######## block 1 ########
Figure 1. Sequential cells coloured by netlist name (block 1).
Other sequential cells in the stronger grey, the rest of the logic in the fainter grey.
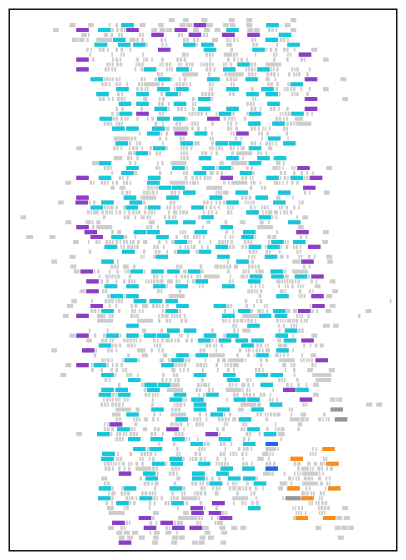

--- config.mk ---
export PLATFORM = sky130hd
export DESIGN_NAME = cuenta_banco
export DESIGN_NICKNAME = d
export VERILOG_FILES = /design/src/rtl/cajero_pkg.sv /design/src/rtl/cuenta_banco_mem.sv /design/src/rtl/cuenta_banco.sv
export SDC_FILE = /design/constraint.sdc
export NUM_CORES = 1
export LEC_CHECK = 0
export ABC_AREA = 1
export CAP_MARGIN = 20
export CORE_AREA = 2 2 211 296
export CTS_BUF_LIST = sky130_fd_sc_hd__clkbuf_4 sky130_fd_sc_hd__clkbuf_8 sky130_fd_sc_hd__clkbuf_16
export CTS_CLUSTER_SIZE = 30
export DETAILED_ROUTE_END_ITERATION = 10
export DIE_AREA = 0 0 213 298
export GPL_TIMING_DRIVEN = 1
export PLACE_DENSITY = 0.5
export SLEW_MARGIN = 20
export SYNTH_ARGS = -nofsm -noshare
export SYNTH_HDL_FRONTEND = slang
export SYNTH_SLANG_ARGS = --single-unit
--- constraint.sdc ---
create_clock -name clk -period 5.3 [get_ports clk]
set_input_delay 1.06 -clock clk [delete_from_list [all_inputs] [get_ports clk]]
set_output_delay 1.06 -clock clk [all_outputs]
set_load 0.01 [all_outputs]
--- src/rtl/cajero_pkg.sv ---
// Shared types and widths for the account-balance responder and its storage.
package cajero_pkg;

    localparam int unsigned BAL_W_DEF = 64;
    localparam int unsigned TRANS_W   = 8;

    typedef enum logic [1:0] {
        ST_IDLE    = 2'd0,
        ST_SESION  = 2'd1,
        ST_RECHAZO = 2'd2
    } estado_t;

endpackage

--- src/rtl/cuenta_banco_mem.sv ---
// Account register file: synchronous write, combinational read, reset to a common balance.
module cuenta_mem
    import cajero_pkg::*;
#(
    parameter int unsigned          NUM_CUENTAS = 4,
    parameter int unsigned          IDX_W       = 2,
    parameter int unsigned          BAL_W       = BAL_W_DEF,
    parameter logic [BAL_W-1:0]     SALDO_RESET = BAL_W'(1000)
) (
    input  logic             clk,
    input  logic             reset,
    input  logic             we,
    input  logic [IDX_W-1:0] waddr,
    input  logic [BAL_W-1:0] wdata,
    input  logic [IDX_W-1:0] raddr,
    output logic [BAL_W-1:0] rdata
);

    localparam logic [IDX_W:0] NUM_C = (IDX_W+1)'(NUM_CUENTAS);

    logic [BAL_W-1:0] mem_q [NUM_CUENTAS];
    logic [BAL_W-1:0] mem_d [NUM_CUENTAS];

    // Out-of-range addresses read as zero and never write.
    always_comb begin
        mem_d = mem_q;
        if (we && ({1'b0, waddr} < NUM_C)) begin
            mem_d[waddr] = wdata;
        end
        rdata = '0;
        if ({1'b0, raddr} < NUM_C) begin
            rdata = mem_q[raddr];
        end
    end

    always_ff @(posedge clk) begin
        if (!reset) begin
            for (int unsigned i = 0; i < NUM_CUENTAS; i++) begin
                mem_q[i] <= SALDO_RESET;
            end
        end else begin
            mem_q <= mem_d;
        end
    end

endmodule

--- src/rtl/cuenta_banco.sv ---
// Account-balance responder: opens one account per card session and commits balance updates.
module cuenta_banco
    import cajero_pkg::*;
#(
    parameter int unsigned          NUM_CUENTAS = 4,
    parameter int unsigned          IDX_W       = 2,
    parameter int unsigned          BAL_W       = BAL_W_DEF,
    parameter logic [BAL_W-1:0]     SALDO_RESET = BAL_W'(1000)
) (
    input  logic               clk,
    input  logic               reset,
    input  logic               tarjeta_recibida,
    input  logic [IDX_W-1:0]   cuenta_id,
    output logic [BAL_W-1:0]   balance_inicial,
    output logic               balance_valido,
    input  logic [BAL_W-1:0]   balance_actualizado,
    input  logic               balance_stb,
    output logic               escritura_ok,
    output logic [TRANS_W-1:0] transacciones,
    output logic               cuenta_invalida,
    output logic               error_stb
);

    localparam logic [IDX_W:0] NUM_C = (IDX_W+1)'(NUM_CUENTAS);

    estado_t            state_q, state_d;
    logic [IDX_W-1:0]   id_lat_q, id_lat_d;
    logic [BAL_W-1:0]   bal_q, bal_d;
    logic               valido_q, valido_d;
    logic               ok_q, ok_d;
    logic [TRANS_W-1:0] trans_q, trans_d;
    logic               inval_q, inval_d;
    logic               err_q, err_d;

    logic               mem_we;
    logic [BAL_W-1:0]   mem_rdata;

    cuenta_mem #(
        .NUM_CUENTAS (NUM_CUENTAS),
        .IDX_W       (IDX_W),
        .BAL_W       (BAL_W),
        .SALDO_RESET (SALDO_RESET)
    ) u_mem (
        .clk   (clk),
        .reset (reset),
        .we    (mem_we),
        .waddr (id_lat_q),
        .wdata (balance_actualizado),
        .raddr (cuenta_id),
        .rdata (mem_rdata)
    );

    always_comb begin
        state_d  = state_q;
        id_lat_d = id_lat_q;
        bal_d    = bal_q;
        valido_d = valido_q;
        ok_d     = 1'b0;
        trans_d  = trans_q;
        inval_d  = inval_q;
        err_d    = 1'b0;
        mem_we   = 1'b0;

        unique case (state_q)
            ST_IDLE: begin
                err_d = balance_stb;
                if (tarjeta_recibida) begin
                    if ({1'b0, cuenta_id} < NUM_C) begin
                        id_lat_d = cuenta_id;
                        bal_d    = mem_rdata;
                        valido_d = 1'b1;
                        trans_d  = '0;
                        state_d  = ST_SESION;
                    end else begin
                        inval_d  = 1'b1;
                        state_d  = ST_RECHAZO;
                    end
                end
            end
            ST_SESION: begin
                if (balance_stb) begin
                    mem_we = 1'b1;
                    bal_d  = balance_actualizado;
                    ok_d   = 1'b1;
                    if (trans_q != '1) begin
                        trans_d = trans_q + 1'b1;
                    end
                end
                // A write on the card-removal cycle still commits; only the visible balance clears.
                if (!tarjeta_recibida) begin
                    bal_d    = '0;
                    valido_d = 1'b0;
                    state_d  = ST_IDLE;
                end
            end
            ST_RECHAZO: begin
                err_d = balance_stb;
                if (!tarjeta_recibida) begin
                    inval_d = 1'b0;
                    state_d = ST_IDLE;
                end
            end
            default: begin
                state_d = ST_IDLE;
            end
        endcase
    end

    always_ff @(posedge clk) begin
        if (!reset) begin
            state_q  <= ST_IDLE;
            id_lat_q <= '0;
            bal_q    <= '0;
            valido_q <= 1'b0;
            ok_q     <= 1'b0;
            trans_q  <= '0;
            inval_q  <= 1'b0;
            err_q    <= 1'b0;
        end else begin
            state_q  <= state_d;
            id_lat_q <= id_lat_d;
            bal_q    <= bal_d;
            valido_q <= valido_d;
            ok_q     <= ok_d;
            trans_q  <= trans_d;
            inval_q  <= inval_d;
            err_q    <= err_d;
        end
    end

    assign balance_inicial = bal_q;
    assign balance_valido  = valido_q;
    assign escritura_ok    = ok_q;
    assign transacciones   = trans_q;
    assign cuenta_invalida = inval_q;
    assign error_stb       = err_q;

endmodule

######## block 2 ########
File: src/rtl/sdadc_pkg.sv
// sdadc_pkg
// Shared definitions for the sigma-delta ADC decimation chain. The CIC
// decimator and the half-band stages use this package.
//   CIC_ORDER        : number of integrator and comb stages
//   CIC_DECIM        : CIC decimation factor (power of two)
//   CIC_OUTPUT_WIDTH : CIC output width, equal to the half-band input width
//   CIC_ACC_WIDTH    : integrator/comb register width, 2 + ORDER*log2(DECIM)
//   cic_state_t      : CIC control FSM state encoding
package sdadc_pkg;

    localparam int CIC_ORDER        = 5;
    localparam int CIC_DECIM        = 64;
    localparam int CIC_OUTPUT_WIDTH = 50;

    // Register growth of a CIC fed by a 2-bit signed (+/-1) sample.
    function automatic int cic_acc_width(input int order, input int decim);
        return 32'sd2 + order * $clog2(decim);
    endfunction

    localparam int CIC_ACC_WIDTH = cic_acc_width(CIC_ORDER, CIC_DECIM);

    typedef enum logic [1:0] {
        ST_IDLE   = 2'd0,
        ST_COMB   = 2'd1,
        ST_OUTPUT = 2'd2
    } cic_state_t;

endpackage

File: src/rtl/cic_integrator.sv
// cic_integrator
// One wrapping two's-complement accumulator with enable.
//   clk : clock, rising edge
//   rst : synchronous active-high reset, clears the accumulator
//   en  : accumulate enable (the input-sample strobe)
//   din : value added on enabled cycles
//   sum : accumulator plus din, i.e. the value the accumulator takes on the
//         next enabled edge; the next stage chains off this so that every
//         stage sees the current sample in the same cycle
module cic_integrator #(
    parameter int WIDTH = 32
) (
    input  logic                    clk,
    input  logic                    rst,
    input  logic                    en,
    input  logic signed [WIDTH-1:0] din,
    output logic signed [WIDTH-1:0] sum
);

    logic signed [WIDTH-1:0] acc_r;

    // Modulo-2^WIDTH add; overflow is harmless because the combs undo it.
    assign sum = acc_r + din;

    // Accumulator register: updates only on sample strobes.
    always_ff @(posedge clk) begin
        if (rst) begin
            acc_r <= '0;
        end else if (en) begin
            acc_r <= sum;
        end else begin
            acc_r <= acc_r;
        end
    end

endmodule

File: src/rtl/cic_decimator.sv
// cic_decimator
// ORDER-stage CIC decimator for a 1-bit sigma-delta stream. The integrators
// run at the input strobe rate. Each decimated sample is captured and then
// passed through the comb section one stage per clock. The comb section is a
// single subtractor shared across the stages.
//   clk       : clock, rising edge
//   rst       : synchronous active-high reset
//   in_valid  : in_bit carries a new modulator sample
//   in_bit    : modulator bit, 1 -> +1, 0 -> -1
//   out_valid : one-cycle pulse, out_data holds a new decimated sample
//   out_data  : decimated sample, sign-extended, held between pulses
module cic_decimator
    import sdadc_pkg::*;
#(
    parameter int ORDER        = CIC_ORDER,
    parameter int DECIM        = CIC_DECIM,
    parameter int OUTPUT_WIDTH = CIC_OUTPUT_WIDTH
) (
    input  logic                           clk,
    input  logic                           rst,
    input  logic                           in_valid,
    input  logic                           in_bit,
    output logic                           out_valid,
    output logic signed [OUTPUT_WIDTH-1:0] out_data
);

    localparam int ACC_WIDTH = cic_acc_width(ORDER, DECIM);
    localparam int CNT_W     = $clog2(DECIM);
    localparam int IDX_W     = $clog2(ORDER + 1);

    localparam logic [CNT_W-1:0] CNT_LAST = CNT_W'(DECIM - 1);
    localparam logic [IDX_W-1:0] IDX_LAST = IDX_W'(ORDER - 1);

    // The comb pass must finish before the next capture arrives.
    if ((DECIM < ORDER + 2) || ((DECIM & (DECIM - 1)) != 0)) begin : g_bad_decim
        $error("cic_decimator: DECIM must be a power of two and >= ORDER+2");
    end
    if (OUTPUT_WIDTH < ACC_WIDTH) begin : g_bad_width
        $error("cic_decimator: OUTPUT_WIDTH must be >= ACC_WIDTH");
    end

    logic signed [1:0]           sample_s;
    logic signed [ACC_WIDTH-1:0] stage_in_s  [ORDER];
    logic signed [ACC_WIDTH-1:0] stage_sum_s [ORDER];
    logic [CNT_W-1:0]            cnt_r;
    logic                        capture_s;

    cic_state_t                  state_r;
    logic [IDX_W-1:0]            idx_r;
    logic signed [ACC_WIDTH-1:0] x_r;
    logic signed [ACC_WIDTH-1:0] d_r [ORDER];

    assign sample_s      = in_bit ? 2'sb01 : 2'sb11;
    assign stage_in_s[0] = ACC_WIDTH'(sample_s);

    for (genvar k = 0; k < ORDER; k++) begin : g_int
        if (k > 0) begin : g_chain
            assign stage_in_s[k] = stage_sum_s[k-1];
        end
        cic_integrator #(
            .WIDTH (ACC_WIDTH)
        ) u_int (
            .clk (clk),
            .rst (rst),
            .en  (in_valid),
            .din (stage_in_s[k]),
            .sum (stage_sum_s[k])
        );
    end

    // Capture takes the last integrator value including the current sample.
    assign capture_s = in_valid && (cnt_r == CNT_LAST);

    // Decimation counter: advances on every strobe, in any FSM state.
    always_ff @(posedge clk) begin
        if (rst) begin
            cnt_r <= '0;
        end else if (in_valid) begin
            cnt_r <= (cnt_r == CNT_LAST) ? '0 : cnt_r + CNT_W'(1);
        end else begin
            cnt_r <= cnt_r;
        end
    end

    // Control FSM with the time-multiplexed comb and the output registers.
    // x_r holds the captured sample and then each intermediate comb result.
    always_ff @(posedge clk) begin
        if (rst) begin
            state_r   <= ST_IDLE;
            idx_r     <= '0;
            x_r       <= '0;
            out_valid <= 1'b0;
            out_data  <= '0;
            for (int k = 0; k < ORDER; k++) begin
                d_r[k] <= '0;
            end
        end else begin
            out_valid <= 1'b0;
            case (state_r)
                ST_IDLE: begin
                    if (capture_s) begin
                        x_r     <= stage_sum_s[ORDER-1];
                        idx_r   <= '0;
                        state_r <= ST_COMB;
                    end else begin
                        state_r <= ST_IDLE;
                    end
                end
                ST_COMB: begin
                    x_r        <= x_r - d_r[idx_r];
                    d_r[idx_r] <= x_r;
                    if (idx_r == IDX_LAST) begin
                        idx_r   <= '0;
                        state_r <= ST_OUTPUT;
                    end else begin
                        idx_r   <= idx_r + IDX_W'(1);
                        state_r <= ST_COMB;
                    end
                end
                ST_OUTPUT: begin
                    out_data  <= OUTPUT_WIDTH'(x_r);
                    out_valid <= 1'b1;
                    state_r   <= ST_IDLE;
                end
                default: begin
                    idx_r   <= '0;
                    state_r <= ST_IDLE;
                end
            endcase
        end
    end

endmodule

File: config.mk
export PLATFORM = sky130hd
export DESIGN_NAME = cic_decimator
export DESIGN_NICKNAME = d
export VERILOG_FILES = /design/src/rtl/sdadc_pkg.sv /design/src/rtl/cic_integrator.sv /design/src/rtl/cic_decimator.sv
export SDC_FILE = /design/constraint.sdc
export NUM_CORES = 1
export LEC_CHECK = 0
export ABC_AREA = 1
export CAP_MARGIN = 30
export CORE_MARGIN = 2
export CORE_UTILIZATION = 31
export CTS_CLUSTER_SIZE = 40
export DETAILED_ROUTE_END_ITERATION = 10
export SYNTH_ARGS = -nofsm -noshare
export SYNTH_HDL_FRONTEND = slang
export SYNTH_SLANG_ARGS = --single-unit
File: constraint.sdc
create_clock -name clk -period 12.2 [get_ports clk]
set_input_delay 2.44 -clock clk [delete_from_list [all_inputs] [get_ports clk]]
set_output_delay 2.44 -clock clk [all_outputs]
set_load 0.02 [all_outputs]
######## block 3 ########
`config.mk`:
```
export PLATFORM = sky130hd
export DESIGN_NAME = basamak_sayaci_flat
export DESIGN_NICKNAME = d
export VERILOG_FILES = /design/src/rtl/basamak_sayaci_if.sv /design/src/rtl/basamak_sayaci.sv /design/src/flat_wrapper.sv
export SDC_FILE = /design/constraint.sdc
export NUM_CORES = 1
export LEC_CHECK = 0
export ABC_CLOCK_PERIOD_IN_PS = 1600
export CAP_MARGIN = 20
export CORE_UTILIZATION = 51
export CTS_CLUSTER_DIAMETER = 40
export CTS_CLUSTER_SIZE = 24
export DETAILED_ROUTE_END_ITERATION = 8
export GPL_ROUTABILITY_DRIVEN = 1
export PLACE_DENSITY = 0.74
export SYNTH_ARGS = -nofsm -noshare
export SYNTH_HDL_FRONTEND = slang
export SYNTH_SLANG_ARGS = --single-unit
```
`constraint.sdc`:
```
create_clock -name clk -period 1.6 [get_ports clk]
set_input_delay 0.32 -clock clk [delete_from_list [all_inputs] [get_ports clk]]
set_output_delay 0.32 -clock clk [all_outputs]
set_load 0.01 [all_outputs]
```
`src/rtl/basamak_sayaci_if.sv`:
```
// Handshake bundle for basamak_sayaci: digit-code input stream and readout stream.
// slave is the counter block's view, master is the driving side's view.
interface basamak_sayaci_if #(
   parameter int SAYAC_GENISLIGI = 8
);
   logic [1:0]                 basamak;
   logic                       giris_gecerli;
   logic                       giris_hazir;
   logic                       oku;
   logic [SAYAC_GENISLIGI-1:0] cikis_veri;
   logic [1:0]                 cikis_indeks;
   logic                       cikis_gecerli;
   logic                       cikis_hazir;
   logic                       cikis_son;
   logic                       mesgul;

   modport slave (
      input  basamak,
      input  giris_gecerli,
      input  oku,
      input  cikis_hazir,
      output giris_hazir,
      output cikis_veri,
      output cikis_indeks,
      output cikis_gecerli,
      output cikis_son,
      output mesgul
   );

   modport master (
      output basamak,
      output giris_gecerli,
      output oku,
      output cikis_hazir,
      input  giris_hazir,
      input  cikis_veri,
      input  cikis_indeks,
      input  cikis_gecerli,
      input  cikis_son,
      input  mesgul
   );
endinterface

```
`src/rtl/basamak_sayaci.sv`:
```
// Per-digit-code histogram: four counters fed by basamak codes, read out and cleared in order 0..3.
// Optional macro BASAMAK_DOYMA_EN: counters saturate at 2^W-1 instead of wrapping.
module basamak_sayaci #(
   parameter int SAYAC_GENISLIGI = 8
) (
   input  logic              clk,
   input  logic              rst_n,
   basamak_sayaci_if.slave   bus
);
   localparam int W = SAYAC_GENISLIGI;
   localparam logic [W-1:0] TAVAN = {W{1'b1}};

   typedef enum logic {
      SAY = 1'b0,
      OKU = 1'b1
   } durum_t;

   durum_t          durum_q, durum_d;
   logic [1:0]      indeks_q, indeks_d;
   logic [3:0][W-1:0] sayac_tum;
   logic            giris_kabul;
   logic            aktarim;

   assign giris_kabul = (durum_q == SAY) && bus.giris_gecerli;
   assign aktarim     = (durum_q == OKU) && bus.cikis_hazir;

   always_ff @(posedge clk) begin
      if (!rst_n) begin
         durum_q  <= SAY;
         indeks_q <= 2'd0;
      end else begin
         durum_q  <= durum_d;
         indeks_q <= indeks_d;
      end
   end

   // An oku arriving with a valid input still counts it: the counters see giris_kabul this same edge.
   always_comb begin
      durum_d  = durum_q;
      indeks_d = indeks_q;
      case (durum_q)
         SAY: begin
            if (bus.oku) begin
               durum_d  = OKU;
               indeks_d = 2'd0;
            end
         end
         OKU: begin
            if (aktarim) begin
               indeks_d = indeks_q + 2'd1;
               if (indeks_q == 2'd3) begin
                  durum_d = SAY;
               end
            end
         end
         default: begin
            durum_d  = SAY;
            indeks_d = 2'd0;
         end
      endcase
   end

   for (genvar gi = 0; gi < 4; gi++) begin : g_sayac
      logic [W-1:0] sayac_q, sayac_d;
      logic [W-1:0] arti_bir;
      logic         secili_giris;
      logic         secili_cikis;

      assign secili_giris = giris_kabul && (bus.basamak == 2'(gi));
      assign secili_cikis = aktarim && (indeks_q == 2'(gi));

`ifdef BASAMAK_DOYMA_EN
      assign arti_bir = (sayac_q == TAVAN) ? TAVAN : sayac_q + 1'b1;
`else
      assign arti_bir = sayac_q + 1'b1;
`endif

      // Counting only happens in SAY and clearing only in OKU, so the two never coincide.
      always_comb begin
         sayac_d = sayac_q;
         if (secili_giris) begin
            sayac_d = arti_bir;
         end else if (secili_cikis) begin
            sayac_d = '0;
         end
      end

      always_ff @(posedge clk) begin
         if (!rst_n) begin
            sayac_q <= '0;
         end else begin
            sayac_q <= sayac_d;
         end
      end

      assign sayac_tum[gi] = sayac_q;
   end

   assign bus.giris_hazir   = (durum_q == SAY);
   assign bus.mesgul        = (durum_q == OKU);
   assign bus.cikis_gecerli = (durum_q == OKU);
   assign bus.cikis_indeks  = indeks_q;
   assign bus.cikis_son     = (durum_q == OKU) && (indeks_q == 2'd3);
   assign bus.cikis_veri    = (durum_q == OKU) ? sayac_tum[indeks_q] : '0;
endmodule

```
`src/flat_wrapper.sv`:
```
// flat-port wrapper written by rule: the top's interface ports become plain ports
module basamak_sayaci_flat 
#(
   parameter int SAYAC_GENISLIGI = 8
)
  (clk, rst_n, bus_basamak, bus_giris_gecerli, bus_oku, bus_cikis_hazir, bus_giris_hazir, bus_cikis_veri, bus_cikis_indeks, bus_cikis_gecerli, bus_cikis_son, bus_mesgul);
  basamak_sayaci_if #(.SAYAC_GENISLIGI(SAYAC_GENISLIGI)) bus_i ();
  input  logic clk;
  input  logic rst_n;
  input wire logic [$bits(bus_i.basamak)-1:0] bus_basamak;
  input wire logic [$bits(bus_i.giris_gecerli)-1:0] bus_giris_gecerli;
  input wire logic [$bits(bus_i.oku)-1:0] bus_oku;
  input wire logic [$bits(bus_i.cikis_hazir)-1:0] bus_cikis_hazir;
  output wire logic [$bits(bus_i.giris_hazir)-1:0] bus_giris_hazir;
  output wire logic [$bits(bus_i.cikis_veri)-1:0] bus_cikis_veri;
  output wire logic [$bits(bus_i.cikis_indeks)-1:0] bus_cikis_indeks;
  output wire logic [$bits(bus_i.cikis_gecerli)-1:0] bus_cikis_gecerli;
  output wire logic [$bits(bus_i.cikis_son)-1:0] bus_cikis_son;
  output wire logic [$bits(bus_i.mesgul)-1:0] bus_mesgul;
  assign bus_i.basamak = bus_basamak;
  assign bus_i.giris_gecerli = bus_giris_gecerli;
  assign bus_i.oku = bus_oku;
  assign bus_i.cikis_hazir = bus_cikis_hazir;
  assign bus_giris_hazir = bus_i.giris_hazir;
  assign bus_cikis_veri = bus_i.cikis_veri;
  assign bus_cikis_indeks = bus_i.cikis_indeks;
  assign bus_cikis_gecerli = bus_i.cikis_gecerli;
  assign bus_cikis_son = bus_i.cikis_son;
  assign bus_mesgul = bus_i.mesgul;
  basamak_sayaci #(.SAYAC_GENISLIGI(SAYAC_GENISLIGI)) u_core (.clk(clk), .rst_n(rst_n), .bus(bus_i));
endmodule
```

==> gallery <==
Signal wires on met3.
picture 1
The bar under the picture is 20 um long.
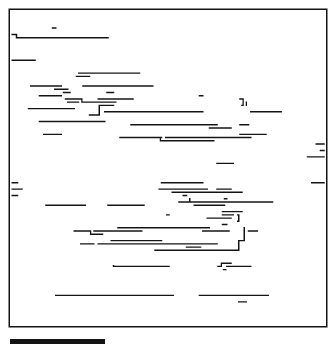
picture 2
The bar under the picture is 50 um long.
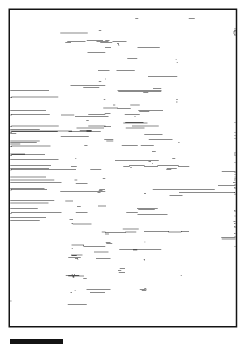
picture 3
The bar under the picture is 100 um long.
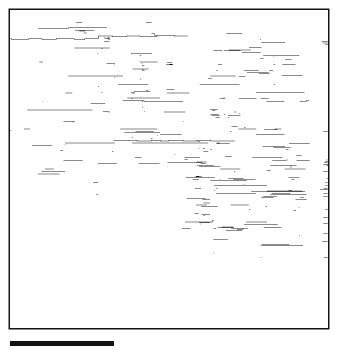
The one with the largest die is picture 3.
The one with the smallest die is picture 1.
block 1: picture 2
block 3: picture 1
block 2: picture 3

Key to picture 2:
longest straight run	60.7 um
nets with wire on the layer	117
main direction	horizontal
wire length on this layer	2770 um

Figure 2. Logic cells by family (block 3).
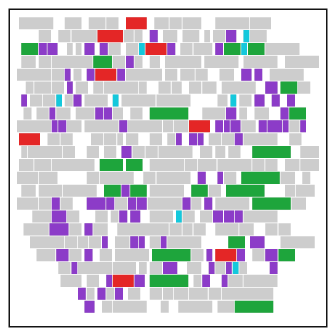
family	colour	cells	most used
fa/ha/maj cells	red	8	ha_1
inv cells	cyan	8	inv_1
nand cells	purple	82	nand3_1
mux cells	green	21	mux2i_1
Comb/total area: 0.4530
Commonest Layout Cell: buf_4
Cell Count, Final, Fillers Out: 371

==> results.sh, block 3 <==
# source this file to load flow results
export IMPL_mux_area_frac=0.1459
export IMPL_violations="negative setup slack"
export IMPL_aoi_share=0.1025
export IMPL_finalCritPeriodShare=1.207
export IMPL_buffer_area_frac=0.2449
export IMPL_min_path_type="in2reg"
export IMPL_drv_slew=0
export IMPL_r2r_start="u_core.bus.cikis_gecerli$_SDFF_PN0_"
export IMPL_die_x_um=66.72
export IMPL_outcome="finished, violations left"
export IMPL_largest_class="multi-input combinational cells"
export IMPL_cts_buffers=5
export IMPL_worstPathRequired_ps=1280
export IMPL_setup_tns_ps=-2205
export IMPL_worst_setup_path_end_kind="output port"
export IMPL_area_growth_pct=44.46
export IMPL_wl_met2_um=3356
export IMPL_via_per_inst=6.094
export IMPL_rows=23
export IMPL_arrival_ps=1610
export IMPL_setup_ws_ps=-331.4
export IMPL_synth_area_sq_um=2136
export IMPL_setup_viol=10
export IMPL_ys_area_sq_um=2136
export IMPL_grt_max_degree=30
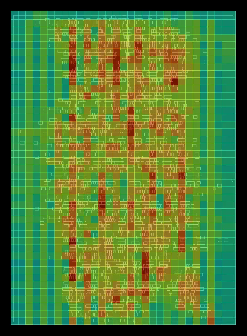
Figure 3: block 1, congestion heat map.
M1 GR Usage: 0.1869
GR Util All Layers: 0.1481

About Figure 1:
name in the netlist	colour	sequential cells
id_lat_q	blue	2
balance_inicial	purple	64
transacciones	orange	8
u_mem.mem_q	cyan	256
not coloured	3
register area: 6670 sq um

==> results.sh, block 1 <==
# source this file to load flow results
export IMPL_outcome="completed"
export IMPL_synthSimpleGateAreaFrac=0.2076
export IMPL_core_area_sq_um=60650
export IMPL_crit_chain="clkdlybuf4s50_1"
export IMPL_first_iter_violations=883
export IMPL_synthTopCellsByCount="nand2_1, dfxtp_1, a21oi_1, o21ai_0, inv_1"
export IMPL_remaining_drc_errors=0
export IMPL_overflow=0
export IMPL_min_path_type="reg2reg"
export IMPL_avgSynthCellArea_sq_um=6.947
export IMPL_ant_nets=0
export IMPL_fp_dieH_um=298
export IMPL_yosysMostFrequentCell="nand2_1"
export IMPL_ios=146
export IMPL_arrival_ps=2240
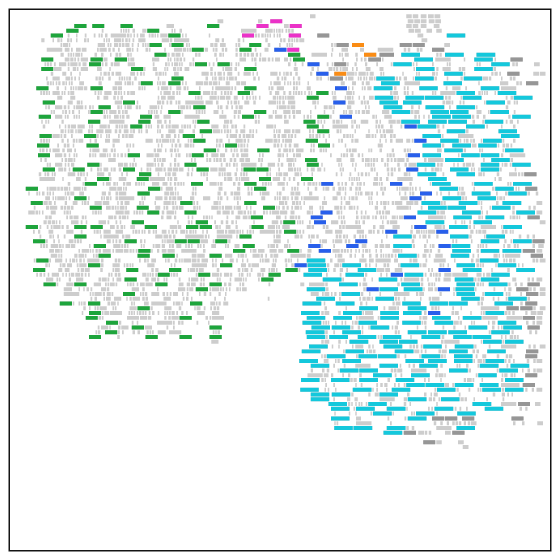
Figure 4: block 2, sequential cells coloured by netlist name.
Other sequential cells in the stronger grey, the rest of the logic in the fainter grey.
name in the netlist	colour	sequential cells
d_r	cyan	256
g_int.u_int.acc_r	green	160
idx_r	orange	3
cnt_r	magenta	6
x_r	blue	32
not coloured	38
Seq area share: 0.3918
register area: 12480 sq um

==> results.sh, block 2 <==
# source this file to load flow results
export IMPL_max_cap_violations=0
export IMPL_wl_met2_um=33890
export IMPL_outcome="completed"
export IMPL_drv_slew=0
export IMPL_hold_slack_ps=483.5
export IMPL_synth_largest_area_cell="edfxtp_1"
export IMPL_synthCells=3508
export IMPL_synth_area_sq_um=28440
export IMPL_clkCellAreaFrac=0.05618
export IMPL_dr_total_vias=23130
export IMPL_worstSetupEndpoint="x_r[29]$_SDFFE_PP0P_"
export IMPL_nClkBuffers=77
export IMPL_yosys_top_cells_area="edfxtp_1, dfxtp_1, nor2_1"
export IMPL_rows=111
export IMPL_synth_async_reset_ratio=0
export IMPL_regToRegEndpoint="x_r[29]$_SDFFE_PP0P_"
export IMPL_worst_pin_slew_ps=998.9
export IMPL_fa_ha_area_frac=0.08869
export IMPL_wirelength_um=74110
export IMPL_synthDistinctLibCells=53
export IMPL_largest_reg_flops=256
export IMPL_ant_nets=0
export IMPL_aoi_share=0.1795
export IMPL_insertion_delay_ps=640
export IMPL_worst_clock_skew_ps=60.88
export IMPL_post_place_ws_ps=1031

######## block 4 ########
Figure 5. Logic cells by family (block 4).
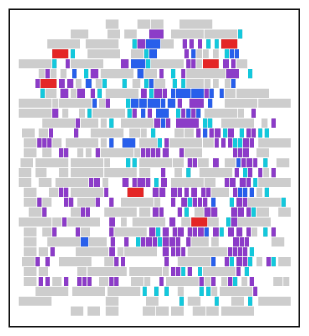

File: src/rtl/sam_str_encoder_pkg.sv
// Shared definitions for the SAM str/mode transmitter: state encoding, default
// timings and the duration-to-timer-load helper.
package sam_str_encoder_pkg;

  localparam int N_W         = 4;
  localparam int KEY_W_DEF   = 8;
  localparam int MSG_MAX_DEF = 15;
  localparam int ONE_HI_DEF  = 20;
  localparam int ONE_LO_DEF  = 12;
  localparam int ZERO_HI_DEF = 10;
  localparam int ZERO_LO_DEF = 17;
  localparam int GAP_CYC_DEF = 4;
  localparam int TERM_LO_DEF = 5;
  localparam int CFG_BITS    = N_W + 2 * KEY_W_DEF;
  localparam int TMR_W       = 5;

  typedef enum logic [3:0] {
    S_IDLE      = 4'd0,
    S_CFG_LEAD  = 4'd1,
    S_CFG_SHIFT = 4'd2,
    S_CFG_TAIL  = 4'd3,
    S_GAP       = 4'd4,
    S_BIT_HI    = 4'd5,
    S_BIT_LO    = 4'd6,
    S_TERM_HI   = 4'd7,
    S_TERM_LO   = 4'd8
  } state_t;

  // The timer is loaded with cycles-1 so that it reads zero on the last cycle.
  function automatic logic [TMR_W-1:0] dur_load(input int cycles);
    return TMR_W'(cycles - 1);
  endfunction

endpackage

File: src/rtl/sam_str_encoder_if.sv
// Request/serial-line bundle between a controller and the SAM str encoder.
interface sam_str_encoder_if
  import sam_str_encoder_pkg::*;
#(
  parameter int KEY_W   = KEY_W_DEF,
  parameter int MSG_MAX = MSG_MAX_DEF
);
  logic               cfg_valid;
  logic               cfg_ready;
  logic [N_W-1:0]     cfg_n;
  logic [KEY_W-1:0]   cfg_d;
  logic [KEY_W-1:0]   cfg_capsn;
  logic               msg_valid;
  logic               msg_ready;
  logic [MSG_MAX-1:0] msg_data;
  logic               str;
  logic               mode;
  logic               configured;
  logic               busy;

  modport master (
    output cfg_valid, cfg_n, cfg_d, cfg_capsn, msg_valid, msg_data,
    input  cfg_ready, msg_ready, str, mode, configured, busy
  );

  modport slave (
    input  cfg_valid, cfg_n, cfg_d, cfg_capsn, msg_valid, msg_data,
    output cfg_ready, msg_ready, str, mode, configured, busy
  );
endinterface

File: src/rtl/sam_str_encoder_pulse_timer.sv
// Loadable down-counter; done is high while the count sits at zero.
module sam_str_encoder_pulse_timer #(
  parameter int W = 5
) (
  input  logic         clk,
  input  logic         reset,
  input  logic         load,
  input  logic [W-1:0] load_val,
  output logic         done
);
  logic [W-1:0] count_reg;

  always_ff @(posedge clk or negedge reset) begin
    if (!reset) begin
      count_reg <= '0;
    end else if (load) begin
      count_reg <= load_val;
    end else if (count_reg != '0) begin
      count_reg <= count_reg - W'(1);
    end
  end

  assign done = (count_reg == '0);
endmodule

File: src/rtl/sam_str_encoder.sv
// Serial str/mode transmitter for SAM: shifts out {n,d,N} under mode=1 and
// sends messages as pulse-width coded bits closed by a terminator pulse.
module sam_str_encoder
  import sam_str_encoder_pkg::*;
#(
  parameter int KEY_W   = KEY_W_DEF,
  parameter int MSG_MAX = MSG_MAX_DEF,
  parameter int ONE_HI  = ONE_HI_DEF,
  parameter int ONE_LO  = ONE_LO_DEF,
  parameter int ZERO_HI = ZERO_HI_DEF,
  parameter int ZERO_LO = ZERO_LO_DEF,
  parameter int GAP_CYC = GAP_CYC_DEF,
  parameter int TERM_LO = TERM_LO_DEF
) (
  input logic              clk,
  input logic              reset,
  sam_str_encoder_if.slave bus
);
  localparam int SH_W  = N_W + 2 * KEY_W;
  localparam int CNT_W = $clog2(SH_W);
  localparam logic [CNT_W-1:0] SHIFT_LAST = CNT_W'(SH_W - 1);
  localparam logic [N_W-1:0]   ONE_N      = N_W'(1);

  // SAM decodes a 1 as high-time longer than low-time; reject timings that break that.
  if (!(ONE_HI > ONE_LO && ZERO_HI < ZERO_LO)) begin : g_bad_timing
    $error("sam_str_encoder: need ONE_HI > ONE_LO and ZERO_HI < ZERO_LO");
  end

  state_t             state_reg, state_next;
  logic [SH_W-1:0]    sh_reg, sh_next;
  logic [CNT_W-1:0]   cnt_reg;
  logic [N_W-1:0]     n_reg, idx_reg;
  logic [MSG_MAX-1:0] msg_reg;
  logic               configured_reg, str_reg, mode_reg;
  logic               str_next, mode_next;
  logic               timer_load, timer_done;
  logic [TMR_W-1:0]   timer_val;
  logic               idle, cfg_go, msg_go, start_bit, cur_bit, next_bit;

  assign idle          = (state_reg == S_IDLE);
  assign bus.cfg_ready = idle;
  assign bus.msg_ready = idle & configured_reg & (n_reg != '0) & ~bus.cfg_valid;
  assign bus.busy      = ~idle;
  assign bus.str       = str_reg;
  assign bus.mode      = mode_reg;
  assign bus.configured = configured_reg;

  assign cfg_go    = idle & bus.cfg_valid;
  assign msg_go    = bus.msg_valid & bus.msg_ready;
  assign start_bit = bus.msg_data[n_reg - ONE_N];
  assign cur_bit   = msg_reg[idx_reg];
  assign next_bit  = msg_reg[idx_reg - ONE_N];

  sam_str_encoder_pulse_timer #(.W(TMR_W)) u_timer (
    .clk      (clk),
    .reset    (reset),
    .load     (timer_load),
    .load_val (timer_val),
    .done     (timer_done)
  );

  always_ff @(posedge clk or negedge reset) begin
    if (!reset) begin
      state_reg <= S_IDLE;
    end else begin
      state_reg <= state_next;
    end
  end

  always_comb begin
    state_next = state_reg;
    timer_load = 1'b0;
    timer_val  = '0;
    case (state_reg)
      S_IDLE: begin
        if (cfg_go) begin
          state_next = S_CFG_LEAD;
        end else if (msg_go) begin
          state_next = S_BIT_HI;
          timer_load = 1'b1;
          timer_val  = start_bit ? dur_load(ONE_HI) : dur_load(ZERO_HI);
        end
      end
      S_CFG_LEAD:  state_next = S_CFG_SHIFT;
      S_CFG_SHIFT: if (cnt_reg == '0) state_next = S_CFG_TAIL;
      S_CFG_TAIL: begin
        state_next = S_GAP;
        timer_load = 1'b1;
        timer_val  = dur_load(GAP_CYC);
      end
      S_GAP: if (timer_done) state_next = S_IDLE;
      S_BIT_HI: begin
        if (timer_done) begin
          state_next = S_BIT_LO;
          timer_load = 1'b1;
          timer_val  = cur_bit ? dur_load(ONE_LO) : dur_load(ZERO_LO);
        end
      end
      S_BIT_LO: begin
        if (timer_done) begin
          if (idx_reg == '0) begin
            state_next = S_TERM_HI;
          end else begin
            state_next = S_BIT_HI;
            timer_load = 1'b1;
            timer_val  = next_bit ? dur_load(ONE_HI) : dur_load(ZERO_HI);
          end
        end
      end
      S_TERM_HI: begin
        state_next = S_TERM_LO;
        timer_load = 1'b1;
        timer_val  = dur_load(TERM_LO);
      end
      S_TERM_LO: if (timer_done) state_next = S_IDLE;
      default:   state_next = S_IDLE;
    endcase
  end

  // Outputs are decoded from the upcoming state so the registered lines align with it.
  always_comb begin
    mode_next = (state_next == S_CFG_LEAD) || (state_next == S_CFG_SHIFT) ||
                (state_next == S_CFG_TAIL);
    if (state_next == S_CFG_SHIFT) begin
      str_next = sh_next[SH_W-1];
    end else begin
      str_next = (state_next == S_BIT_HI) || (state_next == S_TERM_HI);
    end
  end

  always_ff @(posedge clk or negedge reset) begin
    if (!reset) begin
      str_reg  <= 1'b0;
      mode_reg <= 1'b0;
    end else begin
      str_reg  <= str_next;
      mode_reg <= mode_next;
    end
  end

  always_comb begin
    sh_next = sh_reg;
    if (cfg_go) begin
      sh_next = {bus.cfg_n, bus.cfg_d, bus.cfg_capsn};
    end else if (state_reg == S_CFG_SHIFT) begin
      sh_next = {sh_reg[SH_W-2:0], 1'b0};
    end
  end

  always_ff @(posedge clk or negedge reset) begin
    if (!reset) begin
      sh_reg         <= '0;
      cnt_reg        <= '0;
      n_reg          <= '0;
      idx_reg        <= '0;
      msg_reg        <= '0;
      configured_reg <= 1'b0;
    end else begin
      sh_reg <= sh_next;
      if (cfg_go) n_reg <= bus.cfg_n;
      if (msg_go) begin
        msg_reg <= bus.msg_data;
        idx_reg <= n_reg - ONE_N;
      end else if (state_reg == S_BIT_LO && timer_done && idx_reg != '0) begin
        idx_reg <= idx_reg - ONE_N;
      end
      if (state_reg == S_CFG_LEAD) begin
        cnt_reg <= SHIFT_LAST;
      end else if (state_reg == S_CFG_SHIFT && cnt_reg != '0) begin
        cnt_reg <= cnt_reg - CNT_W'(1);
      end
      if (state_reg == S_CFG_TAIL) configured_reg <= 1'b1;
    end
  end
endmodule
File: src/flat_wrapper.sv
// flat-port wrapper written by rule: the top's interface ports become plain ports
module sam_str_encoder_flat import sam_str_encoder_pkg::*;
#(
  parameter int KEY_W   = KEY_W_DEF,
  parameter int MSG_MAX = MSG_MAX_DEF,
  parameter int ONE_HI  = ONE_HI_DEF,
  parameter int ONE_LO  = ONE_LO_DEF,
  parameter int ZERO_HI = ZERO_HI_DEF,
  parameter int ZERO_LO = ZERO_LO_DEF,
  parameter int GAP_CYC = GAP_CYC_DEF,
  parameter int TERM_LO = TERM_LO_DEF
)
  (clk, reset, bus_cfg_valid, bus_cfg_n, bus_cfg_d, bus_cfg_capsn, bus_msg_valid, bus_msg_data, bus_cfg_ready, bus_msg_ready, bus_str, bus_mode, bus_configured, bus_busy);
  sam_str_encoder_if #(.KEY_W(KEY_W), .MSG_MAX(MSG_MAX)) bus_i ();
  input logic clk;
  input logic reset;
  input wire logic [$bits(bus_i.cfg_valid)-1:0] bus_cfg_valid;
  input wire logic [$bits(bus_i.cfg_n)-1:0] bus_cfg_n;
  input wire logic [$bits(bus_i.cfg_d)-1:0] bus_cfg_d;
  input wire logic [$bits(bus_i.cfg_capsn)-1:0] bus_cfg_capsn;
  input wire logic [$bits(bus_i.msg_valid)-1:0] bus_msg_valid;
  input wire logic [$bits(bus_i.msg_data)-1:0] bus_msg_data;
  output wire logic [$bits(bus_i.cfg_ready)-1:0] bus_cfg_ready;
  output wire logic [$bits(bus_i.msg_ready)-1:0] bus_msg_ready;
  output wire logic [$bits(bus_i.str)-1:0] bus_str;
  output wire logic [$bits(bus_i.mode)-1:0] bus_mode;
  output wire logic [$bits(bus_i.configured)-1:0] bus_configured;
  output wire logic [$bits(bus_i.busy)-1:0] bus_busy;
  assign bus_i.cfg_valid = bus_cfg_valid;
  assign bus_i.cfg_n = bus_cfg_n;
  assign bus_i.cfg_d = bus_cfg_d;
  assign bus_i.cfg_capsn = bus_cfg_capsn;
  assign bus_i.msg_valid = bus_msg_valid;
  assign bus_i.msg_data = bus_msg_data;
  assign bus_cfg_ready = bus_i.cfg_ready;
  assign bus_msg_ready = bus_i.msg_ready;
  assign bus_str = bus_i.str;
  assign bus_mode = bus_i.mode;
  assign bus_configured = bus_i.configured;
  assign bus_busy = bus_i.busy;
  sam_str_encoder #(.KEY_W(KEY_W), .MSG_MAX(MSG_MAX), .ONE_HI(ONE_HI), .ONE_LO(ONE_LO), .ZERO_HI(ZERO_HI), .ZERO_LO(ZERO_LO), .GAP_CYC(GAP_CYC), .TERM_LO(TERM_LO)) u_core (.clk(clk), .reset(reset), .bus(bus_i));
endmodule
File: config.mk
export PLATFORM = sky130hd
export DESIGN_NAME = sam_str_encoder_flat
export DESIGN_NICKNAME = d
export VERILOG_FILES = /design/src/rtl/sam_str_encoder_pkg.sv /design/src/rtl/sam_str_encoder_if.sv /design/src/rtl/sam_str_encoder_pulse_timer.sv /design/src/rtl/sam_str_encoder.sv /design/src/flat_wrapper.sv
export SDC_FILE = /design/constraint.sdc
export NUM_CORES = 1
export LEC_CHECK = 0
export ABC_AREA = 1
export ABC_CLOCK_PERIOD_IN_PS = 5900
export CAP_MARGIN = 20
export CORE_ASPECT_RATIO = 1.1
export CORE_MARGIN = 2
export CORE_UTILIZATION = 55
export DETAILED_ROUTE_END_ITERATION = 6
export PLACE_DENSITY = 0.8
export SETUP_SLACK_MARGIN = 0.15
export SLEW_MARGIN = 5
export SYNTH_ARGS = -nofsm -noshare
export SYNTH_HDL_FRONTEND = slang
export SYNTH_SLANG_ARGS = --single-unit
File: constraint.sdc
create_clock -name clk -period 5.9 [get_ports clk]
set_clock_uncertainty 0.2 [all_clocks]
set_input_delay 1.77 -clock clk [delete_from_list [all_inputs] [get_ports clk]]
set_output_delay 1.77 -clock clk [all_outputs]
set_load 0.05 [all_outputs]
######## block 5 ########
## src/rtl/frame_write_arbiter.sv

```systemverilog
// Single write port of the frame buffer: an optional per-frame clear to a background
// colour, then round-robin sharing between two pixel-writing requesters.
module frame_write_arbiter #(
  parameter int FRAME_PIXELS = 307200,
  parameter int ADDR_W       = 19,
  parameter int DATA_W       = 8
) (
  input  logic              Clk,
  input  logic              Reset,
  input  logic              vs,
  input  logic              clear_en,
  input  logic [DATA_W-1:0] clear_color,
  input  logic              req0,
  input  logic              req1,
  input  logic [ADDR_W-1:0] addr0,
  input  logic [ADDR_W-1:0] addr1,
  input  logic [DATA_W-1:0] data0,
  input  logic [DATA_W-1:0] data1,
  output logic              gnt0,
  output logic              gnt1,
  output logic [ADDR_W-1:0] frame_wrAddress,
  output logic [DATA_W-1:0] frame_input,
  output logic              frame_we,
  output logic              clearing,
  output logic              frame_start,
  output logic              overrun
);

  typedef enum logic [1:0] {ST_IDLE, ST_CLEAR, ST_ARB} state_t;

  state_t              state_q, state_d;
  logic                vs_q, vs_d;
  logic                frame_start_q, frame_start_d;
  logic                overrun_q, overrun_d;
  logic                rr_last_q, rr_last_d;
  logic [ADDR_W-1:0]   clear_addr_q, clear_addr_d;
  logic [ADDR_W-1:0]   wr_addr_q, wr_addr_d;
  logic [DATA_W-1:0]   wr_data_q, wr_data_d;
  logic                we_q, we_d;
  logic                fs;
  logic                clear_last;

  assign fs            = vs_q & ~vs;
  assign vs_d          = vs;
  assign frame_start_d = fs;
  assign clear_last    = (clear_addr_q == ADDR_W'(FRAME_PIXELS - 1));

  always_ff @(posedge Clk or posedge Reset) begin
    if (Reset) begin
      state_q       <= ST_IDLE;
      vs_q          <= 1'b1;
      frame_start_q <= 1'b0;
      overrun_q     <= 1'b0;
      rr_last_q     <= 1'b1;
      clear_addr_q  <= '0;
      wr_addr_q     <= '0;
      wr_data_q     <= '0;
      we_q          <= 1'b0;
    end else begin
      state_q       <= state_d;
      vs_q          <= vs_d;
      frame_start_q <= frame_start_d;
      overrun_q     <= overrun_d;
      rr_last_q     <= rr_last_d;
      clear_addr_q  <= clear_addr_d;
      wr_addr_q     <= wr_addr_d;
      wr_data_q     <= wr_data_d;
      we_q          <= we_d;
    end
  end

  always_comb begin
    state_d      = state_q;
    clear_addr_d = clear_addr_q;
    case (state_q)
      ST_IDLE: begin
        if (fs) begin
          state_d      = clear_en ? ST_CLEAR : ST_ARB;
          clear_addr_d = '0;
        end
      end
      ST_CLEAR: begin
        // A frame start during the clear is ignored here; it only flags overrun.
        clear_addr_d = clear_addr_q + ADDR_W'(1);
        if (clear_last) state_d = ST_ARB;
      end
      ST_ARB: begin
        if (fs && clear_en) begin
          state_d      = ST_CLEAR;
          clear_addr_d = '0;
        end
      end
      default: state_d = ST_IDLE;
    endcase
  end

  always_comb begin
    gnt0      = 1'b0;
    gnt1      = 1'b0;
    rr_last_d = rr_last_q;
    wr_addr_d = wr_addr_q;
    wr_data_d = wr_data_q;
    we_d      = 1'b0;
    overrun_d = overrun_q;
    case (state_q)
      ST_CLEAR: begin
        wr_addr_d = clear_addr_q;
        wr_data_d = clear_color;
        we_d      = 1'b1;
        if (fs) overrun_d = 1'b1;
      end
      ST_ARB: begin
        // On a tie the requester that did not win last time gets the port.
        if (req0 && (!req1 || rr_last_q)) begin
          gnt0      = 1'b1;
          rr_last_d = 1'b0;
          wr_addr_d = addr0;
          wr_data_d = data0;
          we_d      = 1'b1;
        end else if (req1) begin
          gnt1      = 1'b1;
          rr_last_d = 1'b1;
          wr_addr_d = addr1;
          wr_data_d = data1;
          we_d      = 1'b1;
        end
      end
      default: ;
    endcase
  end

  assign frame_wrAddress = wr_addr_q;
  assign frame_input     = wr_data_q;
  assign frame_we        = we_q;
  assign clearing        = (state_q == ST_CLEAR);
  assign frame_start     = frame_start_q;
  assign overrun         = overrun_q;

endmodule

```

## config.mk

```make
export PLATFORM = sky130hd
export DESIGN_NAME = frame_write_arbiter
export DESIGN_NICKNAME = d
export VERILOG_FILES = /design/src/rtl/frame_write_arbiter.sv
export SDC_FILE = /design/constraint.sdc
export NUM_CORES = 1
export LEC_CHECK = 0
export ABC_AREA = 1
export CAP_MARGIN = 30
export CORE_MARGIN = 2
export CORE_UTILIZATION = 50
export DETAILED_ROUTE_END_ITERATION = 8
export PLACE_DENSITY = 0.93
export REMOVE_ABC_BUFFERS = 1
export SYNTH_ARGS = -nofsm -noshare
export SYNTH_HDL_FRONTEND = slang
export SYNTH_SLANG_ARGS = --single-unit
export TNS_END_PERCENT = 10
```

## constraint.sdc

```tcl
create_clock -name Clk -period 2.9 [get_ports Clk]
set_clock_uncertainty 0.1 [all_clocks]
set_input_delay 0.58 -clock Clk [delete_from_list [all_inputs] [get_ports Clk]]
set_output_delay 0.58 -clock Clk [all_outputs]
set_load 0.05 [all_outputs]
```

######## block 6 ########
<file path="config.mk">
export PLATFORM = sky130hd
export DESIGN_NAME = seg7_scan_ctrl
export DESIGN_NICKNAME = d
export VERILOG_FILES = /design/src/rtl/seg7_scan_ctrl.sv
export SDC_FILE = /design/constraint.sdc
export NUM_CORES = 1
export LEC_CHECK = 0
export CORE_MARGIN = 5
export CORE_UTILIZATION = 56
export DETAILED_ROUTE_END_ITERATION = 10
export HOLD_SLACK_MARGIN = 0.1
export PLACE_DENSITY = 0.77
export SLEW_MARGIN = 20
export SYNTH_ARGS = -nofsm -noshare
export SYNTH_HDL_FRONTEND = slang
export SYNTH_SLANG_ARGS = --single-unit
</file>
<file path="constraint.sdc">
create_clock -name clk -period 3.7 [get_ports clk]
set_clock_uncertainty 0.05 [all_clocks]
set_input_delay 0.74 -clock clk [delete_from_list [all_inputs] [get_ports clk]]
set_output_delay 0.74 -clock clk [all_outputs]
set_load 0.01 [all_outputs]
</file>
<file path="src/rtl/seg7_scan_ctrl.sv">
// Scan controller that time-multiplexes a DIGITS-wide BCD frame onto one shared 4511-style decoder.
// Build macro LEADING_ZERO_BLANK_EN blanks, during SHOW, every digit above the highest nonzero digit.
module seg7_scan_ctrl #(
  parameter int DIGITS    = 4,
  parameter int DIV       = 50000,
  parameter int BLANK_CYC = 2
) (
  input  logic                clk,
  input  logic                rst,
  input  logic                en,
  input  logic                lamp_test,
  input  logic                load,
  input  logic [4*DIGITS-1:0] data_in,
  output logic [3:0]          D,
  output logic                LE,
  output logic                BL,
  output logic                LT,
  output logic [DIGITS-1:0]   dig_sel,
  output logic                frame_done,
  output logic [1:0]          state_dbg
);
  localparam int CMAX = (DIV > BLANK_CYC) ? DIV : BLANK_CYC;
  localparam int CW   = (CMAX > 1) ? $clog2(CMAX) : 1;
  localparam int IW   = (DIGITS > 1) ? $clog2(DIGITS) : 1;
  localparam logic [CW-1:0] BLANK_LAST = CW'(BLANK_CYC - 1);
  localparam logic [CW-1:0] SHOW_LAST  = CW'(DIV - 1);
  localparam logic [IW-1:0] IDX_LAST   = IW'(DIGITS - 1);

  typedef enum logic [1:0] {IDLE = 2'd0, BLANK = 2'd1, SHOW = 2'd2} state_t;

  state_t              state_q, state_d;
  logic [IW-1:0]       idx_q, idx_d;
  logic [CW-1:0]       cnt_q, cnt_d;
  logic [4*DIGITS-1:0] shadow_q, shadow_d;
  logic [4*DIGITS-1:0] disp_q, disp_d;
  logic                pending_q, pending_d;
  logic [3:0]          d_q, d_d;
  logic                le_q, le_d;
  logic                bl_q, bl_d;
  logic                lt_q, lt_d;
  logic [DIGITS-1:0]   sel_q, sel_d;
  logic                fd_q, fd_d;
  logic                wrap;
  logic                lz_blank;
  logic [3:0]          digit;

  always_comb begin
    state_d   = state_q;
    idx_d     = idx_q;
    cnt_d     = cnt_q;
    shadow_d  = shadow_q;
    disp_d    = disp_q;
    pending_d = pending_q;
    fd_d      = 1'b0;
    wrap      = 1'b0;
    case (state_q)
      IDLE: begin
        if (en) begin
          state_d = BLANK;
          idx_d   = '0;
          cnt_d   = '0;
        end
      end
      BLANK: begin
        if (!en) begin
          state_d = IDLE;
          idx_d   = '0;
          cnt_d   = '0;
        end else if (cnt_q == BLANK_LAST) begin
          state_d = SHOW;
          cnt_d   = '0;
        end else begin
          cnt_d = cnt_q + 1'b1;
        end
      end
      SHOW: begin
        if (!en) begin
          state_d = IDLE;
          idx_d   = '0;
          cnt_d   = '0;
        end else if (cnt_q == SHOW_LAST) begin
          state_d = BLANK;
          cnt_d   = '0;
          if (idx_q == IDX_LAST) begin
            idx_d = '0;
            fd_d  = 1'b1;
            wrap  = 1'b1;
          end else begin
            idx_d = idx_q + 1'b1;
          end
        end else begin
          cnt_d = cnt_q + 1'b1;
        end
      end
      default: state_d = IDLE;
    endcase

    // The displayed frame only changes at a frame boundary (or while idle), so a frame never mixes loads.
    if (load && (state_q == IDLE || wrap)) begin
      disp_d    = data_in;
      shadow_d  = data_in;
      pending_d = 1'b0;
    end else if (wrap && pending_q) begin
      disp_d    = shadow_q;
      pending_d = 1'b0;
    end else if (load) begin
      shadow_d  = data_in;
      pending_d = 1'b1;
    end
  end

`ifdef LEADING_ZERO_BLANK_EN
  logic [IW-1:0] top_nz;
  always_comb begin
    top_nz = '0;
    for (int i = 1; i < DIGITS; i++) begin
      if (disp_d[4*i +: 4] != 4'd0) top_nz = IW'(i);
    end
  end
  assign lz_blank = (idx_d > top_nz);
`else
  assign lz_blank = 1'b0;
`endif

  // Outputs are computed from the next state so they change on the same edge as the state.
  always_comb begin
    digit = 4'(disp_d >> {idx_d, 2'b00});
    d_d   = 4'd0;
    le_d  = 1'b1;
    bl_d  = 1'b0;
    sel_d = '0;
    lt_d  = ~lamp_test;
    case (state_d)
      BLANK: begin
        d_d  = digit;
        le_d = 1'b0;
      end
      SHOW: begin
        d_d   = digit;
        le_d  = 1'b0;
        bl_d  = ~lz_blank;
        sel_d = DIGITS'(1) << idx_d;
      end
      default: ;
    endcase
  end

  always_ff @(posedge clk) begin
    if (rst) begin
      state_q   <= IDLE;
      idx_q     <= '0;
      cnt_q     <= '0;
      shadow_q  <= '0;
      disp_q    <= '0;
      pending_q <= 1'b0;
      d_q       <= 4'd0;
      le_q      <= 1'b1;
      bl_q      <= 1'b0;
      lt_q      <= 1'b1;
      sel_q     <= '0;
      fd_q      <= 1'b0;
    end else begin
      state_q   <= state_d;
      idx_q     <= idx_d;
      cnt_q     <= cnt_d;
      shadow_q  <= shadow_d;
      disp_q    <= disp_d;
      pending_q <= pending_d;
      d_q       <= d_d;
      le_q      <= le_d;
      bl_q      <= bl_d;
      lt_q      <= lt_d;
      sel_q     <= sel_d;
      fd_q      <= fd_d;
    end
  end

  assign D          = d_q;
  assign LE         = le_q;
  assign BL         = bl_q;
  assign LT         = lt_q;
  assign dig_sel    = sel_q;
  assign frame_done = fd_q;
  assign state_dbg  = state_q;
endmodule

</file>
######## block 7 ########
`src/rtl/i2c_pkg.sv`:
```
// Shared definitions for the display-link I2C target: FSM encoding and
// control-byte field positions.
package i2c_pkg;

    typedef enum logic [3:0] {
        ST_IDLE,
        ST_ADDR,
        ST_ADDR_ACK,
        ST_CTRL,
        ST_CTRL_ACK,
        ST_PAYLOAD,
        ST_PAYLOAD_ACK,
        ST_RD_BYTE,
        ST_RD_ACK,
        ST_IGNORE
    } state_t;

    localparam int   CO_BIT      = 7;
    localparam int   DC_BIT      = 6;
    localparam logic I2C_RW_READ = 1'b1;

endpackage

```
`src/rtl/i2c_sync_edge.sv`:
```
// Input synchroniser for one bus line, followed by a history flop so that
// single-cycle rise/fall strobes can be derived from the synchronised level.
module i2c_sync_edge #(
    parameter int SYNC_STAGES = 2
) (
    input  logic clk,
    input  logic rst,
    input  logic din,
    output logic level,
    output logic rise,
    output logic fall
);

    logic [SYNC_STAGES-1:0] sync_reg;
    logic                   hist_reg;

    // Reset to 1 (idle open-drain bus) so leaving reset creates no false edges.
    always_ff @(posedge clk or posedge rst) begin
        if (rst) begin
            sync_reg <= '1;
            hist_reg <= 1'b1;
        end else begin
            sync_reg <= {sync_reg[SYNC_STAGES-2:0], din};
            hist_reg <= sync_reg[SYNC_STAGES-1];
        end
    end

    assign level = sync_reg[SYNC_STAGES-1];
    assign rise  = level & ~hist_reg;
    assign fall  = ~level & hist_reg;

endmodule

```
`src/rtl/i2c_target.sv`:
```
// I2C target for the display link: decodes address, control and payload
// bytes, ACKs its own traffic and serves status bytes on reads.
module i2c_target
    import i2c_pkg::*;
#(
    parameter logic [6:0] TARGET_ADDR = 7'h3C,
    parameter int         SYNC_STAGES = 2
) (
    input  logic       clk,
    input  logic       rst,
    input  logic       scl_in,
    input  logic       sda_in,
    output logic       sda_oe,
    output logic       rx_valid,
    output logic [7:0] rx_data,
    output logic       rx_dc,
    input  logic [7:0] tx_data,
    output logic       tx_req,
    output logic       busy
);

    logic scl_lvl, scl_rise, scl_fall;
    logic sda_lvl, sda_rise, sda_fall;

    i2c_sync_edge #(.SYNC_STAGES(SYNC_STAGES)) u_scl (
        .clk(clk), .rst(rst), .din(scl_in),
        .level(scl_lvl), .rise(scl_rise), .fall(scl_fall)
    );

    i2c_sync_edge #(.SYNC_STAGES(SYNC_STAGES)) u_sda (
        .clk(clk), .rst(rst), .din(sda_in),
        .level(sda_lvl), .rise(sda_rise), .fall(sda_fall)
    );

    logic start_det, stop_det;
    assign start_det = sda_fall & scl_lvl;
    assign stop_det  = sda_rise & scl_lvl;

    state_t     state_reg, state_next;
    logic [2:0] bit_cnt_reg, bit_cnt_next;
    logic       full_reg, full_next;
    logic [7:0] shreg_reg, shreg_next;
    logic [7:0] tx_byte_reg, tx_byte_next;
    logic       rw_reg, rw_next;
    logic       co_reg, co_next;
    logic       dc_reg, dc_next;
    logic       sda_oe_reg, sda_oe_next;
    logic       rx_valid_reg, rx_valid_next;
    logic [7:0] rx_data_reg, rx_data_next;
    logic       rx_dc_reg, rx_dc_next;
    logic       tx_req_reg, tx_req_next;
    logic       busy_reg, busy_next;

    logic       shifting;
    logic [7:0] shift_in;
    assign shifting = (state_reg == ST_ADDR) || (state_reg == ST_CTRL) ||
                      (state_reg == ST_PAYLOAD) || (state_reg == ST_RD_BYTE);
    assign shift_in = {shreg_reg[6:0], sda_lvl};

    always_ff @(posedge clk or posedge rst) begin
        if (rst) begin
            state_reg    <= ST_IDLE;
            bit_cnt_reg  <= 3'd7;
            full_reg     <= 1'b0;
            shreg_reg    <= 8'h00;
            tx_byte_reg  <= 8'h00;
            rw_reg       <= 1'b0;
            co_reg       <= 1'b0;
            dc_reg       <= 1'b0;
            sda_oe_reg   <= 1'b0;
            rx_valid_reg <= 1'b0;
            rx_data_reg  <= 8'h00;
            rx_dc_reg    <= 1'b0;
            tx_req_reg   <= 1'b0;
            busy_reg     <= 1'b0;
        end else begin
            state_reg    <= state_next;
            bit_cnt_reg  <= bit_cnt_next;
            full_reg     <= full_next;
            shreg_reg    <= shreg_next;
            tx_byte_reg  <= tx_byte_next;
            rw_reg       <= rw_next;
            co_reg       <= co_next;
            dc_reg       <= dc_next;
            sda_oe_reg   <= sda_oe_next;
            rx_valid_reg <= rx_valid_next;
            rx_data_reg  <= rx_data_next;
            rx_dc_reg    <= rx_dc_next;
            tx_req_reg   <= tx_req_next;
            busy_reg     <= busy_next;
        end
    end

    // full_reg marks "8 bits sampled"; the byte is acted on at the next scl fall.
    always_comb begin
        state_next = state_reg;
        if (stop_det) begin
            state_next = ST_IDLE;
        end else if (start_det) begin
            state_next = ST_ADDR;
        end else begin
            case (state_reg)
                ST_ADDR:
                    if (scl_fall && full_reg)
                        state_next = (shreg_reg[7:1] == TARGET_ADDR) ? ST_ADDR_ACK : ST_IGNORE;
                ST_ADDR_ACK:
                    if (scl_fall)
                        state_next = (rw_reg == I2C_RW_READ) ? ST_RD_BYTE : ST_CTRL;
                ST_CTRL:
                    if (scl_fall && full_reg) state_next = ST_CTRL_ACK;
                ST_CTRL_ACK:
                    if (scl_fall) state_next = ST_PAYLOAD;
                ST_PAYLOAD:
                    if (scl_fall && full_reg) state_next = ST_PAYLOAD_ACK;
                ST_PAYLOAD_ACK:
                    if (scl_fall) state_next = co_reg ? ST_CTRL : ST_PAYLOAD;
                ST_RD_BYTE:
                    if (scl_fall && full_reg) state_next = ST_RD_ACK;
                ST_RD_ACK:
                    if (scl_rise && sda_lvl) state_next = ST_IGNORE;
                    else if (scl_fall && full_reg) state_next = ST_RD_BYTE;
                default: state_next = state_reg;
            endcase
        end
    end

    always_comb begin
        bit_cnt_next  = bit_cnt_reg;
        full_next     = full_reg;
        shreg_next    = shreg_reg;
        tx_byte_next  = tx_byte_reg;
        rw_next       = rw_reg;
        co_next       = co_reg;
        dc_next       = dc_reg;
        sda_oe_next   = sda_oe_reg;
        rx_valid_next = 1'b0;
        rx_data_next  = rx_data_reg;
        rx_dc_next    = rx_dc_reg;
        tx_req_next   = 1'b0;
        busy_next     = busy_reg;
        if (stop_det) begin
            sda_oe_next = 1'b0;
            busy_next   = 1'b0;
        end else if (start_det) begin
            sda_oe_next  = 1'b0;
            busy_next    = 1'b1;
            bit_cnt_next = 3'd7;
            full_next    = 1'b0;
        end else begin
            if (scl_rise && shifting) begin
                shreg_next = shift_in;
                if (bit_cnt_reg == 3'd0) full_next = 1'b1;
                else                     bit_cnt_next = bit_cnt_reg - 3'd1;
                if (state_reg == ST_PAYLOAD && bit_cnt_reg == 3'd0) begin
                    rx_valid_next = 1'b1;
                    rx_data_next  = shift_in;
                    rx_dc_next    = dc_reg;
                end
            end
            case (state_reg)
                ST_ADDR:
                    if (scl_fall && full_reg) begin
                        rw_next     = shreg_reg[0];
                        sda_oe_next = (shreg_reg[7:1] == TARGET_ADDR);
                    end
                ST_CTRL:
                    if (scl_fall && full_reg) begin
                        co_next     = shreg_reg[CO_BIT];
                        dc_next     = shreg_reg[DC_BIT];
                        sda_oe_next = 1'b1;
                    end
                ST_PAYLOAD:
                    if (scl_fall && full_reg) sda_oe_next = 1'b1;
                ST_ADDR_ACK, ST_CTRL_ACK, ST_PAYLOAD_ACK:
                    if (scl_fall) begin
                        sda_oe_next  = 1'b0;
                        bit_cnt_next = 3'd7;
                        full_next    = 1'b0;
                        if (state_reg == ST_ADDR_ACK && rw_reg == I2C_RW_READ) begin
                            tx_req_next  = 1'b1;
                            tx_byte_next = tx_data;
                            sda_oe_next  = ~tx_data[7];
                        end
                    end
                ST_RD_BYTE:
                    if (scl_fall) begin
                        if (full_reg) begin
                            sda_oe_next = 1'b0;
                            full_next   = 1'b0;
                        end else begin
                            sda_oe_next = ~tx_byte_reg[bit_cnt_reg];
                        end
                    end
                ST_RD_ACK: begin
                    if (scl_rise && !sda_lvl) full_next = 1'b1;
                    if (scl_fall && full_reg) begin
                        tx_req_next  = 1'b1;
                        tx_byte_next = tx_data;
                        sda_oe_next  = ~tx_data[7];
                        bit_cnt_next = 3'd7;
                        full_next    = 1'b0;
                    end
                end
                ST_IGNORE: sda_oe_next = 1'b0;
                default: ;
            endcase
        end
    end

    assign sda_oe   = sda_oe_reg;
    assign rx_valid = rx_valid_reg;
    assign rx_data  = rx_data_reg;
    assign rx_dc    = rx_dc_reg;
    assign tx_req   = tx_req_reg;
    assign busy     = busy_reg;

endmodule

```
`config.mk`:
```
export PLATFORM = sky130hd
export DESIGN_NAME = i2c_target
export DESIGN_NICKNAME = d
export VERILOG_FILES = /design/src/rtl/i2c_pkg.sv /design/src/rtl/i2c_sync_edge.sv /design/src/rtl/i2c_target.sv
export SDC_FILE = /design/constraint.sdc
export NUM_CORES = 1
export LEC_CHECK = 0
export ABC_AREA = 1
export CAP_MARGIN = 20
export CORE_UTILIZATION = 35
export CTS_CLUSTER_DIAMETER = 150
export DETAILED_ROUTE_END_ITERATION = 16
export HOLD_SLACK_MARGIN = 0.06
export PLACE_DENSITY_LB_ADDON = 0.1
export SLEW_MARGIN = 10
export SYNTH_ARGS = -nofsm -noshare
export SYNTH_HDL_FRONTEND = slang
export SYNTH_SLANG_ARGS = --single-unit
```
`constraint.sdc`:
```
create_clock -name clk -period 2.45 [get_ports clk]
set_input_delay 0.3675 -clock clk [delete_from_list [all_inputs] [get_ports clk]]
set_output_delay 0.3675 -clock clk [all_outputs]
set_load 0.01 [all_outputs]
```

==> layout pictures side by side <==
Metal 2.
Cells faint in the background.
panel A
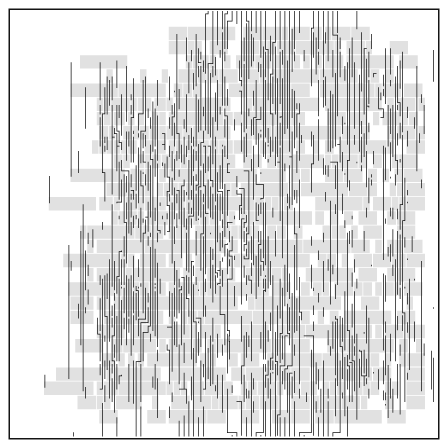
panel B
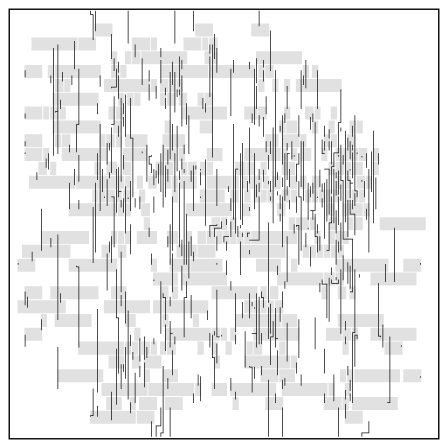
panel C
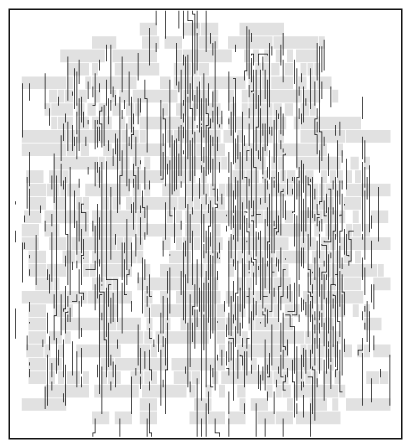
panel D
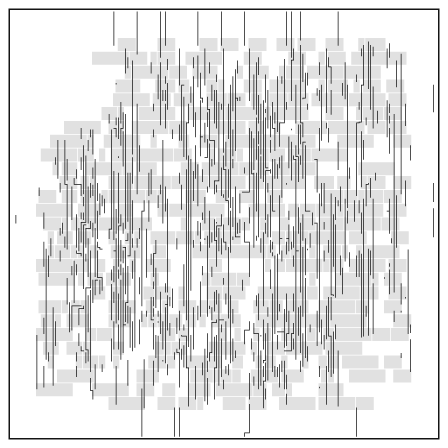
Block 5 is panel A.
Block 4 is panel C.
Block 6 is panel D.
Block 7 is panel B.

Figure 6. Sequential cells coloured by netlist name (block 4).
Other sequential cells in the stronger grey, the rest of the logic in the fainter grey.
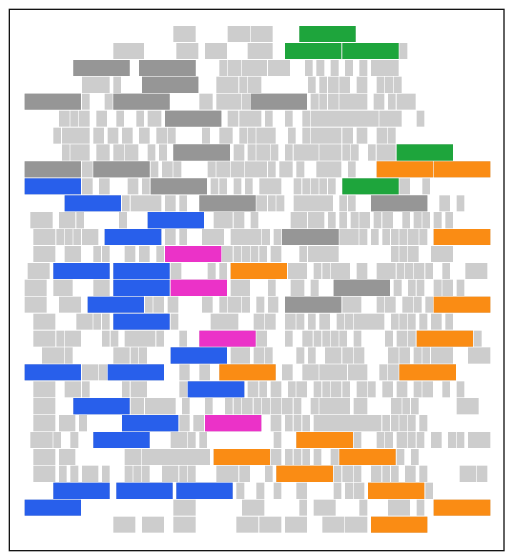
name in the netlist	colour	sequential cells
u_core.sh_reg	blue	20
u_core.u_timer.count_reg	green	5
u_core.msg_reg	orange	15
u_core.n_reg	magenta	4
Util after Layout: 0.6773
power drawn by the sequential cells: 766 uW
Seq area share: 0.3623
register area: 1501 sq um

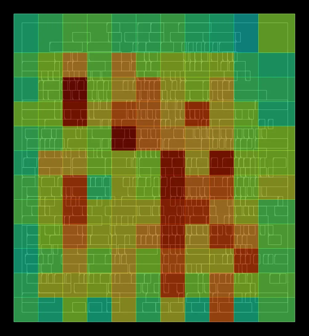
Figure 7: block 4, congestion heat map.
busiest grt layer: met2
GR Util All Layers: 0.2454
met3 Use GR: 0.05938

## Picture notes: Figure 5
family	colour	cells	most used
fa/ha/maj cells	red	6	ha_1
nor cells	blue	39	nor2_1
nand cells	purple	195	nand2_1
inv cells	cyan	70	inv_1
Commonest Layout Cell: nand2_1
Cell Count, Final, Fillers Out: 585
Comb/total area: 0.3838

==> results.sh, block 4 <==
# source this file to load flow results
export IMPL_synth_flops=60
export IMPL_dieArea_sq_um=6886
export IMPL_pg_comb_uw=1210
export IMPL_outcome="completed"
export IMPL_crit_family="buffers and inverters"
export IMPL_cp_common_cell="clkdlybuf4s50_1"
export IMPL_min_path_type="reg2reg"
export IMPL_via_per_inst=5.326
export IMPL_inverters_excl_clock=70
export IMPL_setup_viol=0
export IMPL_synth_largest_area_cell="dfrtp_1"
export IMPL_p_clk_uw=450
export IMPL_fp_util=0.5607
export IMPL_layout_area_comb_sq_um=1590
export IMPL_min_to="u_core.sh_reg[12]$_DFFE_PN0P_"
export IMPL_antenna_found_initial=0
export IMPL_ys_warn_count=0
export IMPL_overflow=0
export IMPL_top_power_group="combinational logic"
export IMPL_finalCritPeriodShare=0.8864
export IMPL_htree_levels=3
export IMPL_area_growth_pct=20.79
export IMPL_yosysMostFrequentCell="nand2_1"
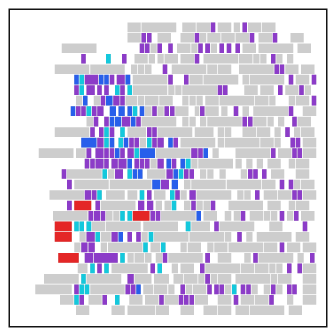
Figure 8: block 5, logic cells by family.
family	colour	cells	most used
fa/ha/maj cells	red	5	ha_1
inv cells	cyan	41	inv_1
nand cells	purple	173	nand2_1
nor cells	blue	32	nor2_1
Cell Count, Final, Fillers Out: 597
Comb/total area: 0.3471
Commonest Layout Cell: nand2_1

==> results.sh, block 5 <==
# source this file to load flow results
export IMPL_outcome="completed"
export IMPL_worstPathRequired_ps=2220
export IMPL_clockRootBuffer="clkbuf_8"
export IMPL_setup_viol=0
export IMPL_dp_hpwl_um=6336
export IMPL_finalCritPeriodShare=0.9341
export IMPL_logic_family="simple AND/OR/NAND/NOR gates"
export IMPL_use_met1=0.3081
export IMPL_min_path_type="reg2reg"
export IMPL_rsz0062_at_grt="no"
export IMPL_r2r_cells=10
export IMPL_grt_pass1_vias=2991
export IMPL_switching_share=0.4982
export IMPL_yosysMostFrequentCell="nand2_1"
export IMPL_finalHoldViolCount=0
export IMPL_layout_drive_gt1_share=0.06130
export IMPL_nNonClkBuffers=107
export IMPL_area_growth_pct=38.36
export IMPL_postSynthSeqShare=0.4367
export IMPL_combinationalPowerShare=0.595
export IMPL_setup_tns_ps=0
export IMPL_top_layer_used="met4"
export IMPL_synth_area_sq_um=3043
export IMPL_fin_area_sq_um=4210
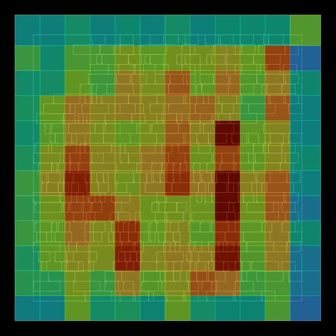
Figure 9: block 6, congestion heat map.
busiest grt layer: met2
GR Util All Layers: 0.2115
met3 Use GR: 0.05005
WL/cell: 15.96 um
met2 usage: 0.3451

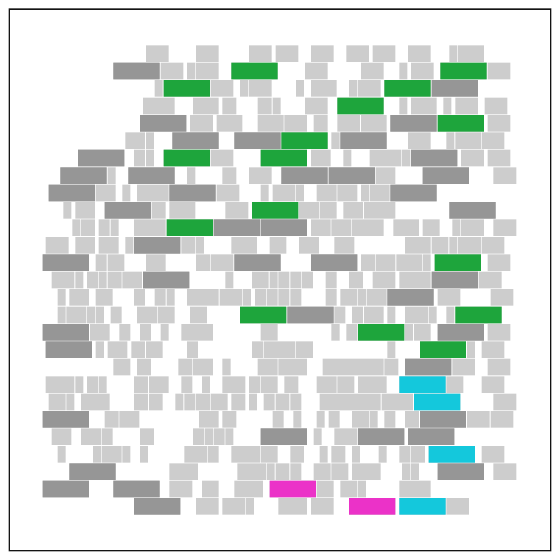
Figure 10: block 6, sequential cells coloured by netlist name.
Other sequential cells in the stronger grey, the rest of the logic in the fainter grey.
name in the netlist	colour	sequential cells
shadow_q	green	16
state_dbg	magenta	2
dig_sel	cyan	4
power drawn by the sequential cells: 747 uW
Util after Layout: 0.6821
register area: 1301 sq um
Seq area share: 0.3508

==> results.sh, block 6 <==
# source this file to load flow results
export IMPL_outcome="completed"
export IMPL_top_cell_area_share=0.4205
export IMPL_remaining_drc_errors=0
export IMPL_grt_max_degree=35
export IMPL_synthSimpleGateAreaFrac=0.2329
export IMPL_finalWorstPathRequiredPeriod_ps=3173
export IMPL_leakage_uw=0.001478
export IMPL_r2r_start="cnt_q[10]$_SDFFE_PP0P_"
export IMPL_cts_buffers=9
export IMPL_first_iter_violations=219
export IMPL_fa_ha_area_frac=0.03639
export IMPL_post_place_ws_ps=189.5
export IMPL_dr_pass1_iters=4
export IMPL_comb_area_frac=0.4580
export IMPL_cp_slowest_stage_delay_ps=590
export IMPL_min_to="shadow_q[12]$_SDFFE_PP0P_"
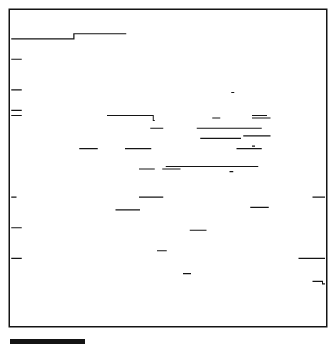
Figure 11: block 7, signal wires on met3.
The bar under the picture is 20 um long.
nets with wire on the layer	27
wire length on this layer	200 um
share of all routed wire	4.1%
longest straight run	24.4 um
main direction	horizontal
final WL: 4888 um
met3 Use GR: 0.02950
Via Count: 1952

==> results.sh, block 7 <==
# source this file to load flow results
export IMPL_outcome="finished, violations left"
export IMPL_violations="design-rule violations"
export IMPL_wire_per_inst_um=12.10
export IMPL_dp_hpwl_um=3729
export IMPL_switching_share=0.4248
export IMPL_yosys_top_cells_area="dfrtp_1, nand2_1, dfstp_2"
export IMPL_die_x_um=84.20
export IMPL_use_met1=0.2291
export IMPL_path_buffers=1
export IMPL_cp_start_kind="flop"
export IMPL_lay_top_count="nand2_1"
export IMPL_clockRootBuffer="clkbuf_8"
export IMPL_ctsHoldBuffers=0
export IMPL_worst_clock_skew_ps=10.43
export IMPL_remaining_drc_errors=2
export IMPL_insertion_delay_ps=300
export IMPL_fp_dieH_um=84.20
export IMPL_relSlewSlack=0.6823
export IMPL_placed_cell_area_sq_um=2689
export IMPL_inverters_excl_clock=43
export IMPL_ff_count=46
export IMPL_leakage_uw=0.001374
export IMPL_internal_power_uw=1485
export IMPL_fin_util=0.4323


==> screenshots <==
Metal 2.
Cells faint in the background.
shot_01.png
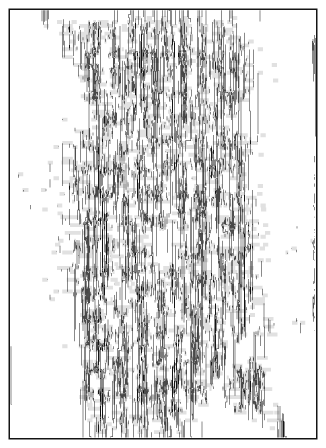
shot_02.png
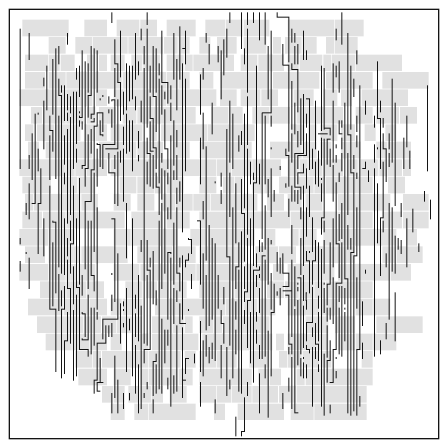
shot_03.png
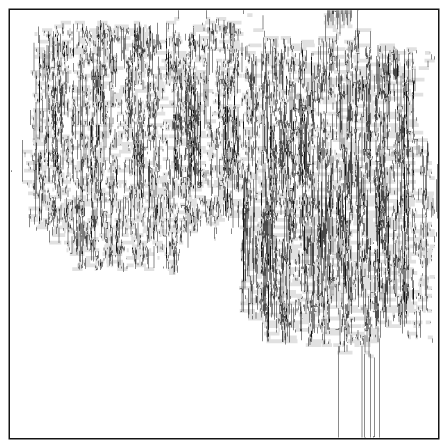
shot_03.png -> block 2
shot_02.png -> block 3
shot_01.png -> block 1

Key to shot_01.png:
main direction	vertical
wire length on this layer	22.5 mm
nets with wire on the layer	1637
longest straight run	117 um


## Gallery

Signal wires on met3.
The bar under the picture is 20 um long.
Plate I
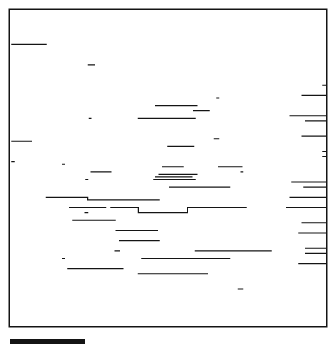
Plate II
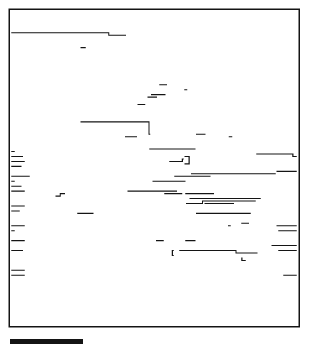
Plate III
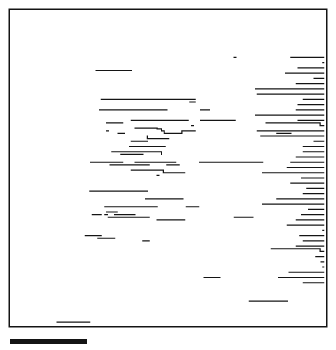
block 5: Plate III
block 6: Plate I
block 4: Plate II

Key to Plate I:
share of all routed wire	5.7%
longest straight run	23.5 um
nets with wire on the layer	37
main direction	horizontal
wire length on this layer	407 um

Power and IR drop assume default switching activity.
